==================== fifo_burst_writer_flat
**config.mk**
```make
export PLATFORM = sky130hd
export DESIGN_NAME = fifo_burst_writer_flat
export DESIGN_NICKNAME = d
export VERILOG_FILES = /design/src/rtl/fifo_burst_writer_if.sv /design/src/rtl/fifo_burst_writer.sv /design/src/flat_wrapper.sv
export SDC_FILE = /design/constraint.sdc
export NUM_CORES = 1
export LEC_CHECK = 0
export CORE_MARGIN = 5
export CORE_UTILIZATION = 40
export CTS_BUF_LIST = sky130_fd_sc_hd__clkbuf_8
export CTS_CLUSTER_DIAMETER = 80
export CTS_CLUSTER_SIZE = 8
export DETAILED_ROUTE_END_ITERATION = 8
export PLACE_DENSITY = 0.77
export SYNTH_ARGS = -nofsm -noshare
export SYNTH_HDL_FRONTEND = slang
export SYNTH_SLANG_ARGS = --single-unit
```
**constraint.sdc**
```tcl
create_clock -name clk -period 6.72 [get_ports clk]
set_input_delay 1.008 -clock clk [delete_from_list [all_inputs] [get_ports clk]]
set_output_delay 1.008 -clock clk [all_outputs]
set_load 0.01 [all_outputs]
```
**src/rtl/fifo_burst_writer_if.sv**
```systemverilog
// Command and FIFO push-port bundle for the burst writer.
// Latency: none, wires only.
// Backpressure: push_grant from the FIFO side throttles push_valid/push_data.
interface fifo_burst_writer_if #(
  parameter int DATA_WIDTH = 32,
  parameter int LEN_WIDTH  = 8
);
  logic                  cmd_valid;
  logic                  cmd_ready;
  logic [DATA_WIDTH-1:0] cmd_start;
  logic [DATA_WIDTH-1:0] cmd_stride;
  logic [LEN_WIDTH-1:0]  cmd_len;
  logic [DATA_WIDTH:0]   push_data;
  logic                  push_valid;
  logic                  push_grant;

  // Writer side: consumes commands, drives the push port.
  modport master (
    input  cmd_valid, cmd_start, cmd_stride, cmd_len, push_grant,
    output cmd_ready, push_data, push_valid
  );

  // Environment side: issues commands, grants pushes.
  modport slave (
    output cmd_valid, cmd_start, cmd_stride, cmd_len, push_grant,
    input  cmd_ready, push_data, push_valid
  );
endinterface

```
**src/rtl/fifo_burst_writer.sv**
```systemverilog
// Burst source: turns a (start, stride, len) command into an arithmetic word stream with a last flag.
// Latency: first word valid the cycle after command acceptance; one word per granted cycle.
// Backpressure: without push_grant the current word is held stable and stall_cycles counts up.
module fifo_burst_writer #(
  parameter int DATA_WIDTH = 32,
  parameter int LEN_WIDTH  = 8,
  parameter int CNT_WIDTH  = 16
) (
  input  logic                 clk,
  input  logic                 rst_n,
  fifo_burst_writer_if.master  bus,
  output logic                 busy_o,
  output logic                 done_o,
  output logic [CNT_WIDTH-1:0] words_sent_o,
  output logic [CNT_WIDTH-1:0] stall_cycles_o
);

  typedef enum logic {IDLE = 1'b0, SEND = 1'b1} state_t;

  state_t                state_q, state_d;
  logic [DATA_WIDTH:0]   data_q, data_d;
  logic [DATA_WIDTH-1:0] stride_q, stride_d;
  logic [LEN_WIDTH-1:0]  remaining_q, remaining_d;
  logic                  done_q, done_d;
  logic [CNT_WIDTH-1:0]  words_q, words_d;
  logic [CNT_WIDTH-1:0]  stall_q, stall_d;
  logic                  xfer;

  // A transfer only happens while a word is offered; grant alone is ignored.
  assign xfer = (state_q == SEND) && bus.push_grant;

  // Next-state, datapath and status counter updates.
  always_comb begin
    state_d     = state_q;
    data_d      = data_q;
    stride_d    = stride_q;
    remaining_d = remaining_q;
    done_d      = 1'b0;
    words_d     = words_q;
    stall_d     = stall_q;

    if (xfer) begin
      words_d = words_q + CNT_WIDTH'(1);
    end
    if ((state_q == SEND) && !bus.push_grant && (stall_q != {CNT_WIDTH{1'b1}})) begin
      stall_d = stall_q + CNT_WIDTH'(1);
    end

    case (state_q)
      IDLE: begin
        if (bus.cmd_valid) begin
          stride_d    = bus.cmd_stride;
          remaining_d = bus.cmd_len;
          data_d      = {(bus.cmd_len == '0), bus.cmd_start};
          state_d     = SEND;
        end
      end
      SEND: begin
        if (bus.push_grant) begin
          if (remaining_q != '0) begin
            // Payload wraps modulo 2^DATA_WIDTH; last flag arms on the final word.
            data_d      = {(remaining_q == LEN_WIDTH'(1)),
                           data_q[DATA_WIDTH-1:0] + stride_q};
            remaining_d = remaining_q - LEN_WIDTH'(1);
          end else begin
            data_d  = '0;
            done_d  = 1'b1;
            state_d = IDLE;
          end
        end
      end
      default: state_d = IDLE;
    endcase
  end

  // State register with synchronous reset that abandons any burst in flight.
  always_ff @(posedge clk) begin
    if (!rst_n) begin
      state_q     <= IDLE;
      data_q      <= '0;
      stride_q    <= '0;
      remaining_q <= '0;
      done_q      <= 1'b0;
      words_q     <= '0;
      stall_q     <= '0;
    end else begin
      state_q     <= state_d;
      data_q      <= data_d;
      stride_q    <= stride_d;
      remaining_q <= remaining_d;
      done_q      <= done_d;
      words_q     <= words_d;
      stall_q     <= stall_d;
    end
  end

  // Every output is decoded from flops only, so valid never depends on grant.
  assign bus.cmd_ready  = (state_q == IDLE);
  assign bus.push_valid = (state_q == SEND);
  assign bus.push_data  = data_q;
  assign busy_o         = (state_q == SEND);
  assign done_o         = done_q;
  assign words_sent_o   = words_q;
  assign stall_cycles_o = stall_q;

endmodule

```
**src/flat_wrapper.sv**
```systemverilog
// flat-port wrapper written by rule: the top's interface ports become plain ports
module fifo_burst_writer_flat 
#(
  parameter int DATA_WIDTH = 32,
  parameter int LEN_WIDTH  = 8,
  parameter int CNT_WIDTH  = 16
)
  (clk, rst_n, busy_o, done_o, words_sent_o, stall_cycles_o, bus_cmd_valid, bus_cmd_start, bus_cmd_stride, bus_cmd_len, bus_push_grant, bus_cmd_ready, bus_push_data, bus_push_valid);
  fifo_burst_writer_if #(.DATA_WIDTH(DATA_WIDTH), .LEN_WIDTH(LEN_WIDTH)) bus_i ();
  input  logic clk;
  input  logic rst_n;
  output logic busy_o;
  output logic done_o;
  output logic [CNT_WIDTH-1:0] words_sent_o;
  output logic [CNT_WIDTH-1:0] stall_cycles_o;
  input wire logic [$bits(bus_i.cmd_valid)-1:0] bus_cmd_valid;
  input wire logic [$bits(bus_i.cmd_start)-1:0] bus_cmd_start;
  input wire logic [$bits(bus_i.cmd_stride)-1:0] bus_cmd_stride;
  input wire logic [$bits(bus_i.cmd_len)-1:0] bus_cmd_len;
  input wire logic [$bits(bus_i.push_grant)-1:0] bus_push_grant;
  output wire logic [$bits(bus_i.cmd_ready)-1:0] bus_cmd_ready;
  output wire logic [$bits(bus_i.push_data)-1:0] bus_push_data;
  output wire logic [$bits(bus_i.push_valid)-1:0] bus_push_valid;
  assign bus_i.cmd_valid = bus_cmd_valid;
  assign bus_i.cmd_start = bus_cmd_start;
  assign bus_i.cmd_stride = bus_cmd_stride;
  assign bus_i.cmd_len = bus_cmd_len;
  assign bus_i.push_grant = bus_push_grant;
  assign bus_cmd_ready = bus_i.cmd_ready;
  assign bus_push_data = bus_i.push_data;
  assign bus_push_valid = bus_i.push_valid;
  fifo_burst_writer #(.DATA_WIDTH(DATA_WIDTH), .LEN_WIDTH(LEN_WIDTH), .CNT_WIDTH(CNT_WIDTH)) u_core (.clk(clk), .rst_n(rst_n), .bus(bus_i), .busy_o(busy_o), .done_o(done_o), .words_sent_o(words_sent_o), .stall_cycles_o(stall_cycles_o));
endmodule
```
==================== cacheline_adapter_flat
===== src/rtl/cacheline_adapter_if.sv =====
// Bundles the cache-side line port (dfp) and the burst-memory beat port (bmem).
// The master modport is the adapter's view; the slave modport is the cache and memory around it.
interface cacheline_adapter_if #(
  parameter int LINE_W = 256,
  parameter int BEAT_W = 64
);

  logic [31:0]       dfp_addr;
  logic              dfp_read;
  logic              dfp_write;
  logic [LINE_W-1:0] dfp_wdata;
  logic [LINE_W-1:0] dfp_rdata;
  logic              dfp_resp;

  logic [31:0]       bmem_addr;
  logic              bmem_read;
  logic              bmem_write;
  logic [BEAT_W-1:0] bmem_wdata;
  logic              bmem_ready;
  logic [31:0]       bmem_raddr;
  logic [BEAT_W-1:0] bmem_rdata;
  logic              bmem_rvalid;

  modport master (
    input  dfp_addr, dfp_read, dfp_write, dfp_wdata,
    output dfp_rdata, dfp_resp,
    output bmem_addr, bmem_read, bmem_write, bmem_wdata,
    input  bmem_ready, bmem_raddr, bmem_rdata, bmem_rvalid
  );

  modport slave (
    output dfp_addr, dfp_read, dfp_write, dfp_wdata,
    input  dfp_rdata, dfp_resp,
    input  bmem_addr, bmem_read, bmem_write, bmem_wdata,
    output bmem_ready, bmem_raddr, bmem_rdata, bmem_rvalid
  );

endinterface


===== src/rtl/cacheline_adapter.sv =====
// Splits line reads/writes from the cache into 4-beat bursts on the burst memory
// and reassembles returning read beats into a full line. One transaction at a time.
module cacheline_adapter #(
  parameter int LINE_W = 256,
  parameter int BEAT_W = 64
) (
  input  logic                 clk,
  input  logic                 rst_n,
  cacheline_adapter_if.master  bus
);

  localparam int BEATS = LINE_W / BEAT_W;
  localparam int CNT_W = $clog2(BEATS);
  localparam logic [CNT_W-1:0] LAST_BEAT = CNT_W'(BEATS - 1);
  localparam logic [31:0] OFFSET_MASK = 32'(LINE_W / 8 - 1);

  typedef enum logic [2:0] {
    IDLE,
    RD_REQ,
    RD_WAIT,
    WR_BURST,
    DONE
  } state_t;

  state_t                       state;
  state_t                       state_next;
  logic [CNT_W-1:0]             beat_cnt;
  logic [31:0]                  addr_q;
  logic [BEATS-1:0][BEAT_W-1:0] line_buf;
  logic [BEATS-1:0][BEAT_W-1:0] line_merged;
  logic [LINE_W-1:0]            rdata_q;
  logic [31:0]                  line_addr;
  logic                         beat_hit;
  logic                         last_beat;

  assign line_addr = bus.dfp_addr & ~OFFSET_MASK;
  assign beat_hit  = bus.bmem_rvalid && (bus.bmem_raddr == addr_q);
  assign last_beat = (beat_cnt == LAST_BEAT);

  always_ff @(posedge clk or negedge rst_n) begin
    if (!rst_n) begin
      state <= IDLE;
    end else begin
      state <= state_next;
    end
  end

  always_comb begin
    state_next = state;
    case (state)
      IDLE: begin
        if (bus.dfp_write) begin
          state_next = WR_BURST;
        end else if (bus.dfp_read) begin
          state_next = RD_REQ;
        end
      end
      RD_REQ: begin
        if (bus.bmem_ready) begin
          state_next = RD_WAIT;
        end
      end
      RD_WAIT: begin
        if (beat_hit && last_beat) begin
          state_next = DONE;
        end
      end
      WR_BURST: begin
        if (bus.bmem_ready && last_beat) begin
          state_next = DONE;
        end
      end
      DONE: begin
        state_next = IDLE;
      end
      default: begin
        state_next = IDLE;
      end
    endcase
  end

  // Bus outputs are decoded from state and registered data only, so an async
  // reset clears them at once and no dfp input leaks through combinationally.
  always_comb begin
    bus.bmem_read  = 1'b0;
    bus.bmem_write = 1'b0;
    bus.bmem_addr  = '0;
    bus.bmem_wdata = '0;
    bus.dfp_resp   = 1'b0;
    case (state)
      RD_REQ: begin
        bus.bmem_read = 1'b1;
        bus.bmem_addr = addr_q;
      end
      WR_BURST: begin
        bus.bmem_write = 1'b1;
        bus.bmem_addr  = addr_q;
        bus.bmem_wdata = line_buf[beat_cnt];
      end
      DONE: begin
        bus.dfp_resp = 1'b1;
      end
      default: begin
      end
    endcase
  end

  assign bus.dfp_rdata = rdata_q;

  always_comb begin
    line_merged           = line_buf;
    line_merged[beat_cnt] = bus.bmem_rdata;
  end

  // line_buf holds write data during a write and collects beats during a read;
  // rdata_q is only replaced when a read completes so dfp_rdata stays stable.
  always_ff @(posedge clk or negedge rst_n) begin
    if (!rst_n) begin
      beat_cnt <= '0;
      addr_q   <= '0;
      line_buf <= '0;
      rdata_q  <= '0;
    end else begin
      case (state)
        IDLE: begin
          beat_cnt <= '0;
          if (bus.dfp_write) begin
            addr_q   <= line_addr;
            line_buf <= bus.dfp_wdata;
          end else if (bus.dfp_read) begin
            addr_q <= line_addr;
          end
        end
        RD_WAIT: begin
          if (beat_hit) begin
            line_buf[beat_cnt] <= bus.bmem_rdata;
            beat_cnt           <= beat_cnt + CNT_W'(1);
            if (last_beat) begin
              rdata_q <= line_merged;
            end
          end
        end
        WR_BURST: begin
          if (bus.bmem_ready) begin
            beat_cnt <= beat_cnt + CNT_W'(1);
          end
        end
        default: begin
        end
      endcase
    end
  end

endmodule


===== src/flat_wrapper.sv =====
// flat-port wrapper written by rule: the top's interface ports become plain ports
module cacheline_adapter_flat 
#(
  parameter int LINE_W = 256,
  parameter int BEAT_W = 64
)
  (clk, rst_n, bus_dfp_addr, bus_dfp_read, bus_dfp_write, bus_dfp_wdata, bus_dfp_rdata, bus_dfp_resp, bus_bmem_addr, bus_bmem_read, bus_bmem_write, bus_bmem_wdata, bus_bmem_ready, bus_bmem_raddr, bus_bmem_rdata, bus_bmem_rvalid);
  cacheline_adapter_if #(.LINE_W(LINE_W), .BEAT_W(BEAT_W)) bus_i ();
  input  logic clk;
  input  logic rst_n;
  input wire logic [$bits(bus_i.dfp_addr)-1:0] bus_dfp_addr;
  input wire logic [$bits(bus_i.dfp_read)-1:0] bus_dfp_read;
  input wire logic [$bits(bus_i.dfp_write)-1:0] bus_dfp_write;
  input wire logic [$bits(bus_i.dfp_wdata)-1:0] bus_dfp_wdata;
  output wire logic [$bits(bus_i.dfp_rdata)-1:0] bus_dfp_rdata;
  output wire logic [$bits(bus_i.dfp_resp)-1:0] bus_dfp_resp;
  output wire logic [$bits(bus_i.bmem_addr)-1:0] bus_bmem_addr;
  output wire logic [$bits(bus_i.bmem_read)-1:0] bus_bmem_read;
  output wire logic [$bits(bus_i.bmem_write)-1:0] bus_bmem_write;
  output wire logic [$bits(bus_i.bmem_wdata)-1:0] bus_bmem_wdata;
  input wire logic [$bits(bus_i.bmem_ready)-1:0] bus_bmem_ready;
  input wire logic [$bits(bus_i.bmem_raddr)-1:0] bus_bmem_raddr;
  input wire logic [$bits(bus_i.bmem_rdata)-1:0] bus_bmem_rdata;
  input wire logic [$bits(bus_i.bmem_rvalid)-1:0] bus_bmem_rvalid;
  assign bus_i.dfp_addr = bus_dfp_addr;
  assign bus_i.dfp_read = bus_dfp_read;
  assign bus_i.dfp_write = bus_dfp_write;
  assign bus_i.dfp_wdata = bus_dfp_wdata;
  assign bus_dfp_rdata = bus_i.dfp_rdata;
  assign bus_dfp_resp = bus_i.dfp_resp;
  assign bus_bmem_addr = bus_i.bmem_addr;
  assign bus_bmem_read = bus_i.bmem_read;
  assign bus_bmem_write = bus_i.bmem_write;
  assign bus_bmem_wdata = bus_i.bmem_wdata;
  assign bus_i.bmem_ready = bus_bmem_ready;
  assign bus_i.bmem_raddr = bus_bmem_raddr;
  assign bus_i.bmem_rdata = bus_bmem_rdata;
  assign bus_i.bmem_rvalid = bus_bmem_rvalid;
  cacheline_adapter #(.LINE_W(LINE_W), .BEAT_W(BEAT_W)) u_core (.clk(clk), .rst_n(rst_n), .bus(bus_i));
endmodule

===== config.mk =====
export PLATFORM = sky130hd
export DESIGN_NAME = cacheline_adapter_flat
export DESIGN_NICKNAME = d
export VERILOG_FILES = /design/src/rtl/cacheline_adapter_if.sv /design/src/rtl/cacheline_adapter.sv /design/src/flat_wrapper.sv
export SDC_FILE = /design/constraint.sdc
export NUM_CORES = 1
export LEC_CHECK = 0
export CORE_AREA = 2 2 289 291
export CTS_CLUSTER_DIAMETER = 30
export DETAILED_ROUTE_END_ITERATION = 6
export DIE_AREA = 0 0 291 293
export PLACE_DENSITY = 0.7
export SLEW_MARGIN = 20
export SYNTH_ARGS = -nofsm -noshare
export SYNTH_HDL_FRONTEND = slang
export SYNTH_SLANG_ARGS = --single-unit

===== constraint.sdc =====
create_clock -name clk -period 4.65 [get_ports clk]
set_input_delay 0.465 -clock clk [delete_from_list [all_inputs] [get_ports clk]]
set_output_delay 0.465 -clock clk [all_outputs]
set_load 0.005 [all_outputs]

==================== game_state_manager
**src/rtl/game_state_manager.sv**
```systemverilog
// game_state_manager: lives, BCD score, invulnerability/blink and start/play/over/win FSM
module game_state_manager #(
  parameter int INIT_LIVES    = 3,
  parameter int MAX_LIVES     = 5,
  parameter int INVULN_FRAMES = 60,
  parameter int WIN_SCORE     = 20
) (
  input  logic       clk,
  input  logic       resetN,
  input  logic       startOfFrame,
  input  logic       start_game,
  input  logic       hit_pulse,
  input  logic       bonus_hit,
  output logic [2:0] lives,
  output logic [3:0] score_hundreds,
  output logic [3:0] score_tens,
  output logic [3:0] score_ones,
  output logic [2:0] game_state,
  output logic       game_over,
  output logic       game_won,
  output logic       player_visible,
  output logic       freeze
);
  typedef enum logic [2:0] {IDLE = 3'd0, PLAY = 3'd1, INVULN = 3'd2, OVER = 3'd3, WON = 3'd4} state_t;
  state_t state_q, state_d;
  logic [2:0] lives_q, lives_d, blink_q, blink_d, lives_b;
  logic [3:0] h_q, h_d, t_q, t_d, o_q, o_d, h_n, t_n, o_n;
  logic [7:0] inv_q, inv_d;
  logic       flag_q, flag_d, start_prev_q;
  logic       start_rise, active, bonus_acc, hit_act, win, o9, t9, sat;
  logic [9:0] score_bin;
  assign start_rise = start_game & ~start_prev_q;
  assign active     = (state_q == PLAY) || (state_q == INVULN);
  assign bonus_acc  = active & bonus_hit & ~flag_q;
  assign hit_act    = (state_q == PLAY) & hit_pulse;
  assign lives_b    = !bonus_acc ? lives_q : (lives_q >= 3'(MAX_LIVES)) ? 3'(MAX_LIVES) : lives_q + 3'd1;
  assign o9  = o_q == 4'd9;
  assign t9  = t_q == 4'd9;
  assign sat = o9 & t9 & (h_q == 4'd9);
  assign o_n = sat ? o_q : o9 ? 4'd0 : o_q + 4'd1;
  assign t_n = sat ? t_q : o9 ? (t9 ? 4'd0 : t_q + 4'd1) : t_q;
  assign h_n = sat ? h_q : (o9 & t9) ? h_q + 4'd1 : h_q;
  assign score_bin = 10'(h_q) * 10'd100 + 10'(t_q) * 10'd10 + 10'(o_q);
  assign win = score_bin >= 10'(WIN_SCORE);
  always_comb begin
    state_d = state_q;
    lives_d = lives_q;
    h_d     = h_q;
    t_d     = t_q;
    o_d     = o_q;
    inv_d   = inv_q;
    blink_d = blink_q;
    // a same-cycle acceptance re-arms the flag even on the frame boundary
    flag_d  = bonus_acc | (flag_q & ~startOfFrame);
    if (!active) begin
      if (start_rise) begin
        state_d = PLAY;
        lives_d = 3'(INIT_LIVES);
        {h_d, t_d, o_d} = 12'h000;
      end
    end else begin
      lives_d = lives_b;
      if (bonus_acc) {h_d, t_d, o_d} = {h_n, t_n, o_n};
      if (state_q == INVULN && startOfFrame) begin
        inv_d   = inv_q - 8'd1;
        blink_d = blink_q + 3'd1;
        if (inv_q == 8'd1) state_d = PLAY;
      end
      // a hit is fatal only without a same-cycle bonus; death outranks the win check
      if (hit_act) begin
        if (!bonus_acc && lives_q == 3'd1) begin
          lives_d = 3'd0;
          state_d = OVER;
        end else begin
          lives_d = lives_b - 3'd1;
          inv_d   = 8'(INVULN_FRAMES);
          blink_d = 3'd0;
          state_d = INVULN;
        end
      end else if (win) state_d = WON;
    end
  end
  always_ff @(posedge clk or negedge resetN)
    if (!resetN) begin
      state_q      <= IDLE;
      lives_q      <= 3'(INIT_LIVES);
      {h_q, t_q, o_q} <= 12'h000;
      inv_q        <= 8'd0;
      blink_q      <= 3'd0;
      flag_q       <= 1'b0;
      start_prev_q <= 1'b0;
    end else begin
      state_q      <= state_d;
      lives_q      <= lives_d;
      {h_q, t_q, o_q} <= {h_d, t_d, o_d};
      inv_q        <= inv_d;
      blink_q      <= blink_d;
      flag_q       <= flag_d;
      start_prev_q <= start_game;
    end
  assign lives          = lives_q;
  assign score_hundreds = h_q;
  assign score_tens     = t_q;
  assign score_ones     = o_q;
  assign game_state     = state_q;
  assign game_over      = state_q == OVER;
  assign game_won       = state_q == WON;
  assign freeze         = (state_q == IDLE) || (state_q == OVER) || (state_q == WON);
  assign player_visible = (state_q == INVULN) ? ~blink_q[2] : (state_q != OVER);
endmodule

```
**config.mk**
```make
export PLATFORM = sky130hd
export DESIGN_NAME = game_state_manager
export DESIGN_NICKNAME = d
export VERILOG_FILES = /design/src/rtl/game_state_manager.sv
export SDC_FILE = /design/constraint.sdc
export NUM_CORES = 1
export LEC_CHECK = 0
export CAP_MARGIN = 20
export CORE_MARGIN = 2
export CORE_UTILIZATION = 36
export CTS_BUF_LIST = sky130_fd_sc_hd__clkbuf_4 sky130_fd_sc_hd__clkbuf_8
export DETAILED_ROUTE_END_ITERATION = 10
export PLACE_DENSITY = 0.66
export SYNTH_ARGS = -nofsm -noshare
export SYNTH_HDL_FRONTEND = slang
export SYNTH_SLANG_ARGS = --single-unit
```
**constraint.sdc**
```tcl
create_clock -name clk -period 8 [get_ports clk]
set_input_delay 0.8 -clock clk [delete_from_list [all_inputs] [get_ports clk]]
set_output_delay 0.8 -clock clk [all_outputs]
set_load 0.02 [all_outputs]
```
==================== mcs_wb_bridge_flat
===== config.mk =====
export PLATFORM = sky130hd
export DESIGN_NAME = mcs_wb_bridge_flat
export DESIGN_NICKNAME = d
export VERILOG_FILES = /design/src/rtl/ft_mcs_pkg.sv /design/src/rtl/wishbone_if.sv /design/src/rtl/mcs_wb_bridge.sv /design/src/flat_wrapper.sv
export SDC_FILE = /design/constraint.sdc
export NUM_CORES = 1
export LEC_CHECK = 0
export CAP_MARGIN = 20
export CORE_MARGIN = 2
export CORE_UTILIZATION = 33
export DETAILED_ROUTE_END_ITERATION = 7
export PLACE_DENSITY = 0.6
export SLEW_MARGIN = 25
export SYNTH_ARGS = -nofsm -noshare
export SYNTH_HDL_FRONTEND = slang
export SYNTH_SLANG_ARGS = --single-unit

===== constraint.sdc =====
create_clock -name clk -period 3.05 [get_ports clk]
set_input_delay 0.61 -clock clk [delete_from_list [all_inputs] [get_ports clk]]
set_output_delay 0.61 -clock clk [all_outputs]
set_load 0.1 [all_outputs]

===== src/rtl/ft_mcs_pkg.sv =====
// Shared types and constants for the MCS I/O-bus to Wishbone bridge.
package ft_mcs_pkg;

  typedef enum logic [1:0] {IDLE, BUS, DONE} bridge_state_t;

  // Word-address slice of the MCS byte address carried on the Wishbone link.
  localparam int unsigned WB_ADDR_LSB = 2;
  localparam int unsigned WB_ADDR_MSB = 12;
  localparam int unsigned WB_ADDR_W   = WB_ADDR_MSB - WB_ADDR_LSB + 1;

  localparam logic [31:0] DEFAULT_TIMEOUT_DATA = 32'hDEAD_BEEF;

endpackage


===== src/rtl/wishbone_if.sv =====
// Wishbone classic link between the bridge (master) and the MMIO slot decoder (slave).
interface wishbone_if;

  logic                             cyc;
  logic                             stb;
  logic                             we;
  logic [ft_mcs_pkg::WB_ADDR_W-1:0] addr;
  logic [31:0]                      dat_i;  // bridge to slave
  logic [31:0]                      dat_o;  // slave to bridge
  logic                             ack;

  modport master (output cyc, stb, we, addr, dat_i, input dat_o, ack);
  modport slave  (input cyc, stb, we, addr, dat_i, output dat_o, ack);

endinterface


===== src/rtl/mcs_wb_bridge.sv =====
// Turns single MCS I/O-bus accesses into Wishbone classic cycles, with an address-window
// check, an ACK timeout returning a fixed word, and a saturating debug error counter.
module mcs_wb_bridge
  import ft_mcs_pkg::*;
#(
  parameter logic [31:0] ADDR_BASE      = 32'hC000_0000,
  parameter logic [31:0] ADDR_MASK      = 32'hFFFF_E000,
  parameter int unsigned TIMEOUT_CYCLES = 255,
  parameter logic [31:0] TIMEOUT_DATA   = DEFAULT_TIMEOUT_DATA
) (
  input  logic        clk,
  input  logic        reset_n,
  input  logic        io_addr_strobe,
  input  logic        io_read_strobe,
  input  logic        io_write_strobe,
  input  logic [31:0] io_address,
  input  logic [3:0]  io_byte_enable,
  input  logic [31:0] io_write_data,
  output logic [31:0] io_read_data,
  output logic        io_ready,
  wishbone_if.master  wb,
  output logic        bus_timeout,
  output logic [7:0]  err_count
);

  localparam logic [15:0] TimeoutLast = 16'(TIMEOUT_CYCLES - 1);

  bridge_state_t        state_q, state_d;
  logic                 cyc_q, cyc_d;
  logic                 we_q, we_d;
  logic [WB_ADDR_W-1:0] addr_q, addr_d;
  logic [31:0]          wdata_q, wdata_d;
  logic [15:0]          tcnt_q, tcnt_d;
  logic [31:0]          resp_q, resp_d;
  logic [31:0]          rdata_q, rdata_d;
  logic                 ready_q, ready_d;
  logic                 timeout_q, timeout_d;
  logic [7:0]           err_q, err_d;

  logic       accept;
  logic       in_window;
  logic       partial;
  logic       expire;
  logic [1:0] err_inc;
  logic [8:0] err_sum;

  assign accept    = (state_q == IDLE) && io_addr_strobe && (io_read_strobe || io_write_strobe);
  assign in_window = (io_address & ADDR_MASK) == ADDR_BASE;
  // Only issued writes can lose bytes, so out-of-window writes are not counted.
  assign partial   = accept && io_write_strobe && in_window && (io_byte_enable != 4'hF);
  assign expire    = (state_q == BUS) && !wb.ack && (tcnt_q == TimeoutLast);

  always_ff @(posedge clk or negedge reset_n) begin
    if (!reset_n) begin
      state_q   <= IDLE;
      cyc_q     <= 1'b0;
      we_q      <= 1'b0;
      addr_q    <= '0;
      wdata_q   <= '0;
      tcnt_q    <= '0;
      resp_q    <= '0;
      rdata_q   <= '0;
      ready_q   <= 1'b0;
      timeout_q <= 1'b0;
      err_q     <= '0;
    end else begin
      state_q   <= state_d;
      cyc_q     <= cyc_d;
      we_q      <= we_d;
      addr_q    <= addr_d;
      wdata_q   <= wdata_d;
      tcnt_q    <= tcnt_d;
      resp_q    <= resp_d;
      rdata_q   <= rdata_d;
      ready_q   <= ready_d;
      timeout_q <= timeout_d;
      err_q     <= err_d;
    end
  end

  always_comb begin
    state_d = state_q;
    case (state_q)
      IDLE:    if (accept) state_d = in_window ? BUS : DONE;
      BUS:     if (wb.ack || expire) state_d = DONE;
      DONE:    state_d = IDLE;
      default: state_d = IDLE;
    endcase
  end

  always_comb begin
    cyc_d     = cyc_q;
    we_d      = we_q;
    addr_d    = addr_q;
    wdata_d   = wdata_q;
    tcnt_d    = tcnt_q;
    resp_d    = resp_q;
    rdata_d   = '0;
    ready_d   = 1'b0;
    timeout_d = 1'b0;
    case (state_q)
      IDLE: begin
        if (accept) begin
          cyc_d   = in_window;
          we_d    = io_write_strobe;
          addr_d  = io_address[WB_ADDR_MSB:WB_ADDR_LSB];
          wdata_d = io_write_data;
          tcnt_d  = '0;
          resp_d  = '0;
        end
      end
      BUS: begin
        tcnt_d = tcnt_q + 16'd1;
        if (wb.ack) begin
          cyc_d  = 1'b0;
          resp_d = we_q ? '0 : wb.dat_o;
        end else if (expire) begin
          cyc_d     = 1'b0;
          resp_d    = TIMEOUT_DATA;
          timeout_d = 1'b1;
        end
      end
      DONE: begin
        ready_d = 1'b1;
        rdata_d = resp_q;
      end
      default: ;
    endcase
  end

  assign err_inc = {1'b0, partial} + {1'b0, expire};
  assign err_sum = {1'b0, err_q} + {7'b0, err_inc};
  assign err_d   = err_sum[8] ? 8'hFF : err_sum[7:0];

  assign wb.cyc       = cyc_q;
  assign wb.stb       = cyc_q;
  assign wb.we        = we_q;
  assign wb.addr      = addr_q;
  assign wb.dat_i     = wdata_q;
  assign io_read_data = rdata_q;
  assign io_ready     = ready_q;
  assign bus_timeout  = timeout_q;
  assign err_count    = err_q;

endmodule


===== src/flat_wrapper.sv =====
// flat-port wrapper written by rule: the top's interface ports become plain ports
module mcs_wb_bridge_flat import ft_mcs_pkg::*;
#(
  parameter logic [31:0] ADDR_BASE      = 32'hC000_0000,
  parameter logic [31:0] ADDR_MASK      = 32'hFFFF_E000,
  parameter int unsigned TIMEOUT_CYCLES = 255,
  parameter logic [31:0] TIMEOUT_DATA   = DEFAULT_TIMEOUT_DATA
)
  (clk, reset_n, io_addr_strobe, io_read_strobe, io_write_strobe, io_address, io_byte_enable, io_write_data, io_read_data, io_ready, bus_timeout, err_count, wb_cyc, wb_stb, wb_we, wb_addr, wb_dat_i, wb_dat_o, wb_ack);
  wishbone_if wb_i ();
  input  logic clk;
  input  logic reset_n;
  input  logic io_addr_strobe;
  input  logic io_read_strobe;
  input  logic io_write_strobe;
  input  logic [31:0] io_address;
  input  logic [3:0] io_byte_enable;
  input  logic [31:0] io_write_data;
  output logic [31:0] io_read_data;
  output logic io_ready;
  output logic bus_timeout;
  output logic [7:0] err_count;
  output wire logic [$bits(wb_i.cyc)-1:0] wb_cyc;
  output wire logic [$bits(wb_i.stb)-1:0] wb_stb;
  output wire logic [$bits(wb_i.we)-1:0] wb_we;
  output wire logic [$bits(wb_i.addr)-1:0] wb_addr;
  output wire logic [$bits(wb_i.dat_i)-1:0] wb_dat_i;
  input wire logic [$bits(wb_i.dat_o)-1:0] wb_dat_o;
  input wire logic [$bits(wb_i.ack)-1:0] wb_ack;
  assign wb_cyc = wb_i.cyc;
  assign wb_stb = wb_i.stb;
  assign wb_we = wb_i.we;
  assign wb_addr = wb_i.addr;
  assign wb_dat_i = wb_i.dat_i;
  assign wb_i.dat_o = wb_dat_o;
  assign wb_i.ack = wb_ack;
  mcs_wb_bridge #(.ADDR_BASE(ADDR_BASE), .ADDR_MASK(ADDR_MASK), .TIMEOUT_CYCLES(TIMEOUT_CYCLES), .TIMEOUT_DATA(TIMEOUT_DATA)) u_core (.clk(clk), .reset_n(reset_n), .io_addr_strobe(io_addr_strobe), .io_read_strobe(io_read_strobe), .io_write_strobe(io_write_strobe), .io_address(io_address), .io_byte_enable(io_byte_enable), .io_write_data(io_write_data), .io_read_data(io_read_data), .io_ready(io_ready), .wb(wb_i), .bus_timeout(bus_timeout), .err_count(err_count));
endmodule

fifo_burst_writer_flat, PDN straps and rails:
Scale: 3 px per µm. Pins as bars on the die edge.
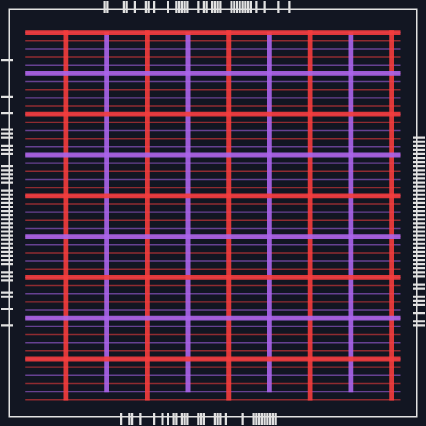
[purple] VDD
[red] VSS
met5 straps: 9
signal pins: 145
met4 straps: 9
rows: 45

==> flow_summary_export.csv, fifo_burst_writer_flat <==
group,metric,value,unit
run_status,status,"finished, final reports clean",
layout,nClkBuffers,9,
global_routing,grt_pass1_vias,5691,
critical_path,crit_end,"u_core.bus.push_data[16]",
critical_path,reg2reg_from,"u_core.bus.push_valid",
placed_design,placedCellCount,1103,
power,p_switching,461,µW
final_timing,setup_ws,3.47,ns
global_routing,use_met2,0.304,
power,max-vdd-ir-drop,0.000129,V
placed_design,dp_hpwl,12400,µm
synth,syn_area,6290,µm²
final_timing,period_needed,3.25,ns
synth,topCombFamilyByArea,"AND-OR/OR-AND gates",
cts,htreeDepth,3,
final_timing,tightestPinTransition,0.886,ns
power,pwr-share-seq,0.458,
synth,floorplan.nets,894,
final_timing,setup_viol,0,
route,first_pass_iters,5,
route,wl_met2,7850,µm
layout,logic_area,3930,µm²
global_routing,grt_max_degree,94,
global_routing,grtUsageMet1,0.235,
power,clkPwrFrac,0.308,
layout,comb_share,0.484,
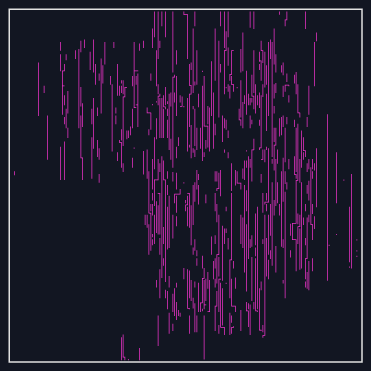
game_state_manager: signal wires on met2
Scale: 4 px per µm.
share of all routed wire: 46%
main direction: vertical
wire length on this layer: 2560 µm
longest straight run: 41.5 µm
nets with wire on the layer: 287

==> flow_summary_export.csv, game_state_manager <==
group,metric,value,unit
run_status,status,"finished, final reports clean",
die,die-area,7710,µm²
layout,signal_buffers,28,
placed_design,placedCellCount,390,
synth,top_cell_area_share,0.287,
critical_path,reg2reg_from,"score_hundreds[1]",
route,first_pass_iters,6,
critical_path,regToRegSetupSlack,4.59,ns
synth,ys_async_sr_fraction,1.00,
job,cap_viol_max_count,0,
critical_path,critPathBufInv,4,
synth,syn_avg_cell_area,9.30,µm²
synth,top_cell,"ha_1",
route,wl_met2,2560,µm
die,dieHeight,87.8,µm
die,pin_count,28,
synth,yosys.area.top_type,"dfrtp_1",
cts,clkLatencyLatePin,0.29,ns
critical_path,cp.arrival,3.59,ns
synth,ys_types,54,
cts,ctsHoldBuffers,0,
synth,synthTopCellsByCount,"ha_1 (31), dfrtp_1 (29), nand2_1 (21), nor2_1 (21), o21ai_0 (19)",
final_timing,tightestPinTransition,0.913,ns
critical_path,cp_max_fo,6,
critical_path,cp.depth,14,
critical_path,crit_end,"game_state[0]",
global_routing,antenna_found_initial,0,
layout,fillCellCount,643,
cacheline_adapter_flat, clock routing:
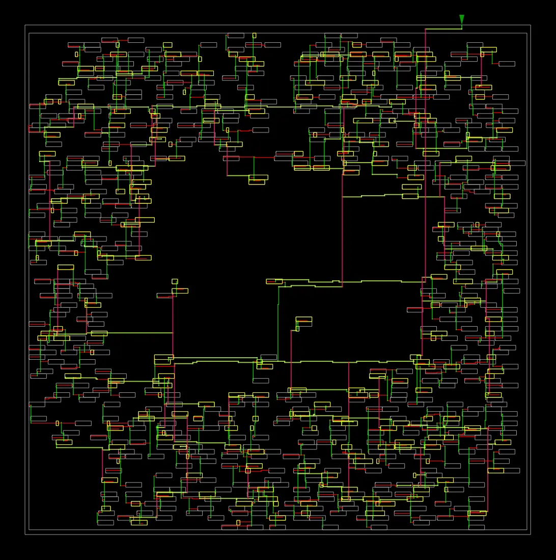
final clock skew: 0.0480 ns
clk_buf instances: 199
Clock Latency Late Sink: 0.71 ns

cacheline_adapter_flat, PDN straps and rails:
Scale: 1 px per µm. Pins as bars on the die edge.
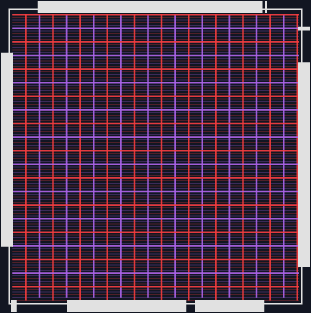
[red] VSS
[purple] VDD
rows: 105
signal pins: 745

==> flow_summary_export.csv, cacheline_adapter_flat <==
group,metric,value,unit
route,postRouteAntennaNets,0,
global_routing,grt-busiest-layer,"met2",
final_timing,period_needed,4.05,ns
layout,layout_top_cells,"clkdlybuf4s50_1 (733), dfrtp_1 (541), o21ai_0 (205), nand2_1 (203), nand2b_1 (196)",
critical_path,critPathKind,"flop to output port",
critical_path,critPathTopFamily,"buffers and inverters",
critical_path,cp.arrival,3.58,ns
layout,lay_top_count,"clkdlybuf4s50_1",
power,switching_share,0.316,
cts,cts_buffers,143,
synth,ys_types,54,
die,n_tap_cell,1070,
cts,htreeDepth,4,
layout,area_growth,50.1,%
route,drc_errors,0,
cts,postCtsSetupBuffers,0,
synth,top_cells_by_area,"dfrtp_1 (51%), o221a_2 (8.0%), mux2i_1 (7.2%)",
placed_design,dp_hpwl,71200,µm
layout,inv_count,26,
final_timing,setup_ws,0.601,ns
synth,ys_cells,2275,
job,warning_count,49,
global_routing,grt_pass1_vias,23506,
placed_design,place.gp.congestion,0.867,
critical_path,crit_end,"bus_bmem_wdata[63]",
critical_path,crit_required,4.18,ns
run_status,status,"finished, final reports clean",
layout,signal_buffers,780,
mcs_wb_bridge_flat, register map, names as in the netlist:
Scale: 3 px per µm. Other sequential cells in the stronger grey, the rest of the logic in the fainter grey.
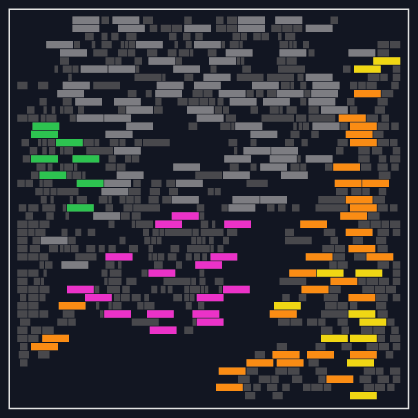
[green] `u_core.err_count` | flops: 8
[magenta] `u_core.tcnt_q` | flops: 16
[yellow] `u_core.wb.addr` | flops: 11
[orange] `u_core.wb.dat_i` | flops: 32

==> flow_summary_export.csv, mcs_wb_bridge_flat <==
group,metric,value,unit
run_status,status,"finished, final reports clean",
layout,inv_count,6,
die,die-area,17600,µm²
synth,syn_avg_cell_area,13.0,µm²
cts,cts_tree,"built",
synth,synthSimpleGateAreaFrac,0.139,
final_timing,slew_viol_final,0,
synth,adder_share,0.0105,
critical_path,critPathBufInv,2,
critical_path,r2r_end,"u_core.err_count[1]",
route,dr.max_layer_used,"met4",
power,power_density,722,nW/µm²
cts,htreeDepth,4,
placed_design,placedCellCount,816,
placed_design,portBuffers,191,
route,num_vias,3995,
synth,synth_flops,137,
synth,ys_seq_frac,0.628,
critical_path,regToRegSetupSlack,0.54,ns

==================== key_conditioner
key_conditioner, clock routing:
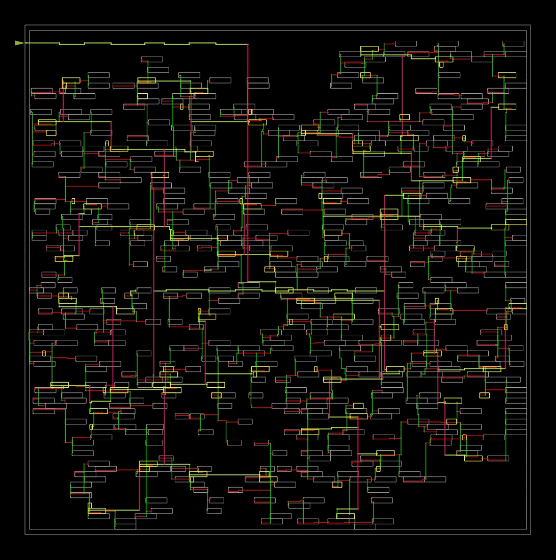

--- src/rtl/key_conditioner.sv ---
// Conditions board buttons and switches: 2-FF synchronisers, per-input debounce,
// press pulses with cancel-over-submit priority, octave auto-repeat and one-hot note decode.
module key_conditioner #(
  parameter int DEBOUNCE_CYCLES = 2_000_000,
  parameter int REPEAT_DELAY    = 50_000_000,
  parameter int REPEAT_PERIOD   = 20_000_000
) (
  input  logic       clk,
  input  logic       rst,
  input  logic [3:0] btn_raw,
  input  logic [6:0] note_raw,
  input  logic [6:0] length_raw,
  output logic [3:0] btn_level,
  output logic [3:0] btn_pulse,
  output logic [1:0] oct_rep,
  output logic [6:0] note_key,
  output logic [6:0] length_key,
  output logic       note_valid,
  output logic [2:0] note_idx
);
  localparam int N_IN  = 18;
  localparam int CNT_W = $clog2(DEBOUNCE_CYCLES + 1);
  localparam logic [CNT_W-1:0] DB_LAST     = CNT_W'(DEBOUNCE_CYCLES - 1);
  localparam logic [31:0]      DELAY_LAST  = 32'(REPEAT_DELAY - 1);
  localparam logic [31:0]      PERIOD_LAST = 32'(REPEAT_PERIOD - 1);

  typedef enum logic [1:0] {ST_IDLE, ST_DELAY, ST_REPEAT} rep_state_t;

  logic [N_IN-1:0]  sync_p0;
  logic [N_IN-1:0]  sync_p1;
  logic [N_IN-1:0]  stable_p2;
  logic [CNT_W-1:0] db_cnt_p2 [N_IN];
  logic [3:0]       level_prev_p3;
  logic [3:0]       rise_p2;
  logic             note_onehot;
  logic [2:0]       note_idx_d;

  // Stages 0-1: two-flop synchroniser; stage 2: debounce into the stable level
  always_ff @(posedge clk) begin
    if (rst) begin
      sync_p0   <= '0;
      sync_p1   <= '0;
      stable_p2 <= '0;
      for (int i = 0; i < N_IN; i++) db_cnt_p2[i] <= '0;
    end else begin
      sync_p0 <= {length_raw, note_raw, btn_raw};
      sync_p1 <= sync_p0;
      for (int i = 0; i < N_IN; i++) begin
        if (sync_p1[i] == stable_p2[i]) begin
          db_cnt_p2[i] <= '0;
        end else if (db_cnt_p2[i] == DB_LAST) begin
          stable_p2[i] <= sync_p1[i];
          db_cnt_p2[i] <= '0;
        end else begin
          db_cnt_p2[i] <= db_cnt_p2[i] + CNT_W'(1);
        end
      end
    end
  end

  assign btn_level  = stable_p2[3:0];
  assign note_key   = stable_p2[10:4];
  assign length_key = stable_p2[17:11];

  // A simultaneous submit press is dropped so the controller never sees both
  always_comb begin
    rise_p2 = stable_p2[3:0] & ~level_prev_p3;
    if (rise_p2[0] && rise_p2[1]) rise_p2[0] = 1'b0;
  end

  always_comb begin
    note_onehot = $onehot(note_key);
    note_idx_d  = 3'd7;
    for (int i = 0; i < 7; i++) begin
      if (note_onehot && note_key[i]) note_idx_d = 3'(i);
    end
  end

  // Stage 3: registered press pulses and note decode
  always_ff @(posedge clk) begin
    if (rst) begin
      level_prev_p3 <= '0;
      btn_pulse     <= '0;
      note_valid    <= 1'b0;
      note_idx      <= 3'd7;
    end else begin
      level_prev_p3 <= stable_p2[3:0];
      btn_pulse     <= rise_p2;
      note_valid    <= note_onehot;
      note_idx      <= note_idx_d;
    end
  end

  // Auto-repeat: g=0 follows oct_up (bit 2), g=1 follows oct_down (bit 3)
  for (genvar g = 0; g < 2; g++) begin : g_oct
    rep_state_t  state_q;
    rep_state_t  state_d;
    logic [31:0] cnt_q;
    logic [31:0] cnt_d;
    logic        rep_d;

    always_ff @(posedge clk) begin
      if (rst) begin
        state_q <= ST_IDLE;
        cnt_q   <= '0;
      end else begin
        state_q <= state_d;
        cnt_q   <= cnt_d;
      end
    end

    always_comb begin
      state_d = state_q;
      cnt_d   = cnt_q;
      rep_d   = 1'b0;
      case (state_q)
        ST_IDLE: begin
          if (btn_pulse[g+2]) begin
            rep_d   = 1'b1;
            cnt_d   = '0;
            state_d = ST_DELAY;
          end
        end
        ST_DELAY: begin
          if (!btn_level[g+2]) begin
            state_d = ST_IDLE;
            cnt_d   = '0;
          end else if (cnt_q == DELAY_LAST) begin
            rep_d   = 1'b1;
            cnt_d   = '0;
            state_d = ST_REPEAT;
          end else begin
            cnt_d = cnt_q + 32'd1;
          end
        end
        ST_REPEAT: begin
          if (!btn_level[g+2]) begin
            state_d = ST_IDLE;
            cnt_d   = '0;
          end else if (cnt_q == PERIOD_LAST) begin
            rep_d = 1'b1;
            cnt_d = '0;
          end else begin
            cnt_d = cnt_q + 32'd1;
          end
        end
        default: begin
          state_d = ST_IDLE;
          cnt_d   = '0;
        end
      endcase
    end

    assign oct_rep[g] = rep_d;
  end

endmodule

--- config.mk ---
export PLATFORM = sky130hd
export DESIGN_NAME = key_conditioner
export DESIGN_NICKNAME = d
export VERILOG_FILES = /design/src/rtl/key_conditioner.sv
export SDC_FILE = /design/constraint.sdc
export NUM_CORES = 1
export LEC_CHECK = 0
export CAP_MARGIN = 20
export CORE_AREA = 2 2 260 262
export DETAILED_ROUTE_END_ITERATION = 6
export DIE_AREA = 0 0 262 264
export HOLD_SLACK_MARGIN = 0.12
export PLACE_DENSITY = 0.54
export SLEW_MARGIN = 5
export SYNTH_ARGS = -nofsm -noshare
export SYNTH_HDL_FRONTEND = slang
export SYNTH_SLANG_ARGS = --single-unit
export TNS_END_PERCENT = 1
--- constraint.sdc ---
create_clock -name clk -period 3.3 [get_ports clk]
set_input_delay 0.99 -clock clk [delete_from_list [all_inputs] [get_ports clk]]
set_output_delay 0.99 -clock clk [all_outputs]
set_load 0.01 [all_outputs]
==================== frame_capture_writer
--- src/rtl/frame_capture_writer.sv ---
`timescale 1ns/1ps
`default_nettype none
// ============================================================================
//  Module   : frame_capture_writer
//  Purpose  : Camera-side writer for the frame buffer. Pairs RGB444 bytes from
//             the camera byte stream into 16-bit pixels and writes them at
//             consecutive addresses 0..PIXELS-1, then pulses frame_done with
//             the number of pixels written once the frame ends.
//  Revision : 1.0 - initial release
// ----------------------------------------------------------------------------
//  Parameters
//    PIXELS          pixels per frame; write address range 0..PIXELS-1
//    ADDR_W          width of frame_waddr / frame_pixels
//  Ports
//    clk25           in   system clock, all logic on the rising edge
//    rst             in   asynchronous active-high reset
//    cam_vsync       in   camera vsync (synchronised), high = vertical blank
//    cam_href        in   camera href (synchronised), high = active line bytes
//    cam_byte_valid  in   one-cycle strobe, cam_data holds a new byte
//    cam_data        in   camera byte: 1st = xxxxRRRR, 2nd = GGGGBBBB
//    frame_we        out  buffer write enable, one cycle per pixel
//    frame_waddr     out  buffer write address
//    frame_wdata     out  pixel {4'b0, R, G, B}; red sits in bits [11:8]
//    frame_done      out  one-cycle pulse after a captured frame has ended
//    frame_pixels    out  pixels written in the last completed frame
//    overflow        out  sticky per frame: more than PIXELS pixels arrived
// ============================================================================
module frame_capture_writer #(
  parameter int PIXELS = 76800,
  parameter int ADDR_W = 17
) (
  input  logic              clk25,
  input  logic              rst,
  input  logic              cam_vsync,
  input  logic              cam_href,
  input  logic              cam_byte_valid,
  input  logic [7:0]        cam_data,
  output logic              frame_we,
  output logic [ADDR_W-1:0] frame_waddr,
  output logic [15:0]       frame_wdata,
  output logic              frame_done,
  output logic [ADDR_W-1:0] frame_pixels,
  output logic              overflow
);

  localparam logic [ADDR_W-1:0] c_pixels = ADDR_W'(PIXELS);

  typedef enum logic [1:0] {
    ST_IDLE    = 2'd0,  // after reset: wait for a clean frame start
    ST_SYNC    = 2'd1,  // vertical blank
    ST_CAPTURE = 2'd2   // active frame, bytes are turned into pixels
  } state_t;

  state_t            r_state;
  state_t            w_state_nxt;

  logic              r_vsync_prev;
  logic              r_phase;       // 0: expecting R byte, 1: expecting GB byte
  logic [3:0]        r_red;
  logic [ADDR_W-1:0] r_addr;        // next write address == writes so far

  logic              r_frame_we;
  logic [ADDR_W-1:0] r_frame_waddr;
  logic [15:0]       r_frame_wdata;
  logic              r_frame_done;
  logic [ADDR_W-1:0] r_frame_pixels;
  logic              r_overflow;

  logic              w_vsync_rise;
  logic              w_vsync_fall;
  logic              w_capture_start;
  logic              w_accept;
  logic              w_pixel_done;
  logic              w_write;
  logic              w_frame_end;
  logic [15:0]       w_pixel;

  // Edge detection against a one-cycle delayed copy of vsync.
  assign w_vsync_rise = cam_vsync & ~r_vsync_prev;
  assign w_vsync_fall = ~cam_vsync & r_vsync_prev;

  assign w_pixel = {4'b0000, r_red, cam_data};

  // --------------------------------------------------------------------------
  // State register
  // --------------------------------------------------------------------------
  always_ff @(posedge clk25 or posedge rst) begin
    if (rst) begin
      r_state <= ST_IDLE;
    end else begin
      r_state <= w_state_nxt;
    end
  end

  // --------------------------------------------------------------------------
  // Next state and per-cycle control strobes
  // --------------------------------------------------------------------------
  always_comb begin
    w_state_nxt     = r_state;
    w_capture_start = 1'b0;
    w_accept        = 1'b0;
    w_pixel_done    = 1'b0;
    w_write         = 1'b0;
    w_frame_end     = 1'b0;
    case (r_state)
      ST_IDLE: begin
        // A frame already in progress at reset is never written; wait for
        // the next blank to begin.
        if (w_vsync_rise) begin
          w_state_nxt = ST_SYNC;
        end
      end
      ST_SYNC: begin
        if (w_vsync_fall) begin
          w_state_nxt     = ST_CAPTURE;
          w_capture_start = 1'b1;
        end
      end
      ST_CAPTURE: begin
        w_accept     = cam_href & cam_byte_valid;
        w_pixel_done = w_accept & r_phase;
        // Pixels beyond the buffer are dropped rather than wrapped.
        w_write      = w_pixel_done & (r_addr < c_pixels);
        if (w_vsync_rise) begin
          w_state_nxt = ST_SYNC;
          w_frame_end = 1'b1;
        end
      end
      default: begin
        w_state_nxt = ST_IDLE;
      end
    endcase
  end

  // --------------------------------------------------------------------------
  // Datapath: byte pairing, address counter, write port and frame status
  // --------------------------------------------------------------------------
  always_ff @(posedge clk25 or posedge rst) begin
    if (rst) begin
      r_vsync_prev   <= 1'b0;
      r_phase        <= 1'b0;
      r_red          <= 4'h0;
      r_addr         <= '0;
      r_frame_we     <= 1'b0;
      r_frame_waddr  <= '0;
      r_frame_wdata  <= 16'h0000;
      r_frame_done   <= 1'b0;
      r_frame_pixels <= '0;
      r_overflow     <= 1'b0;
    end else begin
      r_vsync_prev <= cam_vsync;
      r_frame_we   <= w_write;
      r_frame_done <= w_frame_end;

      if (w_write) begin
        r_frame_waddr <= r_addr;
        r_frame_wdata <= w_pixel;
      end

      // A pixel completing in the same cycle as the vsync rise is still
      // written, so it is included in the reported count.
      if (w_frame_end) begin
        r_frame_pixels <= r_addr + (w_write ? ADDR_W'(1) : ADDR_W'(0));
      end

      if (w_capture_start) begin
        r_addr     <= '0;
        r_phase    <= 1'b0;
        r_overflow <= 1'b0;
      end else if (r_state == ST_CAPTURE) begin
        if (!cam_href) begin
          // Line gap: a dangling odd byte is discarded.
          r_phase <= 1'b0;
        end else if (w_accept) begin
          if (!r_phase) begin
            r_red   <= cam_data[3:0];
            r_phase <= 1'b1;
          end else begin
            r_phase <= 1'b0;
            if (w_write) begin
              r_addr <= r_addr + ADDR_W'(1);
            end else begin
              // Buffer full: address holds, flag stays until next frame.
              r_overflow <= 1'b1;
            end
          end
        end
      end
    end
  end

  assign frame_we     = r_frame_we;
  assign frame_waddr  = r_frame_waddr;
  assign frame_wdata  = r_frame_wdata;
  assign frame_done   = r_frame_done;
  assign frame_pixels = r_frame_pixels;
  assign overflow     = r_overflow;

endmodule
`default_nettype wire

--- config.mk ---
export PLATFORM = sky130hd
export DESIGN_NAME = frame_capture_writer
export DESIGN_NICKNAME = d
export VERILOG_FILES = /design/src/rtl/frame_capture_writer.sv
export SDC_FILE = /design/constraint.sdc
export NUM_CORES = 1
export LEC_CHECK = 0
export ABC_AREA = 1
export CAP_MARGIN = 30
export CORE_ASPECT_RATIO = 1.75
export CORE_UTILIZATION = 45
export DETAILED_ROUTE_END_ITERATION = 8
export GPL_TIMING_DRIVEN = 0
export MAX_ROUTING_LAYER = met4
export PLACE_DENSITY = 0.75
export SLEW_MARGIN = 20
export SYNTH_ARGS = -nofsm -noshare
export SYNTH_HDL_FRONTEND = slang
export SYNTH_SLANG_ARGS = --single-unit
--- constraint.sdc ---
create_clock -name clk25 -period 3.5 [get_ports clk25]
set_clock_uncertainty 0.1 [all_clocks]
set_input_delay 1.05 -clock clk25 [delete_from_list [all_inputs] [get_ports clk25]]
set_output_delay 1.05 -clock clk25 [all_outputs]
set_load 0.01 [all_outputs]
key_conditioner, PDN straps and rails:
Scale: 1.5 px per µm. Pins as bars on the die edge.
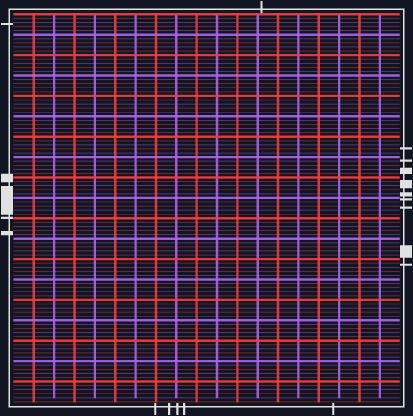
[red] VSS
[purple] VDD
met5 straps: 19
signal pins: 48
met4 straps: 18
rows: 95
die width: 262 µm
die span in y: 264 µm

Notes on 'clock routing' of key_conditioner above:
clk_buf instances: 97
final clock skew: 0.0141 ns
Num CTS Buffers: 60

==> flow_summary_export.csv, key_conditioner <==
group,metric,value,unit
layout,regMostFlops,"db_cnt_p2",
layout,fillCellCount,6349,
die,rows,95,
synth,top_cell_area_share,0.431,
power,comb-power,562,µW
job,cap_viol_max_count,0,
power,p_switching,3.17,mW
final_timing,period_needed,3.20,ns
power,max-vdd-ir-drop,0.000492,V
layout,buf_share,0.0254,
final_timing,setup_viol,0,
layout,comb_cells,2333,
layout,diodes,0,
route,wl_met2,23000,µm
synth,ys_chip_area,26400,µm²
global_routing,grtUsageMet1,0.202,
placed_design,place.gp.congestion,0.799,
job,warning_count,34,
synth,ff_type,"edfxtp_1",
route,wl_met3,2100,µm
power,intPower,11.4,mW
run_status,status,"finished, final reports clean",
synth,ys_cells,2623,
cts,clockBufferDepth,3,
synth,topCombFamilyByArea,"simple AND/OR/NAND/NOR gates",
hold_path,min-delay-start,"level_prev_p3[0]",
placed_design,portBuffers,47,
synth,top_cell,"nor2_1",
route,drc_errors,0,
placed_design,dp_slack,0.158,ns
frame_capture_writer, clock routing:
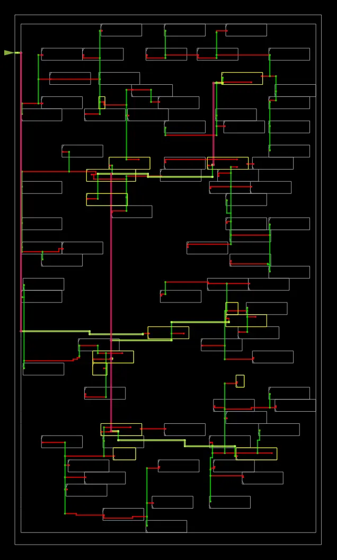
clk pwr: 917 µW
Sink Count: 74
flop count: 74
clk_buf instances: 11
Clock Latency Late Sink: 0.33 ns

==> flow_summary_export.csv, frame_capture_writer <==
group,metric,value,unit
synth,netlist_instances,426,
synth,topCombFamilyByArea,"simple AND/OR/NAND/NOR gates",
route,drtIter0Drc,248,
synth,ys_types,29,
die,n_tap_cell,88,
final_timing,tightestPinTransition,0.610,ns
layout,signal_buffers,77,
layout,dominant_cells,"flip-flops and latches",
layout,layout_top_cells,"nand2_1 (153), dfrtp_1 (74), clkdlybuf4s50_1 (61), nand3_1 (31), o21ai_0 (30)",
route,viasPerCell,5.24,
synth,synthSimpleGateAreaFrac,0.294,
layout,area_growth,30.3,%
critical_path,crit_start,"cam_href",
final_timing,rsz0062_at_grt,"false",
layout,buf_share,0.164,
power,clkPwrFrac,0.377,
cts,cts_root_buf,"clkbuf_16",
critical_path,reg2regPathDepth,15,
critical_path,cp_max_fo,20,
run_status,status,"finished, final reports clean",
layout,lay_top_count,"nand2_1",
placed_design,place.gp.congestion,0.925,
hold_path,min_to,"frame_wdata[0]",
global_routing,grt_usage,0.263,
power,p_total,2.43,mW
placed_design,dp_hpwl,6920,µm
die,die_x,68.9,µm
critical_path,worst_setup_path_end_kind,"flop",

==================== alu_muldiv_control
alu_muldiv_control, local utilization:
Scale: 2 px per µm. 20 x 20 tiles, from black (low) to pale yellow (high), 0 to 100% covered.
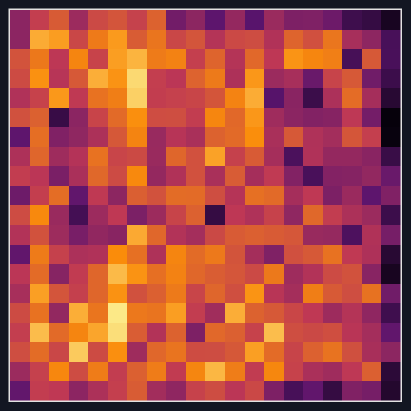

File: src/rtl/alu_muldiv_control.sv
// Execute-stage ALU control decoder with an iterative RV32M/RV64M multiply/divide unit.
// aluControl classes: 0 load/store, 1 branch, 2 R-type, 3 I-type, 4 JAL, 5 JALR, 6 LUI, 7 AUIPC.
module alu_muldiv_control #(
  parameter int XLEN  = 32,
  parameter int CNT_W = $clog2(XLEN) + 1
) (
  input  logic            clk,
  input  logic            reset_n,
  input  logic            in_valid,
  input  logic            flush,
  input  logic [2:0]      aluControl,
  input  logic [2:0]      func3,
  input  logic [6:0]      func7,
  input  logic [XLEN-1:0] op_a,
  input  logic [XLEN-1:0] op_b,
  output logic [4:0]      aluControlOut,
  output logic            illegal_op,
  output logic            stall,
  output logic            md_valid,
  output logic [XLEN-1:0] md_result
);

  localparam logic [2:0] CLS_B = 3'd1;
  localparam logic [2:0] CLS_R = 3'd2;
  localparam logic [2:0] CLS_I = 3'd3;

  localparam logic [6:0] F7_BASE = 7'b0000000;
  localparam logic [6:0] F7_ALT  = 7'b0100000;
  localparam logic [6:0] F7_MD   = 7'b0000001;

  localparam logic [XLEN-1:0]  INT_MIN = {1'b1, {(XLEN-1){1'b0}}};
  localparam logic [CNT_W-1:0] LAST    = CNT_W'(XLEN - 1);

  typedef enum logic [1:0] {S_IDLE, S_BUSY, S_DONE} state_t;

  function automatic logic [4:0] base_op(input logic [2:0] f3);
    case (f3)
      3'b000:  base_op = 5'b00000;
      3'b001:  base_op = 5'b00101;
      3'b010:  base_op = 5'b01000;
      3'b011:  base_op = 5'b01001;
      3'b100:  base_op = 5'b00100;
      3'b101:  base_op = 5'b00110;
      3'b110:  base_op = 5'b00011;
      default: base_op = 5'b00010;
    endcase
  endfunction

  function automatic logic [4:0] branch_op(input logic [2:0] f3);
    case (f3)
      3'b000:  branch_op = 5'b01010;
      3'b001:  branch_op = 5'b01011;
      3'b100:  branch_op = 5'b01100;
      3'b101:  branch_op = 5'b01101;
      3'b110:  branch_op = 5'b01110;
      default: branch_op = 5'b01111;
    endcase
  endfunction

  logic is_md;

  always_comb begin
    aluControlOut = 5'b00000;
    illegal_op    = 1'b0;
    is_md         = 1'b0;
    case (aluControl)
      CLS_B: begin
        if (func3 == 3'b010 || func3 == 3'b011) illegal_op = 1'b1;
        else                                    aluControlOut = branch_op(func3);
      end
      CLS_R: begin
        if (func7 == F7_BASE) begin
          aluControlOut = base_op(func3);
        end else if (func7 == F7_ALT && func3 == 3'b000) begin
          aluControlOut = 5'b00001;
        end else if (func7 == F7_ALT && func3 == 3'b101) begin
          aluControlOut = 5'b00111;
        end else if (func7 == F7_MD) begin
          aluControlOut = {2'b10, func3};
          is_md         = 1'b1;
        end else begin
          illegal_op = 1'b1;
        end
      end
      CLS_I: begin
        if (func3 == 3'b101) begin
          if (func7 == F7_BASE)     aluControlOut = 5'b00110;
          else if (func7 == F7_ALT) aluControlOut = 5'b00111;
          else                      illegal_op = 1'b1;
        end else begin
          aluControlOut = base_op(func3);
        end
      end
      default: aluControlOut = 5'b00000;
    endcase
  end

  // Operand preparation: magnitudes, result sign and divide special cases.
  logic            a_signed, b_signed, a_neg, b_neg, res_neg;
  logic            div_zero, div_ovf;
  logic [XLEN-1:0] mag_a, mag_b, special_res;

  always_comb begin
    a_signed = ~(func3 == 3'b011 || func3 == 3'b101 || func3 == 3'b111);
    b_signed = (func3 == 3'b000 || func3 == 3'b001 || func3 == 3'b100 || func3 == 3'b110);
    a_neg    = a_signed & op_a[XLEN-1];
    b_neg    = b_signed & op_b[XLEN-1];
    mag_a    = a_neg ? -op_a : op_a;
    mag_b    = b_neg ? -op_b : op_b;
    case (func3)
      3'b000, 3'b001, 3'b100: res_neg = a_neg ^ b_neg;
      3'b010, 3'b110:         res_neg = a_neg;
      default:                res_neg = 1'b0;
    endcase
    div_zero = func3[2] & (op_b == '0);
    div_ovf  = func3[2] & ~func3[0] & (op_a == INT_MIN) & (op_b == '1);
    if (div_zero) special_res = func3[1] ? op_a : '1;
    else          special_res = func3[1] ? '0 : op_a;
  end

  state_t              state_q, state_d;
  logic [CNT_W-1:0]    count_q, count_d;
  logic [XLEN-1:0]     res_q, res_d;
  logic [2:0]          op_q, op_d;
  logic                neg_q, neg_d;
  logic [XLEN-1:0]     opnd_q, opnd_d;
  logic [XLEN:0]       acc_q, acc_d;
  logic [XLEN-1:0]     lo_q, lo_d;

  logic capture;
  assign capture = (state_q == S_IDLE) & in_valid & is_md & ~flush;

  // One shift-add or restoring-divide step on {acc, lo}.
  logic [XLEN:0]     mul_sum, mul_acc, div_shift, div_acc, step_acc;
  logic [XLEN+1:0]   div_diff;
  logic [XLEN-1:0]   mul_lo, div_lo, step_lo;
  logic              div_ok;

  always_comb begin
    mul_sum   = acc_q + (lo_q[0] ? {1'b0, opnd_q} : '0);
    mul_acc   = {1'b0, mul_sum[XLEN:1]};
    mul_lo    = {mul_sum[0], lo_q[XLEN-1:1]};
    div_shift = {acc_q[XLEN-1:0], lo_q[XLEN-1]};
    div_diff  = {1'b0, div_shift} - {2'b00, opnd_q};
    div_ok    = ~div_diff[XLEN+1];
    div_acc   = div_ok ? div_diff[XLEN:0] : div_shift;
    div_lo    = {lo_q[XLEN-2:0], div_ok};
    step_acc  = op_q[2] ? div_acc : mul_acc;
    step_lo   = op_q[2] ? div_lo  : mul_lo;
  end

  logic [2*XLEN-1:0] prod, prod_s;
  logic [XLEN-1:0]   quo_s, rem_s, final_res;

  always_comb begin
    prod   = {step_acc[XLEN-1:0], step_lo};
    prod_s = neg_q ? -prod : prod;
    quo_s  = neg_q ? -step_lo : step_lo;
    rem_s  = neg_q ? -step_acc[XLEN-1:0] : step_acc[XLEN-1:0];
    case (op_q)
      3'b000:                 final_res = prod_s[XLEN-1:0];
      3'b001, 3'b010, 3'b011: final_res = prod_s[2*XLEN-1:XLEN];
      3'b100, 3'b101:         final_res = quo_s;
      default:                final_res = rem_s;
    endcase
  end

  always_comb begin
    state_d = state_q;
    count_d = count_q;
    res_d   = res_q;
    op_d    = op_q;
    neg_d   = neg_q;
    opnd_d  = opnd_q;
    acc_d   = acc_q;
    lo_d    = lo_q;
    case (state_q)
      S_IDLE: begin
        if (capture) begin
          op_d    = func3;
          neg_d   = res_neg;
          opnd_d  = func3[2] ? mag_b : mag_a;
          lo_d    = func3[2] ? mag_a : mag_b;
          acc_d   = '0;
          count_d = '0;
          if (div_zero || div_ovf) begin
            res_d   = special_res;
            state_d = S_DONE;
          end else begin
            state_d = S_BUSY;
          end
        end
      end
      S_BUSY: begin
        acc_d = step_acc;
        lo_d  = step_lo;
        if (count_q == LAST) begin
          res_d   = final_res;
          state_d = S_DONE;
        end else begin
          count_d = count_q + CNT_W'(1);
        end
      end
      S_DONE:  state_d = S_IDLE;
      default: state_d = S_IDLE;
    endcase
    if (flush) state_d = S_IDLE;
  end

  always_ff @(posedge clk or negedge reset_n) begin
    if (!reset_n) begin
      state_q <= S_IDLE;
      count_q <= '0;
      res_q   <= '0;
    end else begin
      state_q <= state_d;
      count_q <= count_d;
      res_q   <= res_d;
    end
  end

  // Datapath registers are fully rewritten on capture, so they carry no reset.
  always_ff @(posedge clk) begin
    op_q   <= op_d;
    neg_q  <= neg_d;
    opnd_q <= opnd_d;
    acc_q  <= acc_d;
    lo_q   <= lo_d;
  end

  assign stall     = reset_n & (capture | (state_q == S_BUSY));
  assign md_valid  = (state_q == S_DONE);
  assign md_result = res_q;

endmodule

File: config.mk
export PLATFORM = sky130hd
export DESIGN_NAME = alu_muldiv_control
export DESIGN_NICKNAME = d
export VERILOG_FILES = /design/src/rtl/alu_muldiv_control.sv
export SDC_FILE = /design/constraint.sdc
export NUM_CORES = 1
export LEC_CHECK = 0
export ABC_AREA = 1
export CAP_MARGIN = 10
export CORE_MARGIN = 1.5
export CORE_UTILIZATION = 50
export CTS_CLUSTER_SIZE = 8
export DETAILED_ROUTE_END_ITERATION = 6
export PLACE_DENSITY = 0.67
export SETUP_SLACK_MARGIN = 0.4
export SLEW_MARGIN = 20
export SYNTH_ARGS = -nofsm -noshare
export SYNTH_HDL_FRONTEND = slang
export SYNTH_SLANG_ARGS = --single-unit
export TNS_END_PERCENT = 50
File: constraint.sdc
create_clock -name clk -period 8.65 [get_ports clk]
set_input_delay 1.73 -clock clk [delete_from_list [all_inputs] [get_ports clk]]
set_output_delay 1.73 -clock clk [all_outputs]
set_load 0.05 [all_outputs]
==================== uart_receiver
===== src/rtl/uart_pkg.sv =====
// Shared UART definitions: parity mode constants, receiver state encoding
// and a helper that builds the data mask for a given data_bits setting.
package uart_pkg;

    localparam logic [1:0] PAR_SPACE = 2'b00;
    localparam logic [1:0] PAR_ODD   = 2'b01;
    localparam logic [1:0] PAR_EVEN  = 2'b10;
    localparam logic [1:0] PAR_MARK  = 2'b11;

    typedef enum logic [2:0] {
        ST_IDLE      = 3'd0,
        ST_START     = 3'd1,
        ST_DATA      = 3'd2,
        ST_PARITY    = 3'd3,
        ST_STOP1     = 3'd4,
        ST_STOP2     = 3'd5,
        ST_WAIT_IDLE = 3'd6
    } rx_state_t;

    // Mask covering the active data bits (data_bits + 5 of them).
    function automatic logic [7:0] data_mask(input logic [1:0] data_bits);
        logic [2:0] drop;
        drop = 3'd3 - {1'b0, data_bits};
        return 8'hFF >> drop;
    endfunction

endpackage


===== src/rtl/uart_rx_parity.sv =====
// Combinational expected-parity bit for a received word.
// Ports:
//   data_i        received word, right-justified
//   data_bits_i   data bit count minus 5
//   parity_mode_i space / odd / even / mark
//   parity_o      parity bit the transmitter should have sent
module uart_rx_parity
    import uart_pkg::*;
(
    input  logic [7:0] data_i,
    input  logic [1:0] data_bits_i,
    input  logic [1:0] parity_mode_i,
    output logic       parity_o
);

    logic [7:0] masked;

    always_comb begin
        masked   = data_i & data_mask(data_bits_i);
        parity_o = 1'b0;
        case (parity_mode_i)
            PAR_SPACE: parity_o = 1'b0;
            PAR_MARK:  parity_o = 1'b1;
            PAR_EVEN:  parity_o = ^masked;
            PAR_ODD:   parity_o = ~^masked;
            default:   parity_o = 1'b0;
        endcase
    end

endmodule


===== src/rtl/uart_receiver.sv =====
// UART receiver: programmable 5-8 data bits, optional parity, 1 or 2 stop
// bits. Received words are presented on a valid/ready port together with
// parity and framing flags; a sticky overrun flags words dropped because
// the previous word was still pending.
// Ports:
//   clk, rst        system clock, synchronous active-high reset
//   rx              asynchronous serial input, idle high
//   data_bits       data bit count minus 5
//   has_parity      parity bit follows the data bits
//   parity_mode     space / odd / even / mark
//   extra_stop_bit  two stop bits expected
//   clock_divisor   bit period minus one, in clk cycles (>= 3)
//   out_data        received word, right-justified
//   out_valid       word pending, held until out_ready
//   out_ready       consumer accept
//   parity_error    parity flag for out_data
//   framing_error   stop bit flag for out_data
//   overrun         sticky: frame completed while a word was pending
//   busy            receiver not idle
module uart_receiver
    import uart_pkg::*;
#(
    parameter int CLOCK_DIVISOR_WIDTH = 24
) (
    input  logic                           clk,
    input  logic                           rst,
    input  logic                           rx,
    input  logic [1:0]                     data_bits,
    input  logic                           has_parity,
    input  logic [1:0]                     parity_mode,
    input  logic                           extra_stop_bit,
    input  logic [CLOCK_DIVISOR_WIDTH-1:0] clock_divisor,
    output logic [7:0]                     out_data,
    output logic                           out_valid,
    input  logic                           out_ready,
    output logic                           parity_error,
    output logic                           framing_error,
    output logic                           overrun,
    output logic                           busy
);

    localparam int W = CLOCK_DIVISOR_WIDTH;

    // Synchronizer plus one history flop for falling-edge detection.
    logic rx_meta_q, rx_s_q, rx_prev_q;

    rx_state_t state_q, state_d;
    logic [W-1:0] cnt_q, cnt_d;
    logic [2:0]   bitn_q, bitn_d;
    logic [7:0]   sr_q, sr_d;
    logic         par_bit_q, par_bit_d;
    logic         stop_bad_q, stop_bad_d;

    // Configuration captured at the start edge.
    logic [1:0]   cfg_bits_q, cfg_bits_d;
    logic         cfg_par_q, cfg_par_d;
    logic [1:0]   cfg_pmode_q, cfg_pmode_d;
    logic         cfg_stop2_q, cfg_stop2_d;
    logic [W-1:0] cfg_div_q, cfg_div_d;

    logic [7:0]   data_q, data_d;
    logic         valid_q, valid_d;
    logic         pe_q, pe_d;
    logic         fe_q, fe_d;
    logic         ovr_q, ovr_d;

    logic         tick, frame_end, stop_bad_now, handshake, exp_par;
    logic [2:0]   shamt;
    logic [7:0]   word;

    // Bits arrive LSB first and enter at the MSB end; shift down so the
    // word is right-justified with zeros above the active width.
    assign shamt = 3'd3 - {1'b0, cfg_bits_q};
    assign word  = sr_q >> shamt;

    uart_rx_parity u_parity (
        .data_i        (word),
        .data_bits_i   (cfg_bits_q),
        .parity_mode_i (cfg_pmode_q),
        .parity_o      (exp_par)
    );

    always_ff @(posedge clk) begin
        if (rst) begin
            rx_meta_q   <= 1'b1;
            rx_s_q      <= 1'b1;
            rx_prev_q   <= 1'b1;
            state_q     <= ST_IDLE;
            cnt_q       <= '0;
            bitn_q      <= '0;
            sr_q        <= '0;
            par_bit_q   <= 1'b0;
            stop_bad_q  <= 1'b0;
            cfg_bits_q  <= '0;
            cfg_par_q   <= 1'b0;
            cfg_pmode_q <= '0;
            cfg_stop2_q <= 1'b0;
            cfg_div_q   <= '0;
            data_q      <= '0;
            valid_q     <= 1'b0;
            pe_q        <= 1'b0;
            fe_q        <= 1'b0;
            ovr_q       <= 1'b0;
        end else begin
            rx_meta_q   <= rx;
            rx_s_q      <= rx_meta_q;
            rx_prev_q   <= rx_s_q;
            state_q     <= state_d;
            cnt_q       <= cnt_d;
            bitn_q      <= bitn_d;
            sr_q        <= sr_d;
            par_bit_q   <= par_bit_d;
            stop_bad_q  <= stop_bad_d;
            cfg_bits_q  <= cfg_bits_d;
            cfg_par_q   <= cfg_par_d;
            cfg_pmode_q <= cfg_pmode_d;
            cfg_stop2_q <= cfg_stop2_d;
            cfg_div_q   <= cfg_div_d;
            data_q      <= data_d;
            valid_q     <= valid_d;
            pe_q        <= pe_d;
            fe_q        <= fe_d;
            ovr_q       <= ovr_d;
        end
    end

    always_comb begin
        state_d      = state_q;
        cnt_d        = cnt_q;
        bitn_d       = bitn_q;
        sr_d         = sr_q;
        par_bit_d    = par_bit_q;
        stop_bad_d   = stop_bad_q;
        cfg_bits_d   = cfg_bits_q;
        cfg_par_d    = cfg_par_q;
        cfg_pmode_d  = cfg_pmode_q;
        cfg_stop2_d  = cfg_stop2_q;
        cfg_div_d    = cfg_div_q;
        data_d       = data_q;
        valid_d      = valid_q;
        pe_d         = pe_q;
        fe_d         = fe_q;
        ovr_d        = ovr_q;
        frame_end    = 1'b0;
        stop_bad_now = stop_bad_q;
        tick         = (cnt_q == '0);
        handshake    = valid_q && out_ready;

        if (handshake) begin
            valid_d = 1'b0;
            ovr_d   = 1'b0;
        end

        // Bit timer: runs in every in-frame state, sample on zero.
        if (state_q != ST_IDLE && state_q != ST_WAIT_IDLE) begin
            if (tick) cnt_d = cfg_div_q;
            else      cnt_d = cnt_q - W'(1);
        end

        case (state_q)
            ST_IDLE: begin
                if (rx_prev_q && !rx_s_q) begin
                    cfg_bits_d  = data_bits;
                    cfg_par_d   = has_parity;
                    cfg_pmode_d = parity_mode;
                    cfg_stop2_d = extra_stop_bit;
                    cfg_div_d   = clock_divisor;
                    // Half a bit period puts every later sample mid-bit.
                    cnt_d       = clock_divisor >> 1;
                    bitn_d      = '0;
                    stop_bad_d  = 1'b0;
                    state_d     = ST_START;
                end
            end
            ST_START: begin
                if (tick) begin
                    if (rx_s_q) begin
                        state_d = ST_IDLE;
                    end else begin
                        sr_d    = '0;
                        state_d = ST_DATA;
                    end
                end
            end
            ST_DATA: begin
                if (tick) begin
                    sr_d   = {rx_s_q, sr_q[7:1]};
                    bitn_d = bitn_q + 3'd1;
                    if (bitn_q == ({1'b0, cfg_bits_q} + 3'd4))
                        state_d = cfg_par_q ? ST_PARITY : ST_STOP1;
                end
            end
            ST_PARITY: begin
                if (tick) begin
                    par_bit_d = rx_s_q;
                    state_d   = ST_STOP1;
                end
            end
            ST_STOP1: begin
                if (tick) begin
                    stop_bad_now = !rx_s_q;
                    stop_bad_d   = stop_bad_now;
                    if (cfg_stop2_q) state_d = ST_STOP2;
                    else             frame_end = 1'b1;
                end
            end
            ST_STOP2: begin
                if (tick) begin
                    stop_bad_now = stop_bad_q | !rx_s_q;
                    stop_bad_d   = stop_bad_now;
                    frame_end    = 1'b1;
                end
            end
            ST_WAIT_IDLE: begin
                if (rx_s_q) state_d = ST_IDLE;
            end
            default: state_d = ST_IDLE;
        endcase

        if (frame_end) begin
            // A break keeps the line low; wait for it to release so the
            // low level is not mistaken for another start bit.
            state_d = stop_bad_now ? ST_WAIT_IDLE : ST_IDLE;
            if (!valid_q || handshake) begin
                data_d  = word;
                pe_d    = cfg_par_q && (par_bit_q != exp_par);
                fe_d    = stop_bad_now;
                valid_d = 1'b1;
            end else begin
                ovr_d = 1'b1;
            end
        end
    end

    assign out_data      = data_q;
    assign out_valid     = valid_q;
    assign parity_error  = pe_q;
    assign framing_error = fe_q;
    assign overrun       = ovr_q;
    assign busy          = (state_q != ST_IDLE);

endmodule

===== config.mk =====
export PLATFORM = sky130hd
export DESIGN_NAME = uart_receiver
export DESIGN_NICKNAME = d
export VERILOG_FILES = /design/src/rtl/uart_pkg.sv /design/src/rtl/uart_rx_parity.sv /design/src/rtl/uart_receiver.sv
export SDC_FILE = /design/constraint.sdc
export NUM_CORES = 1
export LEC_CHECK = 0
export ABC_AREA = 1
export ABC_CLOCK_PERIOD_IN_PS = 6400
export CORE_MARGIN = 2
export CORE_UTILIZATION = 53
export DETAILED_ROUTE_END_ITERATION = 10
export GPL_TIMING_DRIVEN = 0
export PLACE_DENSITY_LB_ADDON = 0.2
export REMOVE_ABC_BUFFERS = 1
export SYNTH_ARGS = -nofsm -noshare
export SYNTH_HDL_FRONTEND = slang
export SYNTH_HIERARCHICAL = 1
export SYNTH_SLANG_ARGS = --single-unit

===== constraint.sdc =====
create_clock -name clk -period 6.4 [get_ports clk]
set_input_delay 1.6 -clock clk [delete_from_list [all_inputs] [get_ports clk]]
set_output_delay 1.6 -clock clk [all_outputs]
set_load 0.01 [all_outputs]

==================== appliance_hub_flat
$ cat config.mk
export PLATFORM = sky130hd
export DESIGN_NAME = appliance_hub_flat
export DESIGN_NICKNAME = d
export VERILOG_FILES = /design/src/rtl/appliance_hub_if.sv /design/src/rtl/appliance_hub.sv /design/src/flat_wrapper.sv
export SDC_FILE = /design/constraint.sdc
export NUM_CORES = 1
export LEC_CHECK = 0
export CORE_ASPECT_RATIO = 0.8
export CORE_MARGIN = 4
export CORE_UTILIZATION = 35
export CTS_CLUSTER_SIZE = 30
export DETAILED_ROUTE_END_ITERATION = 10
export PLACE_DENSITY = 0.65
export SYNTH_ARGS = -nofsm -noshare
export SYNTH_HDL_FRONTEND = slang
export SYNTH_SLANG_ARGS = --single-unit
$ cat constraint.sdc
create_clock -name clk -period 3.1 [get_ports clk]
set_clock_uncertainty 0.15 [all_clocks]
set_input_delay 0.31 -clock clk [delete_from_list [all_inputs] [get_ports clk]]
set_output_delay 0.31 -clock clk [all_outputs]
set_load 0.005 [all_outputs]
$ cat src/rtl/appliance_hub_if.sv
`default_nettype none
// ============================================================================
//  Module  : appliance_hub_if
//  Brief   : Command write port (valid/ready plus ack/err result pulses).
//  Revision: 1.0  initial release
// ============================================================================
interface appliance_hub_if #(
    parameter int VAL_W = 5
) ();
    logic             cmd_valid;
    logic             cmd_ready;
    logic [3:0]       cmd_dev;
    logic [1:0]       cmd_field;
    logic [VAL_W-1:0] cmd_data;
    logic             cmd_ack;
    logic             cmd_err;

    modport master (
        output cmd_valid, cmd_dev, cmd_field, cmd_data,
        input  cmd_ready, cmd_ack, cmd_err
    );

    modport slave (
        input  cmd_valid, cmd_dev, cmd_field, cmd_data,
        output cmd_ready, cmd_ack, cmd_err
    );
endinterface
`default_nettype wire

$ cat src/rtl/appliance_hub.sv
`default_nettype none
// ============================================================================
//  Module  : appliance_hub
//  Brief   : NUM_DEV appliance slots (setpoint/level/power/auto-off timer)
//            written one command at a time, timers driven by a shared tick.
//  Revision: 1.0  initial release
// ============================================================================
module appliance_hub #(
    parameter int NUM_DEV   = 4,
    parameter int VAL_W     = 5,
    parameter int TIME_W    = 8,
    parameter int SET_MIN   = 16,
    parameter int SET_MAX   = 30,
    parameter int LEVEL_MAX = 5
) (
    input  wire logic                      clk,
    input  wire logic                      rst_n,
    input  wire logic                      tick,
    appliance_hub_if.slave                 cmd,
    output logic [NUM_DEV*VAL_W-1:0]       dev_set,
    output logic [NUM_DEV*VAL_W-1:0]       dev_level,
    output logic [NUM_DEV*TIME_W-1:0]      dev_time,
    output logic [NUM_DEV-1:0]             dev_on,
    output logic [NUM_DEV-1:0]             dev_done
);

    localparam logic [0:0] S_IDLE  = 1'b0;
    localparam logic [0:0] S_APPLY = 1'b1;

    logic [0:0]        r_state;
    logic [0:0]        w_state_nxt;
    logic              r_ready;
    logic              r_ack;
    logic              r_err;
    logic [3:0]        r_dev;
    logic [1:0]        r_field;
    logic [VAL_W-1:0]  r_data;
    logic              w_accept;
    logic              w_apply;
    logic              w_dev_ok;
    logic [VAL_W-1:0]  w_set_clamp;
    logic [VAL_W-1:0]  w_level_clamp;
    logic [TIME_W-1:0] w_time_load;

    always_comb begin
        w_state_nxt = r_state;
        w_accept    = 1'b0;
        w_apply     = 1'b0;
        case (r_state)
            S_IDLE: begin
                w_accept = cmd.cmd_valid && r_ready;
                if (w_accept) w_state_nxt = S_APPLY;
            end
            S_APPLY: begin
                w_apply     = 1'b1;
                w_state_nxt = S_IDLE;
            end
            default: w_state_nxt = S_IDLE;
        endcase
    end

    always_ff @(posedge clk) begin
        if (!rst_n) begin
            r_state <= S_IDLE;
            r_ready <= 1'b1;
            r_ack   <= 1'b0;
            r_err   <= 1'b0;
            r_dev   <= '0;
            r_field <= '0;
            r_data  <= '0;
        end else begin
            r_state <= w_state_nxt;
            r_ready <= (w_state_nxt == S_IDLE);
            r_ack   <= w_apply && w_dev_ok;
            r_err   <= w_apply && !w_dev_ok;
            if (w_accept) begin
                r_dev   <= cmd.cmd_dev;
                r_field <= cmd.cmd_field;
                r_data  <= cmd.cmd_data;
            end
        end
    end

    assign cmd.cmd_ready = r_ready;
    assign cmd.cmd_ack   = r_ack;
    assign cmd.cmd_err   = r_err;

    assign w_dev_ok    = (32'(r_dev) < NUM_DEV);
    assign w_time_load = TIME_W'(r_data) << 2;

    always_comb begin
        w_set_clamp = r_data;
        if (32'(r_data) < SET_MIN)
            w_set_clamp = VAL_W'(SET_MIN);
        else if (32'(r_data) > SET_MAX)
            w_set_clamp = VAL_W'(SET_MAX);
        w_level_clamp = (32'(r_data) > LEVEL_MAX) ? VAL_W'(LEVEL_MAX) : r_data;
    end

    for (genvar gi = 0; gi < NUM_DEV; gi++) begin : g_slot
        logic [VAL_W-1:0]  r_set;
        logic [VAL_W-1:0]  r_level;
        logic [TIME_W-1:0] r_time;
        logic              r_on;
        logic              r_done;
        logic              w_hit;
        logic              w_own_time;

        assign w_hit      = w_apply && w_dev_ok && (32'(r_dev) == gi);
        // Timer and power writes own dev_time this cycle, so the tick is dropped.
        assign w_own_time = w_hit && r_field[1];

        always_ff @(posedge clk) begin
            if (!rst_n) begin
                r_set   <= VAL_W'(SET_MIN);
                r_level <= '0;
                r_time  <= '0;
                r_on    <= 1'b0;
                r_done  <= 1'b0;
            end else begin
                r_done <= 1'b0;
                if (w_hit) begin
                    case (r_field)
                        2'd0:    r_set   <= w_set_clamp;
                        2'd1:    r_level <= w_level_clamp;
                        2'd2:    r_time  <= w_time_load;
                        default: begin
                            r_on <= r_data[0];
                            if (!r_data[0]) r_time <= '0;
                        end
                    endcase
                end
                if (tick && !w_own_time && r_on && (r_time != '0)) begin
                    if (r_time == TIME_W'(1)) begin
                        r_time <= '0;
                        r_on   <= 1'b0;
                        r_done <= 1'b1;
                    end else begin
                        r_time <= r_time - TIME_W'(1);
                    end
                end
            end
        end

        assign dev_set[gi*VAL_W +: VAL_W]     = r_set;
        assign dev_level[gi*VAL_W +: VAL_W]   = r_level;
        assign dev_time[gi*TIME_W +: TIME_W]  = r_time;
        assign dev_on[gi]                     = r_on;
        assign dev_done[gi]                   = r_done;
    end

endmodule
`default_nettype wire

$ cat src/flat_wrapper.sv
// flat-port wrapper written by rule: the top's interface ports become plain ports
module appliance_hub_flat 
#(
    parameter int NUM_DEV   = 4,
    parameter int VAL_W     = 5,
    parameter int TIME_W    = 8,
    parameter int SET_MIN   = 16,
    parameter int SET_MAX   = 30,
    parameter int LEVEL_MAX = 5
)
  (clk, rst_n, tick, dev_set, dev_level, dev_time, dev_on, dev_done, cmd_cmd_valid, cmd_cmd_dev, cmd_cmd_field, cmd_cmd_data, cmd_cmd_ready, cmd_cmd_ack, cmd_cmd_err);
  appliance_hub_if #(.VAL_W(VAL_W)) cmd_i ();
  input  wire logic clk;
  input  wire logic rst_n;
  input  wire logic tick;
  output logic [NUM_DEV*VAL_W-1:0] dev_set;
  output logic [NUM_DEV*VAL_W-1:0] dev_level;
  output logic [NUM_DEV*TIME_W-1:0] dev_time;
  output logic [NUM_DEV-1:0] dev_on;
  output logic [NUM_DEV-1:0] dev_done;
  input wire logic [$bits(cmd_i.cmd_valid)-1:0] cmd_cmd_valid;
  input wire logic [$bits(cmd_i.cmd_dev)-1:0] cmd_cmd_dev;
  input wire logic [$bits(cmd_i.cmd_field)-1:0] cmd_cmd_field;
  input wire logic [$bits(cmd_i.cmd_data)-1:0] cmd_cmd_data;
  output wire logic [$bits(cmd_i.cmd_ready)-1:0] cmd_cmd_ready;
  output wire logic [$bits(cmd_i.cmd_ack)-1:0] cmd_cmd_ack;
  output wire logic [$bits(cmd_i.cmd_err)-1:0] cmd_cmd_err;
  assign cmd_i.cmd_valid = cmd_cmd_valid;
  assign cmd_i.cmd_dev = cmd_cmd_dev;
  assign cmd_i.cmd_field = cmd_cmd_field;
  assign cmd_i.cmd_data = cmd_cmd_data;
  assign cmd_cmd_ready = cmd_i.cmd_ready;
  assign cmd_cmd_ack = cmd_i.cmd_ack;
  assign cmd_cmd_err = cmd_i.cmd_err;
  appliance_hub #(.NUM_DEV(NUM_DEV), .VAL_W(VAL_W), .TIME_W(TIME_W), .SET_MIN(SET_MIN), .SET_MAX(SET_MAX), .LEVEL_MAX(LEVEL_MAX)) u_core (.clk(clk), .rst_n(rst_n), .tick(tick), .cmd(cmd_i), .dev_set(dev_set), .dev_level(dev_level), .dev_time(dev_time), .dev_on(dev_on), .dev_done(dev_done));
endmodule
==================== instr_sequencer
$ cat src/rtl/instr_sequencer.sv
// instr_sequencer: five-state decode/read/execute/writeback sequencer with retired-instruction counter
module instr_sequencer #(
    parameter int CNT_W = 16
) (
    input  logic             clk,
    input  logic             rst_n,
    input  logic             instr_valid,
    input  logic [15:0]      instr_data,
    output logic             instr_ready,
    output logic [2:0]       rf_rs_addr,
    output logic [2:0]       rf_rt_addr,
    output logic             rf_re,
    output logic [2:0]       alu_op,
    output logic             alu_en,
    output logic [2:0]       rf_wr_addr,
    output logic             rf_we,
    output logic             busy,
    output logic             illegal,
    output logic [CNT_W-1:0] retired_cnt
);
    typedef enum logic [2:0] {IDLE, DECODE, READ, EXEC, WB} state_t;
    state_t state_q, state_d;
    logic [15:0] instr_q, instr_d;
    logic [2:0] rs_q, rs_d, rt_q, rt_d, op_q, op_d, wr_q, wr_d;
    logic nop_q, nop_d, illegal_q, illegal_d;
    logic [CNT_W-1:0] cnt_q, cnt_d;
    logic [5:0] opc;
    logic is_alu, is_nop;
    assign opc    = instr_q[15:10];
    assign is_alu = (opc <= 6'd4) && !instr_q[0];
    assign is_nop = (opc == 6'h3f) && !instr_q[0];
    // Next-state logic; addresses and op only change on entry to the state that strobes them
    always_comb begin
        state_d   = state_q;
        instr_d   = instr_q;
        rs_d      = rs_q;
        rt_d      = rt_q;
        op_d      = op_q;
        wr_d      = wr_q;
        nop_d     = nop_q;
        illegal_d = 1'b0;
        cnt_d     = cnt_q;
        case (state_q)
            IDLE: if (instr_valid) begin
                instr_d = instr_data;
                state_d = DECODE;
            end
            DECODE: begin
                nop_d     = is_nop;
                illegal_d = !is_alu && !is_nop;
                state_d   = is_alu ? READ : is_nop ? WB : IDLE;
                rs_d      = is_alu ? instr_q[9:7] : rs_q;
                rt_d      = is_alu ? instr_q[6:4] : rt_q;
            end
            READ: begin
                op_d    = opc[2:0];
                state_d = EXEC;
            end
            EXEC: begin
                wr_d    = instr_q[3:1];
                state_d = WB;
            end
            WB: begin
                cnt_d   = cnt_q + {{(CNT_W-1){1'b0}}, 1'b1};
                state_d = IDLE;
            end
            default: state_d = IDLE;
        endcase
    end
    // State register; asynchronous reset aborts any in-flight instruction
    always_ff @(posedge clk or negedge rst_n) begin
        if (!rst_n) begin
            state_q   <= IDLE;
            instr_q   <= '0;
            rs_q      <= '0;
            rt_q      <= '0;
            op_q      <= '0;
            wr_q      <= '0;
            nop_q     <= 1'b0;
            illegal_q <= 1'b0;
            cnt_q     <= '0;
        end else begin
            state_q   <= state_d;
            instr_q   <= instr_d;
            rs_q      <= rs_d;
            rt_q      <= rt_d;
            op_q      <= op_d;
            wr_q      <= wr_d;
            nop_q     <= nop_d;
            illegal_q <= illegal_d;
            cnt_q     <= cnt_d;
        end
    end
    assign instr_ready = (state_q == IDLE);
    assign busy        = (state_q != IDLE);
    assign rf_re       = (state_q == READ);
    assign alu_en      = (state_q == EXEC);
    assign rf_we       = (state_q == WB) && !nop_q;
    assign illegal     = illegal_q;
    assign rf_rs_addr  = rs_q;
    assign rf_rt_addr  = rt_q;
    assign alu_op      = op_q;
    assign rf_wr_addr  = wr_q;
    assign retired_cnt = cnt_q;
endmodule
$ cat config.mk
export PLATFORM = sky130hd
export DESIGN_NAME = instr_sequencer
export DESIGN_NICKNAME = d
export VERILOG_FILES = /design/src/rtl/instr_sequencer.sv
export SDC_FILE = /design/constraint.sdc
export NUM_CORES = 1
export LEC_CHECK = 0
export ABC_CLOCK_PERIOD_IN_PS = 2000
export CORE_ASPECT_RATIO = 1.5
export CORE_MARGIN = 2
export CORE_UTILIZATION = 48
export CTS_BUF_LIST = sky130_fd_sc_hd__clkbuf_4 sky130_fd_sc_hd__clkbuf_8 sky130_fd_sc_hd__clkbuf_16
export DETAILED_ROUTE_END_ITERATION = 12
export PLACE_DENSITY = 0.87
export SLEW_MARGIN = 10
export SYNTH_ARGS = -nofsm -noshare
export SYNTH_HDL_FRONTEND = slang
export SYNTH_SLANG_ARGS = --single-unit
$ cat constraint.sdc
create_clock -name clk -period 2 [get_ports clk]
set_input_delay 0.4 -clock clk [delete_from_list [all_inputs] [get_ports clk]]
set_output_delay 0.4 -clock clk [all_outputs]
set_load 0.005 [all_outputs]
appliance_hub_flat, signal wires on met2:
Scale: 3 px per µm.
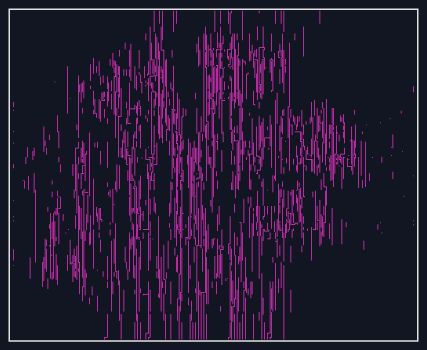
longest straight run: 32.6 µm
share of all routed wire: 43%
nets with wire on the layer: 531
wire length on this layer: 5610 µm
main direction: vertical

==> flow_summary_export.csv, appliance_hub_flat <==
group,metric,value,unit
synth,yosys.area.top_type,"dfxtp_1",
final_timing,hold_viol,0,
layout,final_cell_area,5960,µm²
power,pg_clk,1.14,mW
final_timing,tightestPinTransition,0.713,ns
synth,syn_area,4560,µm²
hold_path,min-delay-start,"u_core.g_slot[2].r_set[4]",
placed_design,portBuffers,97,
cts,cts.sinks,95,
power,comb-power,126,µW
synth,ff_type,"dfxtp_1",
power,pwr-share-seq,0.499,
layout,stdcell_count,796,
layout,seq_area,1900,µm²
die,n_tap_cell,175,
run_status,status,"finished, final reports clean",
synth,synthTopCellsByCount,"dfxtp_1 (95), nand2_1 (58), nor2_1 (47), a21oi_1 (37), nand3_1 (25)",
cts,ctsResizeCount,0,
layout,diodes,0,
critical_path,critPathTopFamily,"simple AND/OR/NAND/NOR gates",
global_routing,grt_max_degree,31,
cts,clk_pin_slew_worst_paths,0.07,ns
power,power_frac_comb,0.050,
layout,seq_cell_count,95,
global_routing,grtUsageMet1,0.245,
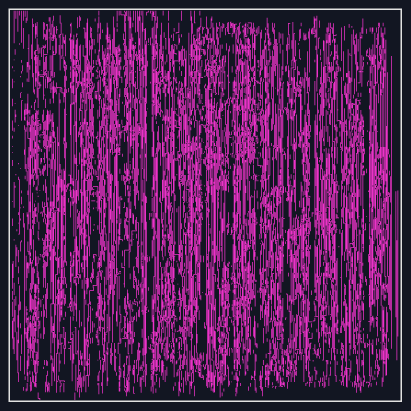
alu_muldiv_control: signal wires on met2
Scale: 2 px per µm.
nets with wire on the layer: 2655
longest straight run: 146 µm
share of all routed wire: 45%
wire length on this layer: 33.7 mm

## Picture notes: 'local utilization' of alu_muldiv_control
nearly empty tiles: 0.30%
tiles over 75% full: 9.0%
fullest tile: 95%
mean over tiles: 52%

==> flow_summary_export.csv, alu_muldiv_control <==
group,metric,value,unit
run_status,status,"finished, final reports clean",
synth,ys_cells,3154,
layout,seq_cell_count,141,
synth,ys_async_sr_fraction,0.284,
synth,netlist_instances,3154,
critical_path,cp_cell_sequence,"clkdlybuf4s50_1 > clkinv_1 > nor2_1 > inv_1 > o31ai_1 > clkdlybuf4s50_1",
hold_path,hp-class,"flop to flop",
placed_design,placed_cell_area,19900,µm²
synth,synthSimpleGateAreaFrac,0.423,
critical_path,worst_setup_path_end_kind,"output port",
critical_path,critPathKind,"primary input to output port",
cts,ctsHoldBuffers,0,
final_timing,rsz0062_at_grt,"false",
route,wl_met2,33700,µm
layout,fin_util,0.562,
placed_design,portBuffers,120,
critical_path,crit_top_cell,"clkdlybuf4s50_1",
final_timing,final.setup.tns,0,ns
layout,stdcell_count,3689,
placed_design,place.gp.congestion,1.09,
synth,yosys_warnings,0,
power,power.leakage,10.2,nW
power,comb-power,306,µW
final_timing,period_needed,6.42,ns
global_routing,grt_overflow,0,
global_routing,grt_max_degree,93,
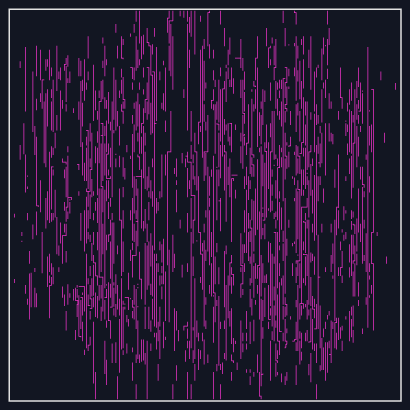
uart_receiver: signal wires on met2
Scale: 4 px per µm.
wire length on this layer: 5570 µm
share of all routed wire: 49%
main direction: vertical

==> flow_summary_export.csv, uart_receiver <==
group,metric,value,unit
layout,final_cell_area,5290,µm²
route,wl_met2,5570,µm
layout,seq_area,1700,µm²
run_status,status,"finished, final reports clean",
cts,cts_tree,"built",
final_timing,max_freq,243,MHz
critical_path,worst_setup_path_end_kind,"flop",
synth,synth_flops,85,
layout,final_layout_size_suffix_gt1_frac,0.0623,
layout,seq_cell_count,85,
synth,topCombFamilyByArea,"simple AND/OR/NAND/NOR gates",
global_routing,antenna_found_initial,0,
cts,ctsResizeCount,0,
job,cap_viol_max_count,0,
layout,clk_share,0.0355,
instr_sequencer, signal wires on met2:
Scale: 4 px per µm.
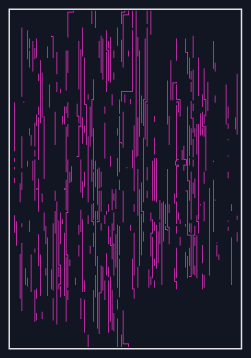
nets with wire on the layer: 224
longest straight run: 36.5 µm
total number of vias: 1401
Routed WL: 3960 µm

==> flow_summary_export.csv, instr_sequencer <==
group,metric,value,unit
run_status,status,"finished, final reports clean",
final_timing,setup_ws,0.134,ns
power,power.leakage,1.31,nW
layout,dominant_cells,"flip-flops and latches",
power,clkPwrFrac,0.208,
layout,clk_share,0.0408,
layout,fin_util,0.671,
global_routing,grt_overflow,0,
route,wl_met3,212,µm
layout,logic_area,800,µm²
synth,ff_type,"dfrtp_1",
layout,layout.nets,235,
power,switching_share,0.265,
critical_path,regToRegSetupSlack,0.27,ns
critical_path,cp_max_fo,3,
layout,signal_buffers,63,
cts,ctsHoldBuffers,0,
placed_design,place.gp.congestion,0.833,

==> layout pictures side by side <==
PDN straps and rails.
panel A
Scale: 2 px per µm. Pins as bars on the die edge.
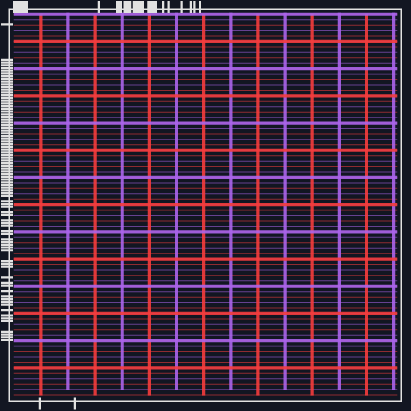
panel B
Scale: 4 px per µm. Pins as bars on the die edge.
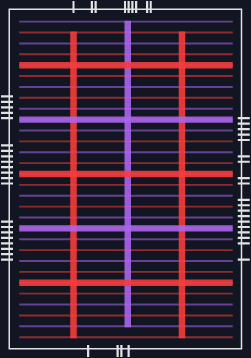
panel C
Scale: 3 px per µm. Pins as bars on the die edge.
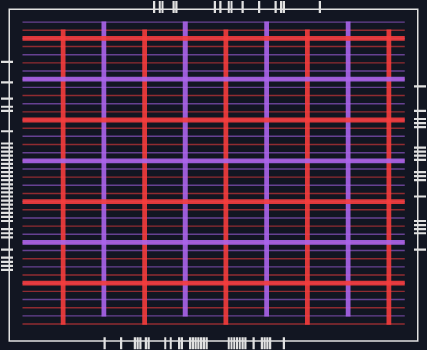
panel D
Scale: 4 px per µm. Pins as bars on the die edge.
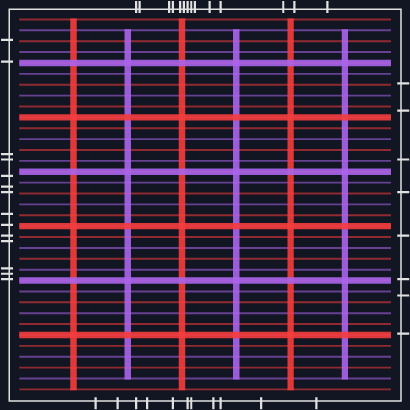
panel B: instr_sequencer
panel A: alu_muldiv_control
panel C: appliance_hub_flat
panel D: uart_receiver
The one with the largest die is panel A.

Key to panel A:
[red] VSS
[purple] VDD
signal pins: 121
rows: 70
met4 straps: 14
met1 rails: 71
met5 straps: 14



==> notes/layouts.md <==
Pictures saved along the way, in no particular order.

Local utilization.
shot_01.png
Scale: 1.5 px per µm. 26 x 26 tiles, from black (low) to pale yellow (high), 0 to 100% covered.
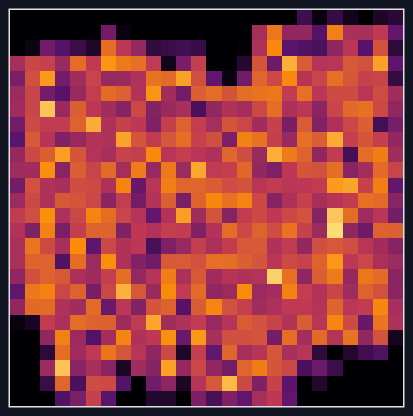
shot_02.png
Scale: 4 px per µm. 6 x 8 tiles, from black (low) to pale yellow (high), 0 to 100% covered.
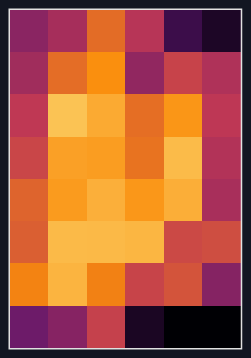
shot_03.png
Scale: 3 px per µm. 14 x 14 tiles, from black (low) to pale yellow (high), 0 to 100% covered.
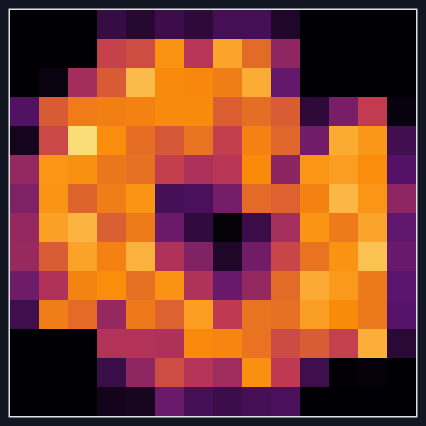
shot_04.png
Scale: 4 px per µm. 9 x 9 tiles, from black (low) to pale yellow (high), 0 to 100% covered.
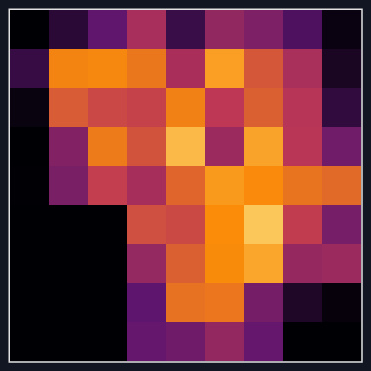
shot_05.png
Scale: 3 px per µm. 14 x 11 tiles, from black (low) to pale yellow (high), 0 to 100% covered.
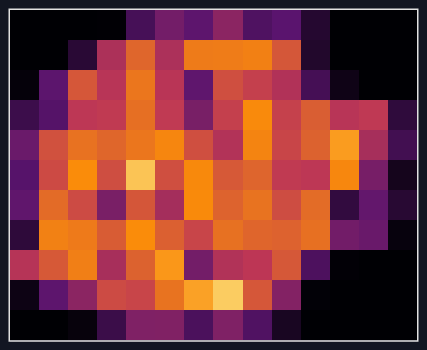
shot_06.png
Scale: 3 px per µm. 13 x 13 tiles, from black (low) to pale yellow (high), 0 to 100% covered.
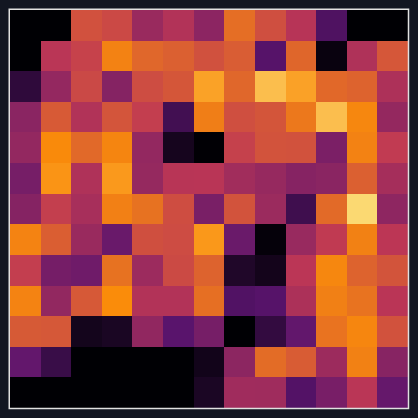
- mcs_wb_bridge_flat = shot_06.png
- instr_sequencer = shot_02.png
- fifo_burst_writer_flat = shot_03.png
- appliance_hub_flat = shot_05.png
- key_conditioner = shot_01.png
- game_state_manager = shot_04.png
The one with the highest utilization is shot_02.png.
The one with the largest die is shot_01.png.


==> layout pictures side by side <==
PDN straps and rails.
image #1
Scale: 4 px per µm. Pins as bars on the die edge.
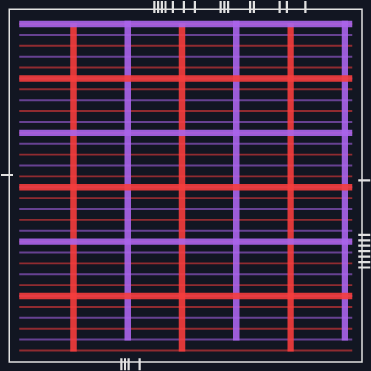
image #2
Scale: 3 px per µm. Pins as bars on the die edge.
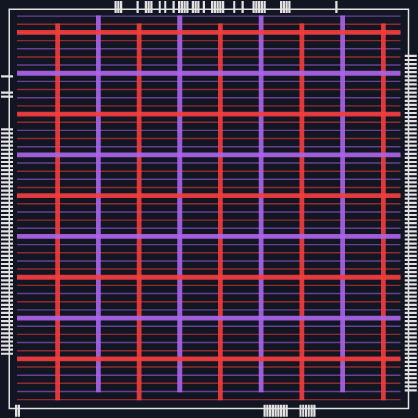
image #3
Scale: 4 px per µm. Pins as bars on the die edge.
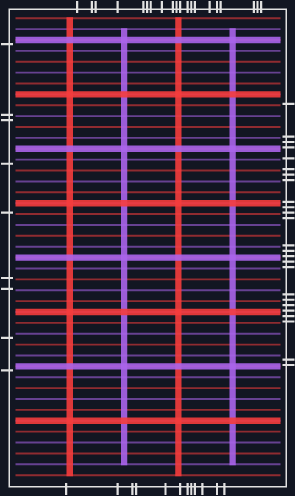
mcs_wb_bridge_flat is image #2.
frame_capture_writer is image #3.
game_state_manager is image #1.

Key to image #3:
[purple] VDD
[red] VSS
signal pins: 66
met4 straps: 4
met5 straps: 8
met1 rails: 43
rows: 42

Power figures rest on the tool's default switching activity, not on a simulated workload.
